==================== design 1
**Design 1: PDN straps and rails**

Pins as bars on the die edge. Tap cells in gray.
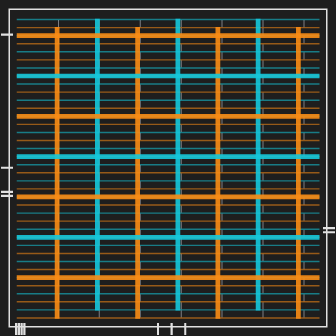

[src/rtl/count_sequencer.sv]
// Run-control sequencer: button debounce, up/down/pause FSM, tick prescaler.
// Optional feature macro: AUTO_REVERSE_EN (bounce the count at 0 / all-ones).
module count_sequencer #(
    parameter int DEBOUNCE_CYCLES = 1_000_000,
    parameter int TICK_DIV        = 100_000_000,
    parameter int COUNT_W         = 4
) (
    input  logic               clk,
    input  logic               rst,
    input  logic               btn_dir,
    input  logic               btn_pause,
    input  logic [COUNT_W-1:0] count_in,
    output logic               tick,
    output logic               UP_DOWN,
    output logic               pause,
    output logic [1:0]         state
);

    localparam int DB_W = $clog2(DEBOUNCE_CYCLES + 1);
    localparam int PS_W = $clog2(TICK_DIV);
    localparam logic [DB_W-1:0] DB_LAST = DB_W'(DEBOUNCE_CYCLES - 1);
    localparam logic [PS_W-1:0] PS_LAST = PS_W'(TICK_DIV - 1);

    typedef enum logic [1:0] {
        S_UP         = 2'b00,
        S_DOWN       = 2'b01,
        S_PAUSE_UP   = 2'b10,
        S_PAUSE_DOWN = 2'b11
    } state_e;

    // Bit 0 is the direction button, bit 1 the pause button.
    logic [1:0]            btn_raw;
    logic [1:0]            sync1_q;
    logic [1:0]            sync2_q;
    logic [1:0]            lvl_q;
    logic [1:0]            lvl_d;
    logic [1:0]            hist_q;
    logic [1:0]            press;
    logic [1:0][DB_W-1:0]  db_cnt_q;
    logic [1:0][DB_W-1:0]  db_cnt_d;

    state_e                state_q;
    state_e                state_d;
    logic                  up_down_q;
    logic                  up_down_d;
    logic                  pause_q;
    logic                  pause_d;
    logic                  auto_rev;
    logic                  dir_toggle;

    logic [PS_W-1:0]       presc_q;
    logic [PS_W-1:0]       presc_d;
    logic                  tick_q;
    logic                  tick_d;

    assign btn_raw = {btn_pause, btn_dir};
    assign press   = lvl_q & ~hist_q;

    // Debounce: count consecutive samples that disagree with the accepted level.
    always_comb begin
        lvl_d    = lvl_q;
        db_cnt_d = '0;
        for (int i = 0; i < 2; i++) begin
            if (sync2_q[i] != lvl_q[i]) begin
                if (db_cnt_q[i] == DB_LAST) begin
                    lvl_d[i] = sync2_q[i];
                end else begin
                    db_cnt_d[i] = db_cnt_q[i] + DB_W'(1);
                end
            end
        end
    end

    // Synchronizers, debounce counters, accepted levels and edge history.
    always_ff @(posedge clk or posedge rst) begin
        if (rst) begin
            sync1_q  <= '0;
            sync2_q  <= '0;
            lvl_q    <= '0;
            hist_q   <= '0;
            db_cnt_q <= '0;
        end else begin
            sync1_q  <= btn_raw;
            sync2_q  <= sync1_q;
            lvl_q    <= lvl_d;
            hist_q   <= lvl_q;
            db_cnt_q <= db_cnt_d;
        end
    end

`ifdef AUTO_REVERSE_EN
    // Running states flip direction when the count reaches its end stop.
    assign auto_rev = ~state_q[1] &
                      ((~state_q[0] & (count_in == {COUNT_W{1'b1}})) |
                       ( state_q[0] & (count_in == '0)));
`else
    logic unused_count_in;
    assign unused_count_in = ^count_in;
    assign auto_rev = 1'b0;
`endif

    // A press and an auto-reverse together still flip direction only once.
    assign dir_toggle = press[0] | auto_rev;

    // FSM state and registered outputs.
    always_ff @(posedge clk or posedge rst) begin
        if (rst) begin
            state_q   <= S_UP;
            up_down_q <= 1'b1;
            pause_q   <= 1'b0;
        end else begin
            state_q   <= state_d;
            up_down_q <= up_down_d;
            pause_q   <= pause_d;
        end
    end

    // FSM next state: each press toggles its own state bit.
    always_comb begin
        state_d = state_e'({state_q[1] ^ press[1], state_q[0] ^ dir_toggle});
    end

    // FSM outputs, derived from the next state so they register with it.
    always_comb begin
        up_down_d = ~state_d[0];
        pause_d   = state_d[1];
    end

    // Prescaler next state: hold while paused, wrap and tick at TICK_DIV-1.
    always_comb begin
        presc_d = presc_q;
        tick_d  = 1'b0;
        if (!state_q[1]) begin
            if (presc_q == PS_LAST) begin
                presc_d = '0;
                tick_d  = 1'b1;
            end else begin
                presc_d = presc_q + PS_W'(1);
            end
        end
    end

    // Prescaler and registered tick.
    always_ff @(posedge clk or posedge rst) begin
        if (rst) begin
            presc_q <= '0;
            tick_q  <= 1'b0;
        end else begin
            presc_q <= presc_d;
            tick_q  <= tick_d;
        end
    end

    assign tick    = tick_q;
    assign UP_DOWN = up_down_q;
    assign pause   = pause_q;
    assign state   = state_q;

endmodule
[config.mk]
export PLATFORM = sky130hd
export DESIGN_NAME = count_sequencer
export DESIGN_NICKNAME = d
export VERILOG_FILES = /design/src/rtl/count_sequencer.sv
export SDC_FILE = /design/constraint.sdc
export NUM_CORES = 1
export LEC_CHECK = 0
export ABC_AREA = 1
export CAP_MARGIN = 20
export CORE_MARGIN = 2
export CORE_UTILIZATION = 40
export DETAILED_ROUTE_END_ITERATION = 10
export PLACE_DENSITY_LB_ADDON = 0.2
export SLEW_MARGIN = 5
export SYNTH_ARGS = -nofsm -noshare
export SYNTH_HDL_FRONTEND = slang
export SYNTH_SLANG_ARGS = --single-unit
[constraint.sdc]
create_clock -name clk -period 3.1 [get_ports clk]
set_input_delay 0.93 -clock clk [delete_from_list [all_inputs] [get_ports clk]]
set_output_delay 0.93 -clock clk [all_outputs]
set_load 0.005 [all_outputs]
==================== design 2
`config.mk`:
```
export PLATFORM = sky130hd
export DESIGN_NAME = ps2_cmd_arbiter
export DESIGN_NICKNAME = d
export VERILOG_FILES = /design/src/rtl/ps2_cmd_arbiter.sv
export SDC_FILE = /design/constraint.sdc
export NUM_CORES = 1
export LEC_CHECK = 0
export CAP_MARGIN = 20
export CORE_UTILIZATION = 58
export DETAILED_ROUTE_END_ITERATION = 7
export PLACE_DENSITY = 0.95
export SYNTH_ARGS = -nofsm -noshare
export SYNTH_HDL_FRONTEND = slang
export SYNTH_SLANG_ARGS = --single-unit
```
`constraint.sdc`:
```
create_clock -name ck -period 3.1 [get_ports ck]
set_input_delay 0.62 -clock ck [delete_from_list [all_inputs] [get_ports ck]]
set_output_delay 0.62 -clock ck [all_outputs]
set_load 0.005 [all_outputs]
```
`src/rtl/ps2_cmd_arbiter.sv`:
```
// rtl/ps2_cmd_arbiter.sv - round-robin PS/2 host command scheduler with quiet wait, response wait and retry
module ps2_cmd_arbiter #(
    parameter int QUIET_CYCLES = 5000,
    parameter int RESP_TIMEOUT = 2000000,
    parameter int MAX_RETRY    = 3
) (
    input  logic       ck,
    input  logic       reset_n,
    input  logic [1:0] req,
    input  logic [7:0] cmd0,
    input  logic [7:0] cmd1,
    output logic [1:0] done,
    output logic [1:0] err,
    output logic       busy,
    input  logic       rd_busy,
    input  logic       wr_busy,
    output logic       wr_send,
    output logic [7:0] wr_data,
    input  logic       rx_valid,
    input  logic [7:0] rx_data,
    output logic       fwd_valid,
    output logic [7:0] fwd_data
);

    localparam int QW = $clog2(QUIET_CYCLES + 1);
    localparam int TW = $clog2(RESP_TIMEOUT + 1);

    localparam logic [7:0] BYTE_ACK    = 8'hFA;
    localparam logic [7:0] BYTE_RESEND = 8'hFE;

    typedef enum logic [2:0] {
        S_IDLE,
        S_QUIET,
        S_SEND,
        S_WR_START,
        S_WR_END,
        S_RESP,
        S_DONE,
        S_FAIL
    } state_t;

    state_t          r_state;
    logic            r_last;       // requester served most recently
    logic            r_grant;      // requester owning the current transaction
    logic [2:0]      r_retry_cnt;
    logic [QW-1:0]   r_quiet_cnt;
    logic [TW-1:0]   r_tmo_cnt;
    logic [1:0]      r_done;
    logic [1:0]      r_err;
    logic            r_busy;
    logic            r_wr_send;
    logic [7:0]      r_wr_data;
    logic            r_fwd_valid;
    logic [7:0]      r_fwd_data;

    logic            w_line_idle;
    logic            w_rx_ack;
    logic            w_rx_resend;
    logic            w_consume;
    logic            w_timeout;
    logic            w_waiting;
    logic            w_attempt_fail;
    logic            w_can_retry;
    logic            w_pick;
    logic            w_quiet_done;

    assign w_line_idle  = !rd_busy && !wr_busy;
    assign w_rx_ack     = rx_valid && (rx_data == BYTE_ACK);
    assign w_rx_resend  = rx_valid && (rx_data == BYTE_RESEND);
    // Only the response window swallows ACK/RESEND; everything else belongs to the scan path.
    assign w_consume    = (r_state == S_RESP) && (w_rx_ack || w_rx_resend);
    assign w_timeout    = (r_tmo_cnt == TW'(RESP_TIMEOUT - 1));
    assign w_waiting    = (r_state == S_WR_START) || (r_state == S_WR_END);
    // A received byte in RESP masks a coincident timeout for that cycle.
    assign w_attempt_fail = (w_waiting && w_timeout) ||
                            ((r_state == S_RESP) && (rx_valid ? w_rx_resend : w_timeout));
    assign w_can_retry  = (r_retry_cnt < 3'(MAX_RETRY));
    // Single requester wins outright; with both pending, the one not served last wins.
    assign w_pick       = (req == 2'b11) ? ~r_last : req[1];
    assign w_quiet_done = w_line_idle && (r_quiet_cnt == QW'(QUIET_CYCLES - 1));

    // Transaction sequencer with registered outputs
    always_ff @(posedge ck or negedge reset_n) begin
        if (!reset_n) begin
            r_state     <= S_IDLE;
            r_last      <= 1'b1;
            r_grant     <= 1'b0;
            r_retry_cnt <= '0;
            r_quiet_cnt <= '0;
            r_tmo_cnt   <= '0;
            r_done      <= 2'b00;
            r_err       <= 2'b00;
            r_busy      <= 1'b0;
            r_wr_send   <= 1'b0;
            r_wr_data   <= 8'h00;
        end else begin
            r_wr_send <= 1'b0;
            r_done    <= 2'b00;
            r_err     <= 2'b00;

            if ((w_waiting || (r_state == S_RESP)) && !w_timeout) begin
                r_tmo_cnt <= r_tmo_cnt + TW'(1);
            end

            if (w_attempt_fail) begin
                if (w_can_retry) begin
                    r_retry_cnt <= r_retry_cnt + 3'd1;
                    r_quiet_cnt <= '0;
                    r_state     <= S_QUIET;
                end else begin
                    r_err   <= r_grant ? 2'b10 : 2'b01;
                    r_state <= S_FAIL;
                end
            end else begin
                case (r_state)
                    S_IDLE: begin
                        if (req != 2'b00) begin
                            r_grant     <= w_pick;
                            r_wr_data   <= w_pick ? cmd1 : cmd0;
                            r_retry_cnt <= '0;
                            r_quiet_cnt <= '0;
                            r_busy      <= 1'b1;
                            r_state     <= S_QUIET;
                        end
                    end
                    S_QUIET: begin
                        if (!w_line_idle) begin
                            r_quiet_cnt <= '0;
                        end else if (w_quiet_done) begin
                            r_wr_send <= 1'b1;
                            r_state   <= S_SEND;
                        end else begin
                            r_quiet_cnt <= r_quiet_cnt + QW'(1);
                        end
                    end
                    S_SEND: begin
                        r_tmo_cnt <= '0;
                        r_state   <= S_WR_START;
                    end
                    S_WR_START: begin
                        if (wr_busy) r_state <= S_WR_END;
                    end
                    S_WR_END: begin
                        if (!wr_busy) r_state <= S_RESP;
                    end
                    S_RESP: begin
                        if (w_rx_ack) begin
                            r_done  <= r_grant ? 2'b10 : 2'b01;
                            r_state <= S_DONE;
                        end
                    end
                    S_DONE, S_FAIL: begin
                        r_last  <= r_grant;
                        r_busy  <= 1'b0;
                        r_state <= S_IDLE;
                    end
                    default: r_state <= S_IDLE;
                endcase
            end
        end
    end

    // Registered pass-through of reader bytes not consumed as a command response
    always_ff @(posedge ck or negedge reset_n) begin
        if (!reset_n) begin
            r_fwd_valid <= 1'b0;
            r_fwd_data  <= 8'h00;
        end else begin
            r_fwd_valid <= rx_valid && !w_consume;
            if (rx_valid && !w_consume) r_fwd_data <= rx_data;
        end
    end

    assign done      = r_done;
    assign err       = r_err;
    assign busy      = r_busy;
    assign wr_send   = r_wr_send;
    assign wr_data   = r_wr_data;
    assign fwd_valid = r_fwd_valid;
    assign fwd_data  = r_fwd_data;

endmodule
```
==================== design 3
[src/rtl/lsu_pkg.sv]
// Shared definitions for the load/store unit: funct3 codes, FSM state encoding
// and the funct3 legality check.
package lsu_pkg;

  localparam logic [2:0] F3_B  = 3'b000;
  localparam logic [2:0] F3_H  = 3'b001;
  localparam logic [2:0] F3_W  = 3'b010;
  localparam logic [2:0] F3_BU = 3'b100;
  localparam logic [2:0] F3_HU = 3'b101;

  typedef enum logic [1:0] {
    S_IDLE   = 2'd0,
    S_ACCESS = 2'd1,
    S_WRITE  = 2'd2,
    S_RESP   = 2'd3
  } state_t;

  // Stores have only the signed-looking codes; unsigned variants exist for loads only.
  function automatic logic isLegalF3(input logic we, input logic [2:0] funct3);
    logic legal;
    legal = 1'b0;
    case (funct3)
      F3_B, F3_H, F3_W: legal = 1'b1;
      F3_BU, F3_HU:     legal = !we;
      default:          legal = 1'b0;
    endcase
    return legal;
  endfunction

endpackage

[src/rtl/lsu_align.sv]
// Combinational lane logic: extracts and extends load data, and merges
// sub-word store data into an old RAM word.
module lsu_align
  import lsu_pkg::*;
(
  input  logic [31:0] i_word,
  input  logic [15:0] i_wdata,
  input  logic [1:0]  i_off,
  input  logic [2:0]  i_funct3,
  output logic [31:0] o_loadData,
  output logic [31:0] o_mergedWord
);

  logic [7:0]  w_byte;
  logic [15:0] w_half;

  always_comb begin
    w_byte = i_word[7:0];
    case (i_off)
      2'd1:    w_byte = i_word[15:8];
      2'd2:    w_byte = i_word[23:16];
      2'd3:    w_byte = i_word[31:24];
      default: w_byte = i_word[7:0];
    endcase
    w_half = i_off[1] ? i_word[31:16] : i_word[15:0];

    case (i_funct3)
      F3_B:    o_loadData = {{24{w_byte[7]}}, w_byte};
      F3_BU:   o_loadData = {24'd0, w_byte};
      F3_H:    o_loadData = {{16{w_half[15]}}, w_half};
      F3_HU:   o_loadData = {16'd0, w_half};
      default: o_loadData = i_word;
    endcase
  end

  // Only the addressed lane(s) change; everything else keeps the old word.
  always_comb begin
    o_mergedWord = i_word;
    case (i_funct3)
      F3_B: begin
        case (i_off)
          2'd1:    o_mergedWord[15:8]  = i_wdata[7:0];
          2'd2:    o_mergedWord[23:16] = i_wdata[7:0];
          2'd3:    o_mergedWord[31:24] = i_wdata[7:0];
          default: o_mergedWord[7:0]   = i_wdata[7:0];
        endcase
      end
      F3_H: begin
        if (i_off[1]) o_mergedWord[31:16] = i_wdata;
        else          o_mergedWord[15:0]  = i_wdata;
      end
      default: o_mergedWord = i_word;
    endcase
  end

endmodule

[src/rtl/load_store_unit.sv]
// CPU-side initiator for the single-port data RAM: byte/half/word loads and
// stores over valid/ready, with read-modify-write for sub-word stores.
module load_store_unit
  import lsu_pkg::*;
#(
  parameter int width     = 32,
  parameter int addrWidth = 8
) (
  input  logic                 clock,
  input  logic                 resetn,
  input  logic                 req_valid,
  output logic                 req_ready,
  input  logic                 req_we,
  input  logic [2:0]           req_funct3,
  input  logic [31:0]          req_addr,
  input  logic [width-1:0]     req_wdata,
  output logic                 rsp_valid,
  output logic [width-1:0]     rsp_rdata,
  output logic                 rsp_err,
  output logic [addrWidth-1:0] mem_addr,
  output logic [width-1:0]     mem_din,
  output logic                 mem_wren,
  input  logic [width-1:0]     mem_dout
);

  state_t               r_state;
  logic                 r_we;
  logic [2:0]           r_funct3;
  logic [1:0]           r_off;
  logic [15:0]          r_wdata;
  logic                 r_rspValid;
  logic [width-1:0]     r_rspRdata;
  logic                 r_rspErr;
  logic [addrWidth-1:0] r_memAddr;
  logic [width-1:0]     r_memDin;
  logic                 r_memWren;

  logic        w_misHalf;
  logic        w_misWord;
  logic        w_outOfRange;
  logic        w_reqErr;
  logic [31:0] w_loadData;
  logic [31:0] w_mergedWord;

  // funct3[1:0]==01 covers both LH and LHU (and SH).
  assign w_misHalf    = (req_funct3[1:0] == 2'b01) && req_addr[0];
  assign w_misWord    = (req_funct3 == F3_W) && (req_addr[1:0] != 2'b00);
  assign w_outOfRange = (req_addr >> (addrWidth + 2)) != 32'd0;
  assign w_reqErr     = !isLegalF3(req_we, req_funct3) || w_misHalf || w_misWord || w_outOfRange;

  lsu_align u_align (
    .i_word       (mem_dout),
    .i_wdata      (r_wdata),
    .i_off        (r_off),
    .i_funct3     (r_funct3),
    .o_loadData   (w_loadData),
    .o_mergedWord (w_mergedWord)
  );

  always_ff @(posedge clock or negedge resetn) begin
    if (!resetn) begin
      r_state    <= S_IDLE;
      r_we       <= 1'b0;
      r_funct3   <= 3'd0;
      r_off      <= 2'd0;
      r_wdata    <= 16'd0;
      r_rspValid <= 1'b0;
      r_rspRdata <= '0;
      r_rspErr   <= 1'b0;
      r_memAddr  <= '0;
      r_memDin   <= '0;
      r_memWren  <= 1'b0;
    end else begin
      r_rspValid <= 1'b0;
      r_memWren  <= 1'b0;
      case (r_state)
        S_IDLE: begin
          if (req_valid) begin
            r_we     <= req_we;
            r_funct3 <= req_funct3;
            r_off    <= req_addr[1:0];
            r_wdata  <= req_wdata[15:0];
            if (w_reqErr) begin
              r_rspValid <= 1'b1;
              r_rspErr   <= 1'b1;
              r_rspRdata <= '0;
              r_state    <= S_RESP;
            end else begin
              r_memAddr <= req_addr[addrWidth+1:2];
              r_state   <= S_ACCESS;
              // A full-word store needs no old data, so it writes during ACCESS.
              if (req_we && (req_funct3 == F3_W)) begin
                r_memWren <= 1'b1;
                r_memDin  <= req_wdata;
              end
            end
          end
        end
        S_ACCESS: begin
          if (r_we && (r_funct3 != F3_W)) begin
            r_memDin  <= w_mergedWord;
            r_memWren <= 1'b1;
            r_state   <= S_WRITE;
          end else begin
            r_rspValid <= 1'b1;
            r_rspErr   <= 1'b0;
            r_rspRdata <= r_we ? '0 : w_loadData;
            r_state    <= S_RESP;
          end
        end
        S_WRITE: begin
          r_rspValid <= 1'b1;
          r_rspErr   <= 1'b0;
          r_rspRdata <= '0;
          r_state    <= S_RESP;
        end
        S_RESP: begin
          r_state <= S_IDLE;
        end
        default: r_state <= S_IDLE;
      endcase
    end
  end

  assign req_ready = (r_state == S_IDLE);
  assign rsp_valid = r_rspValid;
  assign rsp_rdata = r_rspRdata;
  assign rsp_err   = r_rspErr;
  assign mem_addr  = r_memAddr;
  assign mem_din   = r_memDin;
  assign mem_wren  = r_memWren;

endmodule
[config.mk]
export PLATFORM = sky130hd
export DESIGN_NAME = load_store_unit
export DESIGN_NICKNAME = d
export VERILOG_FILES = /design/src/rtl/lsu_pkg.sv /design/src/rtl/lsu_align.sv /design/src/rtl/load_store_unit.sv
export SDC_FILE = /design/constraint.sdc
export NUM_CORES = 1
export LEC_CHECK = 0
export CORE_UTILIZATION = 40
export DETAILED_ROUTE_END_ITERATION = 8
export PLACE_DENSITY = 0.77
export SYNTH_ARGS = -nofsm -noshare
export SYNTH_HDL_FRONTEND = slang
export SYNTH_SLANG_ARGS = --single-unit
export TNS_END_PERCENT = 100
[constraint.sdc]
create_clock -name clock -period 5.2 [get_ports clock]
set_input_delay 1.04 -clock clock [delete_from_list [all_inputs] [get_ports clock]]
set_output_delay 1.04 -clock clock [all_outputs]
set_load 0.005 [all_outputs]
**Design 3: PDN straps and rails**

Pins as bars on the die edge. Tap cells in gray.
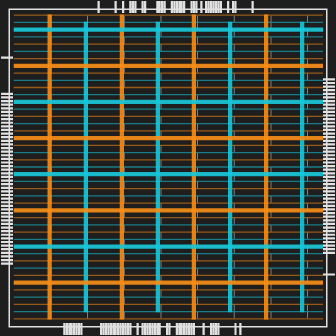
[orange] VSS
[cyan] VDD
met5 straps: 8
tap cells: 176
met1 rails: 43
Die H: 119 um
chip width: 119 um
total core area: 13,300 sq um
peak supply drop: 269 uV

==> reports/results.txt, design 3 <==
Tcrit/Tclk final - 62.8%
Final hold violations - 0
LEAKAGE - 0.00344 uW
H-tree depth - 3
Xor/xnor share - 0%
Top cell category - logic gates
FMAX - 306 MHz
Layout cells sized above 1 - 15.8%
Hold-fix buffers, CTS - 0
Clock skew - 0.00634 ns
Row count - 42
Async set or reset register ratio after synthesis - 100%
Reg2Reg Setup Slack - 2.25 ns
Tap cells - 176
Most frequent cell after synthesis - dfrtp_1
Worst Tran Pin Value - 1.14 ns
Top Layer Used - met4
CP Data Required Time - 5.43 ns
Sw Pwr - 1540 uW
Status - finished clean
Met2 Track Usage GR - 40.6%
Gr ovfl total - 0
Hold_ws - 0.496 ns
Routed wl met2 - 8.02 mm
Non-clk bufs - 182
Clk. pwr - 627 uW
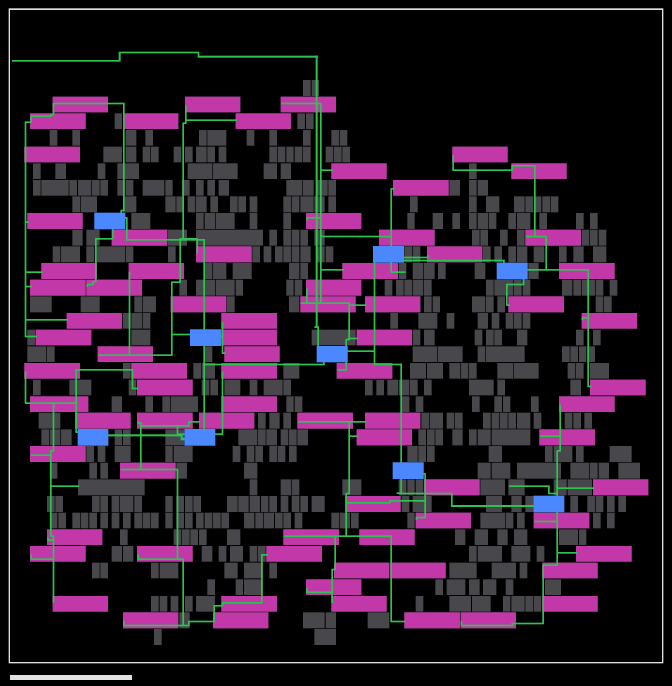
**Above:** design 1 (clock distribution).
The bar under the picture is 20 um long.
[magenta] flip-flops | count: 79
[green] clock wires | length: 1,070 um
[blue] cells driving clock nets | count: 9
flops lie: widely spread
clk latency late pin: 0.36 ns
Clock Power Share: 43.7%
Clk. pwr: 850 uW
clock skew: 0.00887 ns

Notes on 'PDN straps and rails' of design 1 above:
[orange] VSS
[cyan] VDD
met5 straps: 7
met1 rails: 38
tap cells: 136
signal pins: 13
rows: 37
total core area: 10,300 sq um
Die H: 107 um
chip width: 107 um

==> reports/results.txt, design 1 <==
Post-Layout Cell Count - 691
Synth Net Count - 543
Drt wl/cell - 11.3 um
Final net count - 561
Buf/Inv on CP - 1
Root buffer cell - clkbuf_8
Status - finished clean
CP Data Required Time - 2.17 ns
Yosys cell count - 532
Unique cell types - 35
Initial antenna violation count - 0
MUX area fraction - 0.238%
Hold_ws - 0.353 ns
Post-synth EDFFs - 0
Routed vias - 3,231
Post-layout min period - 2.47 ns
Detailed router's first-iteration violation count - 128
Post-Synth AOI/OAI Area - 2.76%
DRC errors left - 0
Mapped Cells - 532
Combinational cell power - 52.3 uW
Slew HR - 58.1%
Comb gates - 379
Pint - 1530 uW
H-tree depth - 3
Top Consumer - registers
FF+latch area - 1980 sq um
Routed Antenna Nets - 0
Final clock-cell share - 4.76%
Setup TNS Final - 0 ns
Worst setup EP type - primary output
FMAX - 405 MHz
Reg2Reg Setup Slack - 1.47 ns
Commonest flop - dfrtp_1
RSZ-0062 raised after global routing - no
Vias in the first global route - 3,151
Async set or reset register ratio after synthesis - 100%
Adder Share, Synth - 0.892%
Worst hold stages - 0
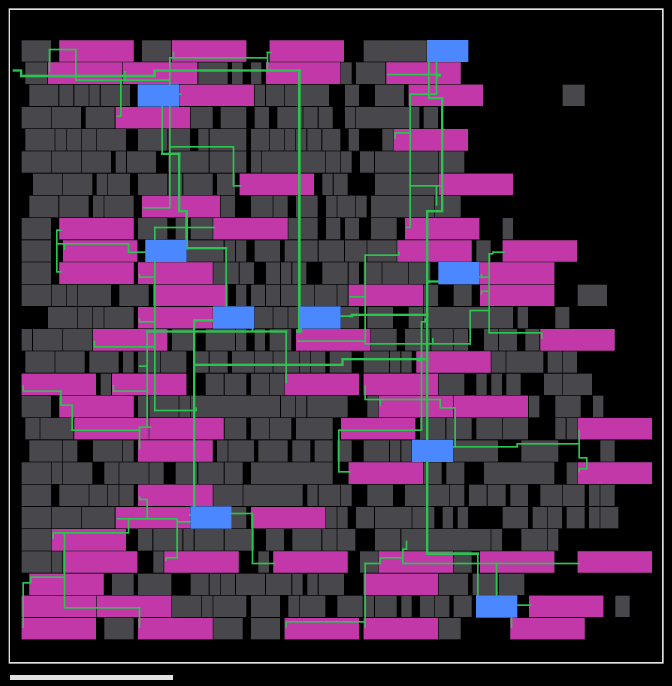
**Above:** design 2 (clock distribution).
The bar under the picture is 20 um long.
[green] clock wires | length: 805 um
[magenta] flip-flops | count: 65
[blue] cells driving clock nets | count: 9
flops lie: widely spread
clock skew: 0.00932 ns
clk latency late pin: 0.35 ns
Clock Power Share: 46.2%
Clk. pwr: 905 uW

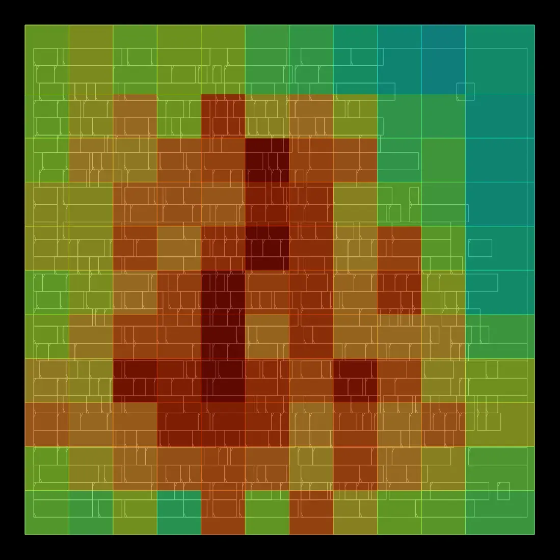
**Above:** design 2 (congestion heat map).
drt wl/cell: 19.2 um
GRT met3 Usage: 7.77%
all-layer global routing usage: 32.5%
post-layout util: 77.1%

==> reports/results.txt, design 2 <==
CP max stage delay - 0.94 ns
MUX area fraction - 4.77%
Post-Layout Cell Count - 484
Tap cells - 72
Top Layer Used - met4
Worst hold path type - input port to asynchronous set/reset pin
Comb area leader - simple AND/OR/NAND/NOR gates
Crit path max fanout - 13
1st-pass router iterations - 5
Post-CTS resize count - 0
Commonest flop - dfrtp_1
Slowest-stage cell, CP - a211oi_4
Hold-fix buffers, CTS - 0
Pint - 1520 uW
Chip area - 6370 sq um
Combinational share of cell area - 40.5%
Combinational Area - 1770 sq um
CP Depth - 6
Post-synth EDFFs - 0
Top cells by count - 64 x dfrtp_1, 33 x nand2_1, 32 x nor2_1
Combinational power share - 8.6%
Layout fillers - 344
Initial antenna violation count - 0
Quantity of I/O buffers inserted on ports - 53
Final hold violations - 0
Fp util - 61.9%
Status - finished clean
Top Consumer - clock
Most frequent cell after synthesis - dfrtp_1
Total tool warning count - 27
Yosys cell count - 348
WL met3 - 728 um
Area delta synth->final - 24.5%
Yosys top cell by area - dfrtp_1
Power per cell area - 448 nW/um^2
Setup violators final - 0
Gr ovfl total - 0

## Gallery

Placement by cell class.
image #1
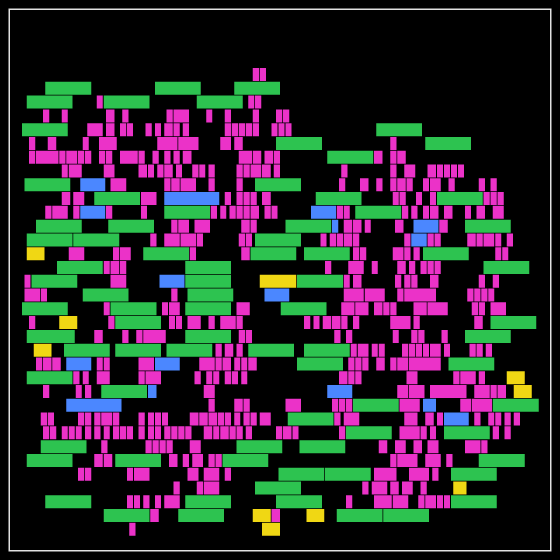
image #2
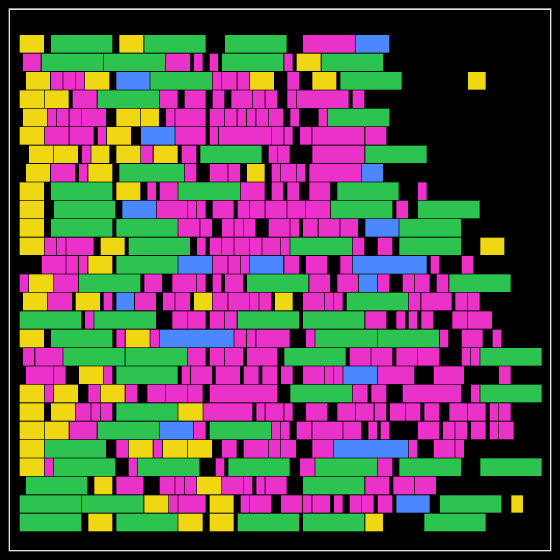
image #3
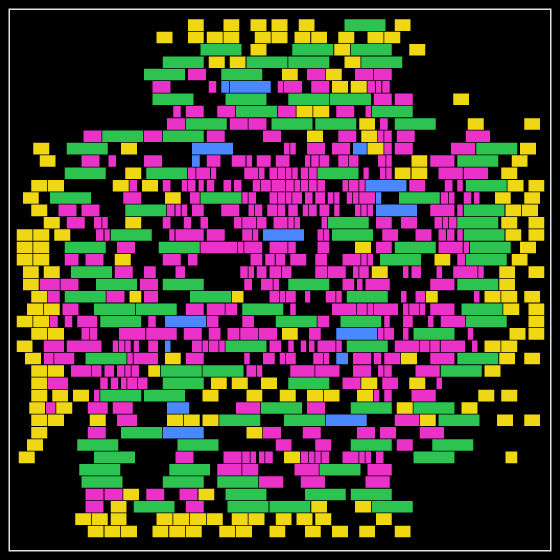
The one with the lowest utilization is image #1.
The one with the most sequential cells is image #3.
- design 1 = image #1
- design 3 = image #3
- design 2 = image #2

Key to image #3:
[yellow] other buffers and delay cells | cells: 182
[magenta] all other logic | cells: 373
[green] flops | cells: 99
[blue] clock drivers and dummy loads | cells: 16


==================== design 4
**Design 4: placement by cell class**

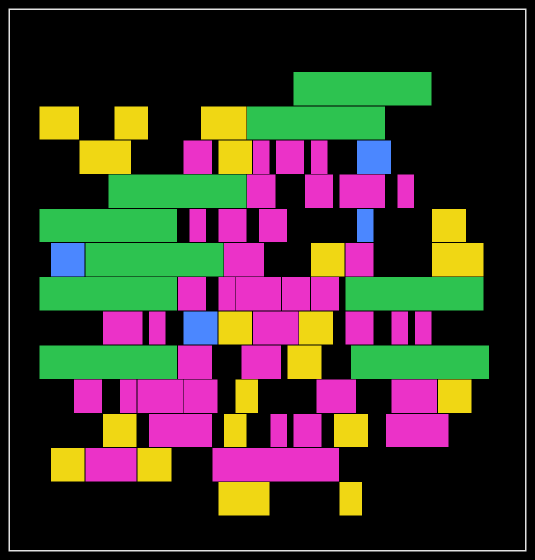

### src/rtl/sudoku_pkg.sv
// Shared types and size helpers for the parametrised Sudoku grid checker.
// The scan order and error encodings live here so the checker and its tracker agree.
package sudoku_pkg;

    typedef enum logic [2:0] {
        ST_IDLE   = 3'd0,
        ST_ROWS   = 3'd1,
        ST_COLS   = 3'd2,
        ST_BOXES  = 3'd3,
        ST_FINISH = 3'd4
    } state_t;

    typedef enum logic [1:0] {
        ERR_ROW   = 2'd0,
        ERR_COL   = 2'd1,
        ERR_BOX   = 2'd2,
        ERR_VALUE = 2'd3
    } err_kind_t;

    function automatic int side_of(input int box_dim);
        return box_dim * box_dim;
    endfunction

    // Width of a counter that runs 0..box_dim-1; never narrower than one bit.
    function automatic int dim_w(input int box_dim);
        return (box_dim <= 2) ? 1 : $clog2(box_dim);
    endfunction

endpackage

### src/rtl/sudoku_dup_tracker.sv
// Seen-mask tracker for one row, column or box at a time.
// Flags a repeated digit and any value that is not a legal digit.
module sudoku_dup_tracker
    import sudoku_pkg::*;
#(
    parameter int BOX_DIM = 3,
    parameter int CELL_W  = 4
) (
    input  logic              clk,
    input  logic              valid,
    input  logic              first,
    input  logic [CELL_W-1:0] value,
    output logic              dup,
    output logic              illegal
);

    localparam int SIDE = side_of(BOX_DIM);

    logic [SIDE-1:0] mask_q;
    logic [SIDE-1:0] onehot;

    // Zero and out-of-range values decode to an empty one-hot, so they never mark the mask.
    always_comb begin
        onehot = '0;
        for (int i = 0; i < SIDE; i++) begin
            onehot[i] = (value == CELL_W'(i + 1));
        end
    end

    assign illegal = valid && (value > CELL_W'(SIDE));
    assign dup     = valid && !first && (|(mask_q & onehot));

    // The first cell of a unit overwrites the mask, which doubles as the clear.
    always_ff @(posedge clk) begin
        if (valid) begin
            mask_q <= first ? onehot : (mask_q | onehot);
        end
    end

endmodule

### config.mk
export PLATFORM = sky130hd
export DESIGN_NAME = sudoku_dup_tracker
export DESIGN_NICKNAME = d
export VERILOG_FILES = /design/src/rtl/sudoku_pkg.sv /design/src/rtl/sudoku_dup_tracker.sv
export SDC_FILE = /design/constraint.sdc
export NUM_CORES = 1
export LEC_CHECK = 0
export ABC_CLOCK_PERIOD_IN_PS = 1450
export CORE_AREA = 2 2 39 41
export DETAILED_ROUTE_END_ITERATION = 12
export DIE_AREA = 0 0 41 43
export GPL_ROUTABILITY_DRIVEN = 0
export SLEW_MARGIN = 10
export SYNTH_ARGS = -nofsm -noshare
export SYNTH_HDL_FRONTEND = slang
export SYNTH_SLANG_ARGS = --single-unit
### constraint.sdc
create_clock -name clk -period 1.45 [get_ports clk]
set_input_delay 0.29 -clock clk [delete_from_list [all_inputs] [get_ports clk]]
set_output_delay 0.29 -clock clk [all_outputs]
set_load 0.02 [all_outputs]
==================== design 5
File: src/rtl/cpu_pkg.sv
// Shared definitions for the 16-bit CPU control/execute slice: widths,
// instruction field positions, opcodes and the control FSM state type.
package cpu_pkg;

  localparam int CPU_DATA_W = 16;
  localparam int CPU_ADDR_W = 4;
  localparam int INSTR_W    = 16;

  localparam int OP_LSB   = 12;
  localparam int RD_LSB   = 8;
  localparam int RS1_LSB  = 4;
  localparam int RS2_LSB  = 0;
  localparam int IMM4_LSB = 0;
  localparam int IMM8_LSB = 0;
  localparam int FIELD_W  = 4;
  localparam int IMM8_W   = 8;

  typedef logic [FIELD_W-1:0] opcode_t;

  localparam opcode_t OP_NOP  = 4'h0;
  localparam opcode_t OP_LOAD = 4'h1;
  localparam opcode_t OP_ADD  = 4'h2;
  localparam opcode_t OP_SUB  = 4'h3;
  localparam opcode_t OP_ADDI = 4'h4;
  localparam opcode_t OP_MUL  = 4'h5;
  localparam opcode_t OP_CLR  = 4'h6;

  typedef enum logic [2:0] {
    S_IDLE,
    S_DECODE,
    S_EXEC,
    S_MUL,
    S_WB
  } state_t;

  function automatic logic is_legal(input opcode_t op);
    return op <= OP_CLR;
  endfunction

endpackage

File: src/rtl/cpu_mul_iter.sv
// Iterative shift-add multiplier: one partial product per cycle for W cycles,
// keeping only the low W bits of the product.
module cpu_mul_iter #(
  parameter int W = 16
) (
  input  logic         clock,
  input  logic         reset,
  input  logic         start,
  input  logic [W-1:0] a,
  input  logic [W-1:0] b,
  output logic         done,
  output logic [W-1:0] product
);

  localparam int CNT_W = $clog2(W);

  logic             running;
  logic [CNT_W-1:0] count;
  logic [W-1:0]     acc;
  logic [W-1:0]     mcand;
  logic [W-1:0]     mplier;
  logic [W-1:0]     acc_next;

  assign acc_next = acc + (mplier[0] ? mcand : '0);
  // done flags the final step; product already includes that step's addend.
  assign done     = running && (count == CNT_W'(W - 1));
  assign product  = acc_next;

  // NOTE: sequential state uses non-blocking assignments so every register
  // samples pre-edge values, matching the hardware it describes.
  always_ff @(posedge clock) begin
    if (reset) begin
      running <= 1'b0;
      count   <= '0;
      acc     <= '0;
      mcand   <= '0;
      mplier  <= '0;
    end else if (start) begin
      running <= 1'b1;
      count   <= '0;
      acc     <= '0;
      mcand   <= a;
      mplier  <= b;
    end else if (running) begin
      acc    <= acc_next;
      mcand  <= mcand << 1;
      mplier <= mplier >> 1;
      count  <= count + 1'b1;
      if (done) running <= 1'b0;
    end
  end

endmodule

File: src/rtl/cpu_control_unit.sv
// Multi-cycle control and execute stage: accepts one instruction, reads the
// register file, computes the result and issues a single write strobe.
module cpu_control_unit
  import cpu_pkg::*;
#(
  parameter int DATA_W = CPU_DATA_W,
  parameter int ADDR_W = CPU_ADDR_W
) (
  input  logic               clock,
  input  logic               reset,
  input  logic               instr_valid,
  output logic               instr_ready,
  input  logic [INSTR_W-1:0] instr,
  output logic [ADDR_W-1:0]  read_reg_addr_1,
  output logic [ADDR_W-1:0]  read_reg_addr_2,
  input  logic [DATA_W-1:0]  read_data_1,
  input  logic [DATA_W-1:0]  read_data_2,
  output logic               regWrite,
  output logic [ADDR_W-1:0]  write_reg_addr,
  output logic [DATA_W-1:0]  write_data,
  output logic               busy,
  output logic               done,
  output logic               illegal
);

  state_t             state;
  state_t             state_next;
  logic [INSTR_W-1:0] instr_q;
  opcode_t            op;
  logic [ADDR_W-1:0]  rd;
  logic [FIELD_W-1:0] imm4;
  logic [IMM8_W-1:0]  imm8;
  logic               accept;
  logic               op_legal;
  logic               alu_writes;
  logic               mul_start;
  logic               mul_done;
  logic [DATA_W-1:0]  alu_result;
  logic [DATA_W-1:0]  mul_product;

  assign op         = instr_q[OP_LSB +: FIELD_W];
  assign rd         = instr_q[RD_LSB +: ADDR_W];
  assign imm4       = instr_q[IMM4_LSB +: FIELD_W];
  assign imm8       = instr_q[IMM8_LSB +: IMM8_W];
  assign op_legal   = is_legal(op);
  assign alu_writes = op_legal && (op != OP_NOP) && (op != OP_MUL);
  assign accept     = instr_valid && instr_ready;

  always_ff @(posedge clock) begin
    if (reset) state <= S_IDLE;
    else       state <= state_next;
  end

  // NOTE: every always_comb output gets a default before the case, otherwise
  // an uncovered path infers a latch.
  always_comb begin
    state_next = state;
    unique case (state)
      S_IDLE:   if (accept) state_next = S_DECODE;
      S_DECODE: state_next = S_EXEC;
      S_EXEC: begin
        if (op == OP_MUL)  state_next = S_MUL;
        else if (!op_legal) state_next = S_IDLE;
        else               state_next = S_WB;
      end
      S_MUL:    if (mul_done) state_next = S_WB;
      S_WB:     state_next = S_IDLE;
      default:  state_next = S_IDLE;
    endcase
  end

  // Gating with reset keeps a mid-instruction reset from leaking a write,
  // done or illegal pulse during the reset cycle itself.
  always_comb begin
    instr_ready = 1'b0;
    busy        = 1'b0;
    regWrite    = 1'b0;
    done        = 1'b0;
    illegal     = 1'b0;
    mul_start   = 1'b0;
    if (!reset) begin
      instr_ready = (state == S_IDLE);
      busy        = (state != S_IDLE);
      regWrite    = (state == S_WB) && (op != OP_NOP);
      done        = (state == S_WB);
      illegal     = (state == S_EXEC) && !op_legal;
      mul_start   = (state == S_EXEC) && (op == OP_MUL);
    end
  end

  always_comb begin
    alu_result = '0;
    case (op)
      OP_LOAD: alu_result = DATA_W'(imm8);
      OP_ADD:  alu_result = read_data_1 + read_data_2;
      OP_SUB:  alu_result = read_data_1 - read_data_2;
      OP_ADDI: alu_result = read_data_1 + {{(DATA_W-FIELD_W){imm4[FIELD_W-1]}}, imm4};
      default: alu_result = '0;
    endcase
  end

  // Read addresses load at accept so they are stable for DECODE and EXEC;
  // the write port only changes when a new result is produced.
  always_ff @(posedge clock) begin
    if (reset) begin
      instr_q         <= '0;
      read_reg_addr_1 <= '0;
      read_reg_addr_2 <= '0;
      write_reg_addr  <= '0;
      write_data      <= '0;
    end else begin
      if (accept) begin
        instr_q         <= instr;
        read_reg_addr_1 <= instr[RS1_LSB +: ADDR_W];
        read_reg_addr_2 <= instr[RS2_LSB +: ADDR_W];
      end
      if (state == S_EXEC && alu_writes) begin
        write_reg_addr <= rd;
        write_data     <= alu_result;
      end
      if (state == S_MUL && mul_done) begin
        write_reg_addr <= rd;
        write_data     <= mul_product;
      end
    end
  end

  cpu_mul_iter #(.W(DATA_W)) u_mul (
    .clock   (clock),
    .reset   (reset),
    .start   (mul_start),
    .a       (read_data_1),
    .b       (read_data_2),
    .done    (mul_done),
    .product (mul_product)
  );

endmodule

File: config.mk
export PLATFORM = sky130hd
export DESIGN_NAME = cpu_control_unit
export DESIGN_NICKNAME = d
export VERILOG_FILES = /design/src/rtl/cpu_pkg.sv /design/src/rtl/cpu_mul_iter.sv /design/src/rtl/cpu_control_unit.sv
export SDC_FILE = /design/constraint.sdc
export NUM_CORES = 1
export LEC_CHECK = 0
export CAP_MARGIN = 20
export CORE_ASPECT_RATIO = 1.2
export CORE_MARGIN = 10
export CORE_UTILIZATION = 35
export CTS_CLUSTER_DIAMETER = 200
export DETAILED_ROUTE_END_ITERATION = 8
export PLACE_DENSITY = 0.67
export SLEW_MARGIN = 0
export SYNTH_ARGS = -nofsm -noshare
export SYNTH_HDL_FRONTEND = slang
export SYNTH_SLANG_ARGS = --single-unit
File: constraint.sdc
create_clock -name clock -period 9.97 [get_ports clock]
set_input_delay 1.4955 -clock clock [delete_from_list [all_inputs] [get_ports clock]]
set_output_delay 1.4955 -clock clock [all_outputs]
set_load 0.05 [all_outputs]
==================== design 6
`config.mk`:
```
export PLATFORM = sky130hd
export DESIGN_NAME = ara_axi_w_responder_flat
export DESIGN_NICKNAME = d
export VERILOG_FILES = /design/src/rtl/ara_axi_w_responder_pkg.sv /design/src/rtl/ara_axi_w_responder_if.sv /design/src/rtl/ara_strb_serializer.sv /design/src/rtl/ara_axi_w_responder.sv /design/src/flat_wrapper.sv
export SDC_FILE = /design/constraint.sdc
export NUM_CORES = 1
export LEC_CHECK = 0
export ABC_CLOCK_PERIOD_IN_PS = 21700
export CAP_MARGIN = 30
export CELL_PAD_IN_SITES_DETAIL_PLACEMENT = 0
export CELL_PAD_IN_SITES_GLOBAL_PLACEMENT = 1
export CORE_MARGIN = 2
export CORE_UTILIZATION = 43
export DETAILED_ROUTE_END_ITERATION = 16
export GPL_TIMING_DRIVEN = 0
export PLACE_DENSITY = 0.92
export SLEW_MARGIN = 20
export SYNTH_ARGS = -nofsm -noshare
export SYNTH_HDL_FRONTEND = slang
export SYNTH_SLANG_ARGS = --single-unit
```
`constraint.sdc`:
```
create_clock -name clk_i -period 21.7 [get_ports clk_i]
set_clock_uncertainty 0.15 [all_clocks]
set_input_delay 5.425 -clock clk_i [delete_from_list [all_inputs] [get_ports clk_i]]
set_output_delay 5.425 -clock clk_i [all_outputs]
set_load 0.05 [all_outputs]
```
`src/rtl/ara_axi_w_responder_pkg.sv`:
```
// Shared types and constants for the Ara AXI write-channel responder.
package ara_axi_w_responder_pkg;

  localparam logic [1:0] RespOkay   = 2'b00;
  localparam logic [1:0] RespSlvErr = 2'b10;

  // Entry fields are sized for the widest supported ID and delay.
  localparam int unsigned MaxIdWidth = 16;
  localparam int unsigned CntWidth   = 16;

  typedef struct packed {
    logic [MaxIdWidth-1:0] id;
    logic [1:0]            resp;
    logic [CntWidth-1:0]   countdown;
  } b_entry_t;

  typedef enum logic {
    IDLE,
    DATA
  } state_e;

endpackage

```
`src/rtl/ara_axi_w_responder_if.sv`:
```
// AW/W/B handshake and serialized byte stream between the VLSU and the responder.
interface ara_axi_w_responder_if #(
  parameter int unsigned AxiDataWidth = 256,
  parameter int unsigned AxiIdWidth   = 5
);
  logic                      aw_valid_i;
  logic                      aw_ready_o;
  logic [AxiIdWidth-1:0]     aw_id_i;
  logic [7:0]                aw_len_i;
  logic                      w_valid_i;
  logic                      w_ready_o;
  logic [AxiDataWidth-1:0]   w_data_i;
  logic [AxiDataWidth/8-1:0] w_strb_i;
  logic                      w_last_i;
  logic                      b_valid_o;
  logic                      b_ready_i;
  logic [AxiIdWidth-1:0]     b_id_o;
  logic [1:0]                b_resp_o;
  logic                      byte_valid_o;
  logic [7:0]                byte_data_o;

  modport slave (
    input  aw_valid_i, aw_id_i, aw_len_i, w_valid_i, w_data_i, w_strb_i, w_last_i, b_ready_i,
    output aw_ready_o, w_ready_o, b_valid_o, b_id_o, b_resp_o, byte_valid_o, byte_data_o
  );

  modport master (
    output aw_valid_i, aw_id_i, aw_len_i, w_valid_i, w_data_i, w_strb_i, w_last_i, b_ready_i,
    input  aw_ready_o, w_ready_o, b_valid_o, b_id_o, b_resp_o, byte_valid_o, byte_data_o
  );
endinterface

```
`src/rtl/ara_strb_serializer.sv`:
```
// Emits the strobed bytes of one W beat, lowest lane first, one byte per cycle.
module ara_strb_serializer #(
  parameter int unsigned DataWidth = 256
) (
  input  logic                   clk_i,
  input  logic                   rst_i,
  input  logic                   load_i,
  input  logic [DataWidth-1:0]   data_i,
  input  logic [DataWidth/8-1:0] strb_i,
  output logic                   empty_o,
  output logic                   drain_o,
  output logic                   byte_valid_o,
  output logic [7:0]             byte_data_o
);
  localparam int unsigned NrLanes = DataWidth / 8;
  localparam int unsigned LaneW   = (NrLanes > 1) ? $clog2(NrLanes) : 1;

  logic [DataWidth-1:0] data_q;
  logic [NrLanes-1:0]   mask_q;
  logic [NrLanes-1:0]   mask_clr;
  logic [LaneW-1:0]     lane_sel;

  always_comb begin
    lane_sel = '0;
    for (int unsigned i = 0; i < NrLanes; i++) begin
      if (mask_q[NrLanes-1-i]) lane_sel = LaneW'(NrLanes-1-i);
    end
  end

  // Clearing the lowest set bit; drain_o flags that this cycle emits the final byte.
  assign mask_clr     = mask_q & (mask_q - NrLanes'(1));
  assign empty_o      = (mask_q == '0);
  assign drain_o      = (mask_clr == '0);
  assign byte_valid_o = !empty_o;
  assign byte_data_o  = empty_o ? '0 : data_q[{lane_sel, 3'b000} +: 8];

  always_ff @(posedge clk_i or posedge rst_i) begin
    if (rst_i) begin
      data_q <= '0;
      mask_q <= '0;
    end else if (load_i) begin
      data_q <= data_i;
      mask_q <= strb_i;
    end else begin
      mask_q <= mask_clr;
    end
  end

endmodule

```
`src/rtl/ara_axi_w_responder.sv`:
```
// AXI write-channel responder: accepts AW/W bursts, serializes strobed bytes, returns delayed in-order B.
module ara_axi_w_responder
  import ara_axi_w_responder_pkg::*;
#(
  parameter int unsigned AxiDataWidth   = 256,
  parameter int unsigned AxiIdWidth     = 5,
  parameter int unsigned RespDelay      = 4,
  parameter int unsigned MaxOutstanding = 4
) (
  input logic                  clk_i,
  input logic                  rst_i,
  ara_axi_w_responder_if.slave axi
);
  localparam int unsigned PtrW = $clog2(MaxOutstanding);

  state_e state_q, state_d;

  logic [AxiIdWidth-1:0] id_q;
  logic [7:0]            len_q;
  logic [7:0]            beat_cnt_q;
  logic                  err_q;
  logic                  last_seen_q;
  logic                  started_q;
  logic                  aw_hs, w_hs, push, pop;
  logic                  ser_empty, ser_drain;

  b_entry_t              queue_q [MaxOutstanding];
  b_entry_t              head;
  logic [PtrW-1:0]       wr_ptr_q, rd_ptr_q;
  logic [PtrW:0]         count_q;
  logic                  unused_id_hi;

  ara_strb_serializer #(
    .DataWidth (AxiDataWidth)
  ) i_serializer (
    .clk_i        (clk_i),
    .rst_i        (rst_i),
    .load_i       (w_hs),
    .data_i       (axi.w_data_i),
    .strb_i       (axi.w_strb_i),
    .empty_o      (ser_empty),
    .drain_o      (ser_drain),
    .byte_valid_o (axi.byte_valid_o),
    .byte_data_o  (axi.byte_data_o)
  );

  always_ff @(posedge clk_i or posedge rst_i) begin
    if (rst_i) state_q <= IDLE;
    else       state_q <= state_d;
  end

  // The burst closes on the cycle its final byte leaves, not when the last beat arrives.
  always_comb begin
    state_d        = state_q;
    axi.aw_ready_o = 1'b0;
    axi.w_ready_o  = 1'b0;
    push           = 1'b0;
    unique case (state_q)
      IDLE: begin
        axi.aw_ready_o = started_q && (count_q < (PtrW+1)'(MaxOutstanding));
        if (axi.aw_valid_i && axi.aw_ready_o) state_d = DATA;
      end
      DATA: begin
        axi.w_ready_o = ser_empty && !last_seen_q;
        if (last_seen_q && ser_drain) begin
          push    = 1'b1;
          state_d = IDLE;
        end
      end
    endcase
  end

  assign aw_hs = axi.aw_valid_i & axi.aw_ready_o;
  assign w_hs  = axi.w_valid_i & axi.w_ready_o;

  // Error is sticky: a last beat at the wrong index, or any non-last beat at index len.
  always_ff @(posedge clk_i or posedge rst_i) begin
    if (rst_i) begin
      started_q   <= 1'b0;
      id_q        <= '0;
      len_q       <= '0;
      beat_cnt_q  <= '0;
      err_q       <= 1'b0;
      last_seen_q <= 1'b0;
    end else begin
      started_q <= 1'b1;
      if (aw_hs) begin
        id_q        <= axi.aw_id_i;
        len_q       <= axi.aw_len_i;
        beat_cnt_q  <= '0;
        err_q       <= 1'b0;
        last_seen_q <= 1'b0;
      end else if (w_hs) begin
        if (beat_cnt_q != 8'hff) beat_cnt_q <= beat_cnt_q + 8'd1;
        if (axi.w_last_i ? (beat_cnt_q != len_q) : (beat_cnt_q == len_q)) err_q <= 1'b1;
        if (axi.w_last_i) last_seen_q <= 1'b1;
      end else if (push) begin
        last_seen_q <= 1'b0;
      end
    end
  end

  assign head            = queue_q[rd_ptr_q];
  assign pop             = axi.b_valid_o & axi.b_ready_i;
  assign axi.b_valid_o   = (count_q != '0) && (head.countdown == '0);
  assign axi.b_id_o      = head.id[AxiIdWidth-1:0];
  assign axi.b_resp_o    = head.resp;
  assign unused_id_hi    = |(head.id >> AxiIdWidth);

  always_ff @(posedge clk_i or posedge rst_i) begin
    if (rst_i) begin
      for (int unsigned i = 0; i < MaxOutstanding; i++) queue_q[i] <= '0;
      wr_ptr_q <= '0;
      rd_ptr_q <= '0;
      count_q  <= '0;
    end else begin
      for (int unsigned i = 0; i < MaxOutstanding; i++) begin
        if (queue_q[i].countdown != '0) queue_q[i].countdown <= queue_q[i].countdown - CntWidth'(1);
      end
      if (push) begin
        queue_q[wr_ptr_q] <= '{id:        MaxIdWidth'(id_q),
                               resp:      err_q ? RespSlvErr : RespOkay,
                               countdown: CntWidth'(RespDelay)};
        wr_ptr_q <= wr_ptr_q + PtrW'(1);
      end
      if (pop) rd_ptr_q <= rd_ptr_q + PtrW'(1);
      unique case ({push, pop})
        2'b10:   count_q <= count_q + (PtrW+1)'(1);
        2'b01:   count_q <= count_q - (PtrW+1)'(1);
        default: count_q <= count_q;
      endcase
    end
  end

endmodule

```
`src/flat_wrapper.sv`:
```
// flat-port wrapper written by rule: the top's interface ports become plain ports
module ara_axi_w_responder_flat import ara_axi_w_responder_pkg::*;
#(
  parameter int unsigned AxiDataWidth   = 256,
  parameter int unsigned AxiIdWidth     = 5,
  parameter int unsigned RespDelay      = 4,
  parameter int unsigned MaxOutstanding = 4
)
  (clk_i, rst_i, axi_aw_valid_i, axi_aw_id_i, axi_aw_len_i, axi_w_valid_i, axi_w_data_i, axi_w_strb_i, axi_w_last_i, axi_b_ready_i, axi_aw_ready_o, axi_w_ready_o, axi_b_valid_o, axi_b_id_o, axi_b_resp_o, axi_byte_valid_o, axi_byte_data_o);
  ara_axi_w_responder_if #(.AxiDataWidth(AxiDataWidth), .AxiIdWidth(AxiIdWidth)) axi_i ();
  input logic clk_i;
  input logic rst_i;
  input wire logic [$bits(axi_i.aw_valid_i)-1:0] axi_aw_valid_i;
  input wire logic [$bits(axi_i.aw_id_i)-1:0] axi_aw_id_i;
  input wire logic [$bits(axi_i.aw_len_i)-1:0] axi_aw_len_i;
  input wire logic [$bits(axi_i.w_valid_i)-1:0] axi_w_valid_i;
  input wire logic [$bits(axi_i.w_data_i)-1:0] axi_w_data_i;
  input wire logic [$bits(axi_i.w_strb_i)-1:0] axi_w_strb_i;
  input wire logic [$bits(axi_i.w_last_i)-1:0] axi_w_last_i;
  input wire logic [$bits(axi_i.b_ready_i)-1:0] axi_b_ready_i;
  output wire logic [$bits(axi_i.aw_ready_o)-1:0] axi_aw_ready_o;
  output wire logic [$bits(axi_i.w_ready_o)-1:0] axi_w_ready_o;
  output wire logic [$bits(axi_i.b_valid_o)-1:0] axi_b_valid_o;
  output wire logic [$bits(axi_i.b_id_o)-1:0] axi_b_id_o;
  output wire logic [$bits(axi_i.b_resp_o)-1:0] axi_b_resp_o;
  output wire logic [$bits(axi_i.byte_valid_o)-1:0] axi_byte_valid_o;
  output wire logic [$bits(axi_i.byte_data_o)-1:0] axi_byte_data_o;
  assign axi_i.aw_valid_i = axi_aw_valid_i;
  assign axi_i.aw_id_i = axi_aw_id_i;
  assign axi_i.aw_len_i = axi_aw_len_i;
  assign axi_i.w_valid_i = axi_w_valid_i;
  assign axi_i.w_data_i = axi_w_data_i;
  assign axi_i.w_strb_i = axi_w_strb_i;
  assign axi_i.w_last_i = axi_w_last_i;
  assign axi_i.b_ready_i = axi_b_ready_i;
  assign axi_aw_ready_o = axi_i.aw_ready_o;
  assign axi_w_ready_o = axi_i.w_ready_o;
  assign axi_b_valid_o = axi_i.b_valid_o;
  assign axi_b_id_o = axi_i.b_id_o;
  assign axi_b_resp_o = axi_i.b_resp_o;
  assign axi_byte_valid_o = axi_i.byte_valid_o;
  assign axi_byte_data_o = axi_i.byte_data_o;
  ara_axi_w_responder #(.AxiDataWidth(AxiDataWidth), .AxiIdWidth(AxiIdWidth), .RespDelay(RespDelay), .MaxOutstanding(MaxOutstanding)) u_core (.clk_i(clk_i), .rst_i(rst_i), .axi(axi_i));
endmodule
```
==================== design 7
===== src/rtl/fifo_stream_reader_pkg.sv =====
// Shared defaults and pointer-width helper for the FIFO stream reader and its skid buffer.
package fifo_stream_reader_pkg;

  localparam int DATA_LEN_DEF = 16;
  localparam int CNT_LEN_DEF  = 32;

  function automatic int ptr_w(input int depth);
    return (depth <= 2) ? 1 : $clog2(depth);
  endfunction

endpackage


===== src/rtl/fifo_stream_reader_skid_buffer.sv =====
// Circular skid buffer: unreset storage, wrapping head/tail pointers and an occupancy count.
module skid_buffer
  import fifo_stream_reader_pkg::*;
#(
  parameter int DATA_LEN  = DATA_LEN_DEF,
  parameter int BUF_DEPTH = 2,
  localparam int PW = ptr_w(BUF_DEPTH),
  localparam int CW = PW + 1
) (
  input  logic                clk,
  input  logic                reset,
  input  logic                push,
  input  logic [DATA_LEN-1:0] push_data,
  input  logic                pop,
  output logic [DATA_LEN-1:0] head_data,
  output logic [CW-1:0]       count
);

  logic [DATA_LEN-1:0] mem [BUF_DEPTH];
  logic [PW-1:0]       head;
  logic [PW-1:0]       tail;

  // Storage is deliberately left out of reset; the top masks the head when empty.
  always_ff @(posedge clk) begin
    if (push) mem[tail] <= push_data;
  end

  always_ff @(posedge clk or posedge reset) begin
    if (reset) begin
      head  <= '0;
      tail  <= '0;
      count <= '0;
    end else begin
      if (push) tail <= tail + 1'b1;
      if (pop)  head <= head + 1'b1;
      case ({push, pop})
        2'b10:   count <= count + 1'b1;
        2'b01:   count <= count - 1'b1;
        default: count <= count;
      endcase
    end
  end

  assign head_data = mem[head];

endmodule


===== src/rtl/fifo_stream_reader.sv =====
// Drains a non-showahead FIFO into a valid/ready stream through a small skid buffer.
module fifo_stream_reader
  import fifo_stream_reader_pkg::*;
#(
  parameter int DATA_LEN  = DATA_LEN_DEF,
  parameter int BUF_DEPTH = 2,
  parameter int CNT_LEN   = CNT_LEN_DEF
) (
  input  logic                clk,
  input  logic                reset,
  input  logic                fifo_rd_empty,
  input  logic [DATA_LEN-1:0] fifo_data_out,
  output logic                fifo_rd_en,
  output logic                out_valid,
  output logic [DATA_LEN-1:0] out_data,
  input  logic                out_ready,
  output logic [CNT_LEN-1:0]  words_delivered
);

  localparam int PW = ptr_w(BUF_DEPTH);
  localparam int CW = PW + 1;
  localparam logic [CW:0] DEPTH_V = (CW+1)'(BUF_DEPTH);

  logic                inflight;
  logic                pop;
  logic [CW-1:0]       count;
  logic [CW:0]         occ_next;
  logic [DATA_LEN-1:0] head_data;

  assign pop = out_valid & out_ready;

  // Occupancy after this edge if no new read were issued; count+inflight never exceeds depth.
  assign occ_next   = {1'b0, count} + {{CW{1'b0}}, inflight} - {{CW{1'b0}}, pop};
  assign fifo_rd_en = !reset && !fifo_rd_empty && (occ_next < DEPTH_V);

  // Read issued last cycle: FIFO data is on fifo_data_out now and is captured unconditionally.
  always_ff @(posedge clk or posedge reset) begin
    if (reset) inflight <= 1'b0;
    else       inflight <= fifo_rd_en;
  end

  always_ff @(posedge clk or posedge reset) begin
    if (reset)    words_delivered <= '0;
    else if (pop) words_delivered <= words_delivered + 1'b1;
  end

  skid_buffer #(
    .DATA_LEN  (DATA_LEN),
    .BUF_DEPTH (BUF_DEPTH)
  ) u_buf (
    .clk       (clk),
    .reset     (reset),
    .push      (inflight),
    .push_data (fifo_data_out),
    .pop       (pop),
    .head_data (head_data),
    .count     (count)
  );

  assign out_valid = (count != '0);
  assign out_data  = out_valid ? head_data : '0;

endmodule


===== config.mk =====
export PLATFORM = sky130hd
export DESIGN_NAME = fifo_stream_reader
export DESIGN_NICKNAME = d
export VERILOG_FILES = /design/src/rtl/fifo_stream_reader_pkg.sv /design/src/rtl/fifo_stream_reader_skid_buffer.sv /design/src/rtl/fifo_stream_reader.sv
export SDC_FILE = /design/constraint.sdc
export NUM_CORES = 1
export LEC_CHECK = 0
export ABC_AREA = 0
export CAP_MARGIN = 20
export CORE_MARGIN = 3
export CORE_UTILIZATION = 45
export DETAILED_ROUTE_END_ITERATION = 10
export PLACE_DENSITY = 0.81
export SYNTH_ARGS = -nofsm -noshare
export SYNTH_HDL_FRONTEND = slang
export SYNTH_SLANG_ARGS = --single-unit
export TNS_END_PERCENT = 10

===== constraint.sdc =====
create_clock -name clk -period 2.5 [get_ports clk]
set_input_delay 0.5 -clock clk [delete_from_list [all_inputs] [get_ports clk]]
set_output_delay 0.5 -clock clk [all_outputs]
set_load 0.05 [all_outputs]

**Design 6: PDN straps and rails**

Pins as bars on the die edge. Tap cells in gray.
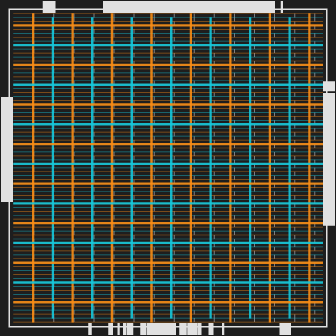
[orange] VSS
[cyan] VDD
signal pins: 326
tap cells: 600
rows: 78
met4 straps: 15
chip width: 217 um
total core area: 45,200 sq um
Die H: 217 um

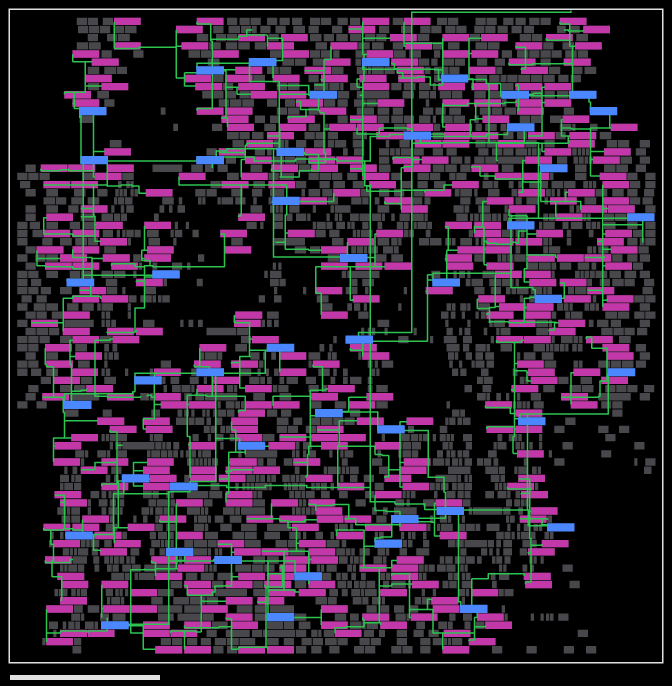
**Above:** design 6 (clock distribution).
The bar under the picture is 50 um long.
[blue] cells driving clock nets | count: 46
[magenta] flip-flops | count: 408
[green] clock wires | length: 5,430 um
routed clock nets: 47
clk latency late pin: 0.59 ns

==> reports/results.txt, design 6 <==
Status - finished clean
Yosys cell count - 1,701
Unique cell types - 68
Top Layer Used - met5
Mapped Cells - 1,701
HP Start - u_core.queue_q[52]
Buf/Inv on CP - 4
CTS tree - done
Critical path type - register to primary output
MUX area fraction - 21.0%
# clk buffers - 57
Inverters - 30
End point of the critical path - axi_byte_data_o[4]
CP max stage delay - 0.81 ns
Reg2Reg Setup Slack - 17.09 ns
Worst setup EP type - primary output
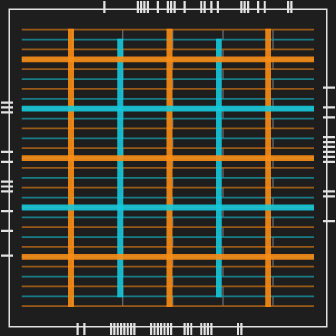
**Above:** design 7 (PDN straps and rails).
Pins as bars on the die edge. Tap cells in gray.
[cyan] VDD
[orange] VSS
rows: 28
met1 rails: 29
chip width: 87.0 um
total core area: 6130 sq um

==> reports/results.txt, design 7 <==
Status - finished clean
FF-to-FF End - words_delivered[21]
FF+latch area - 1890 sq um
Xor/xnor share - 10.4%
End point of the critical path - fifo_rd_en
First-pass GRT wire length - 9.67 mm
Quantity of I/O buffers inserted on ports - 69
Chip area - 7570 sq um
Post-synth top area share - 32.5%
Crit path from - u_buf.count[1]
Vias in the first global route - 2,001
Post-layout min period - 2.48 ns
Yosys top cell by area - edfxtp_1
R2r worst-path depth - 4
Adder Share, Synth - 1.10%
Yosys cell count - 223
Placed cell area - 3800 sq um
Critical Path Start Type - register
Most frequent cell after synthesis - dfrtp_1
CP Depth - 7
Post-Synth AOI/OAI Area - 1.36%
Total clock buffers created by CTS - 9
IO Count - 70
HP Start - words_delivered[31]
Drt wl/cell - 14.9 um
Routed vias - 1,979
Top cell category - sequential cells
Worst Tran Pin Value - 0.749 ns
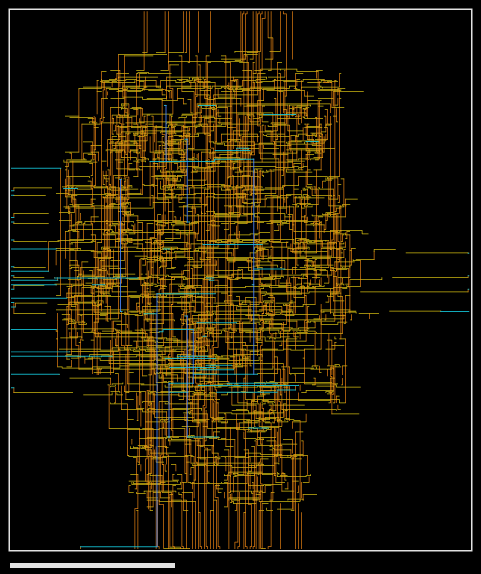
**Above:** design 5 (signal wires by layer).
The bar under the picture is 50 um long.
[yellow] met1 | wire length: 7,550 um
[blue] met4 | wire length: 294 um
[orange] met2 | wire length: 8,910 um
[cyan] met3 | wire length: 555 um
drt wl/cell: 16.9 um
routed vias: 5,544
all-layer global routing usage: 14.7%
DRT Wirelength: 17.3 mm

==> reports/results.txt, design 5 <==
Most used logic cell in the final layout - dfxtp_1
Seq/Total Area, Yosys - 30.4%
Top Layer Used - met4
Max-cap violations - 0
Die H - 164 um
Status - finished clean
Buf/Inv on CP - 2
Crit path max fanout - 7
Slew HR - 36.8%
Final-report max-slew violation count - 0
HPWL Detailed - 13.0 mm
Met2 Track Usage GR - 26.6%
RR Startpoint - instr_q[14]
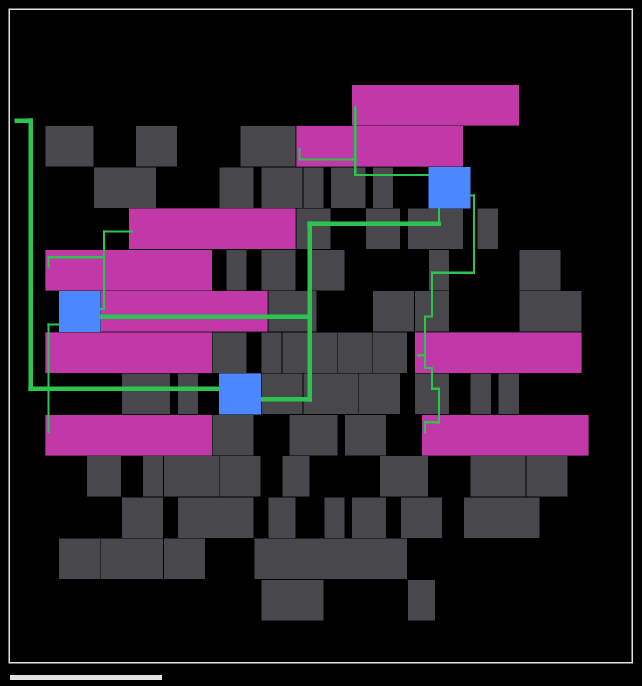
**Above:** design 4 (clock distribution).
The bar under the picture is 10 um long.
[blue] cells driving clock nets | count: 3
[green] clock wires | length: 132 um
[magenta] flip-flops | count: 9
routed clock nets: 4
clk latency late pin: 0.26 ns

About 'placement by cell class' of design 4:
[magenta] all other logic | cells: 38
[green] flops | cells: 9
[yellow] other buffers and delay cells | cells: 20
[blue] clock drivers and dummy loads | cells: 4
total core area: 1380 sq um
post-layout util: 54.9%
Seq/total area: 35.6%

==> reports/results.txt, design 4 <==
Status - finished with violations
Violated checks - setup timing
Comb gates - 29
Row count - 14
Final hold violations - 0
Final-report max-slew violation count - 0
Setup violators final - 1
Flop count - 9
Post-route worst setup slack - -0.210 ns
First-pass GRT wire length - 1.79 mm
Quantity of I/O buffers inserted on ports - 8
HP Start - valid
Critical Path AT - 1.37 ns
Drt wl/cell - 12.8 um
Busiest grt layer - met1


==> screenshots <==
PDN straps and rails.
Pins as bars on the die edge. Tap cells in gray.
panel A
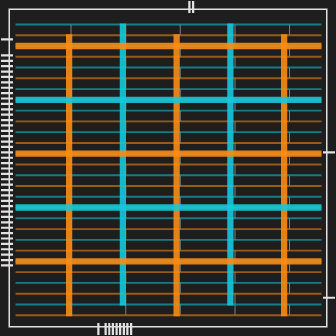
panel B
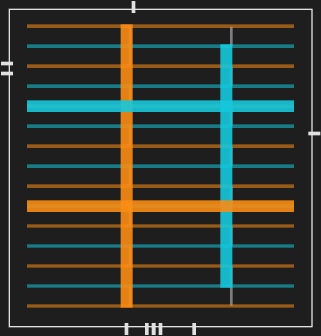
panel C
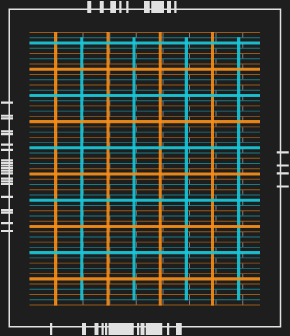
The one with the largest die is panel C.
The one with the smallest die is panel B.
| from | picture |
|---|---|
| design 5 | panel C |
| design 2 | panel A |
| design 4 | panel B |

Key to panel A:
[orange] VSS
[cyan] VDD
met5 straps: 5
met4 straps: 5
rows: 27


## Gallery

Congestion heat map.
Plate I
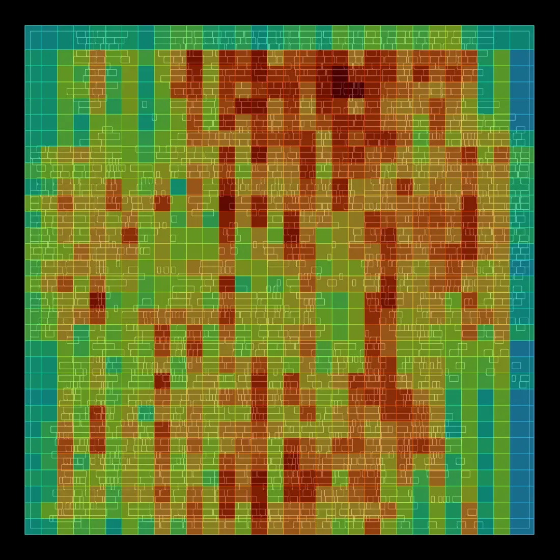
Plate II
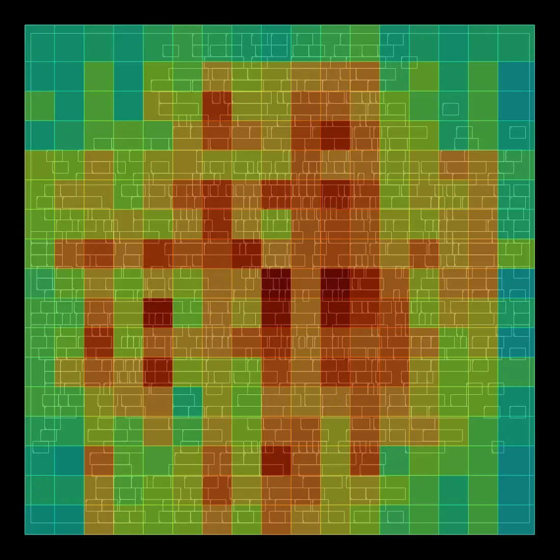
Plate III
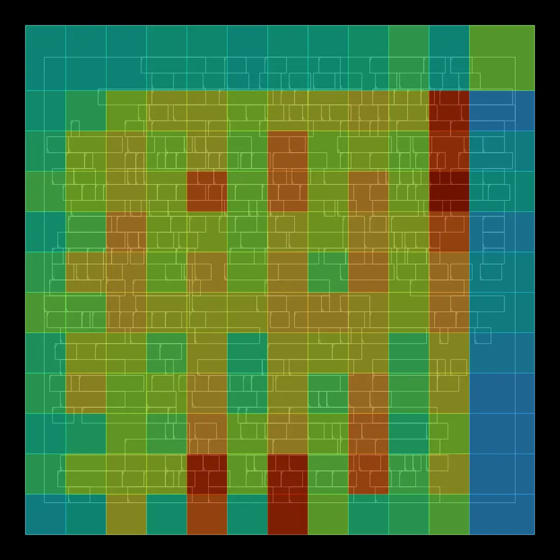
Plate IV
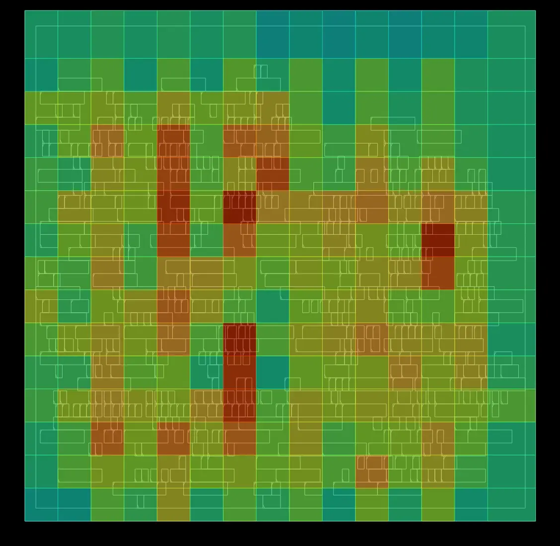
Plate V
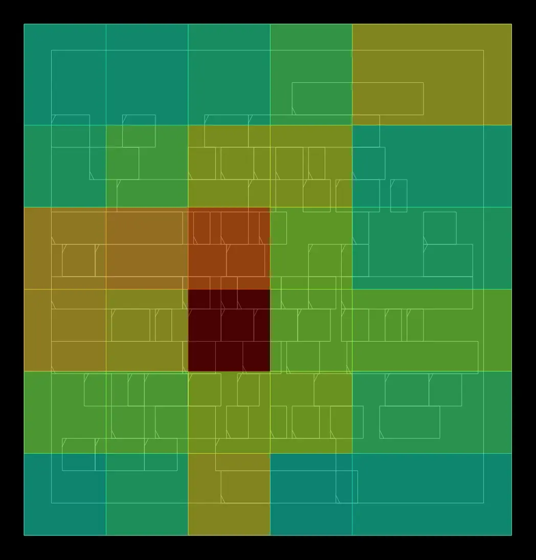
Plate VI
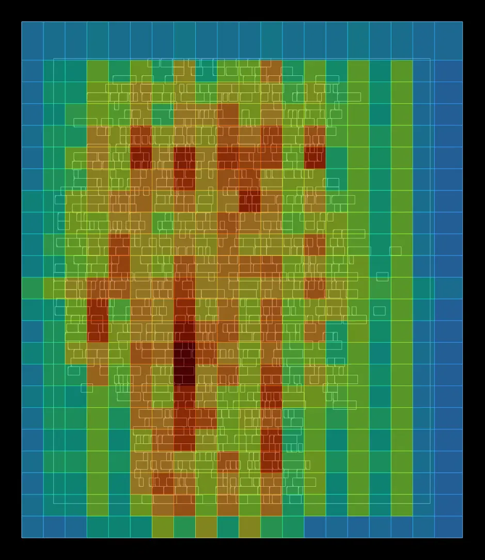
- design 3 = Plate II
- design 4 = Plate V
- design 7 = Plate III
- design 5 = Plate VI
- design 1 = Plate IV
- design 6 = Plate I

No activity file was given, so power comes from the tool's default toggle rates.
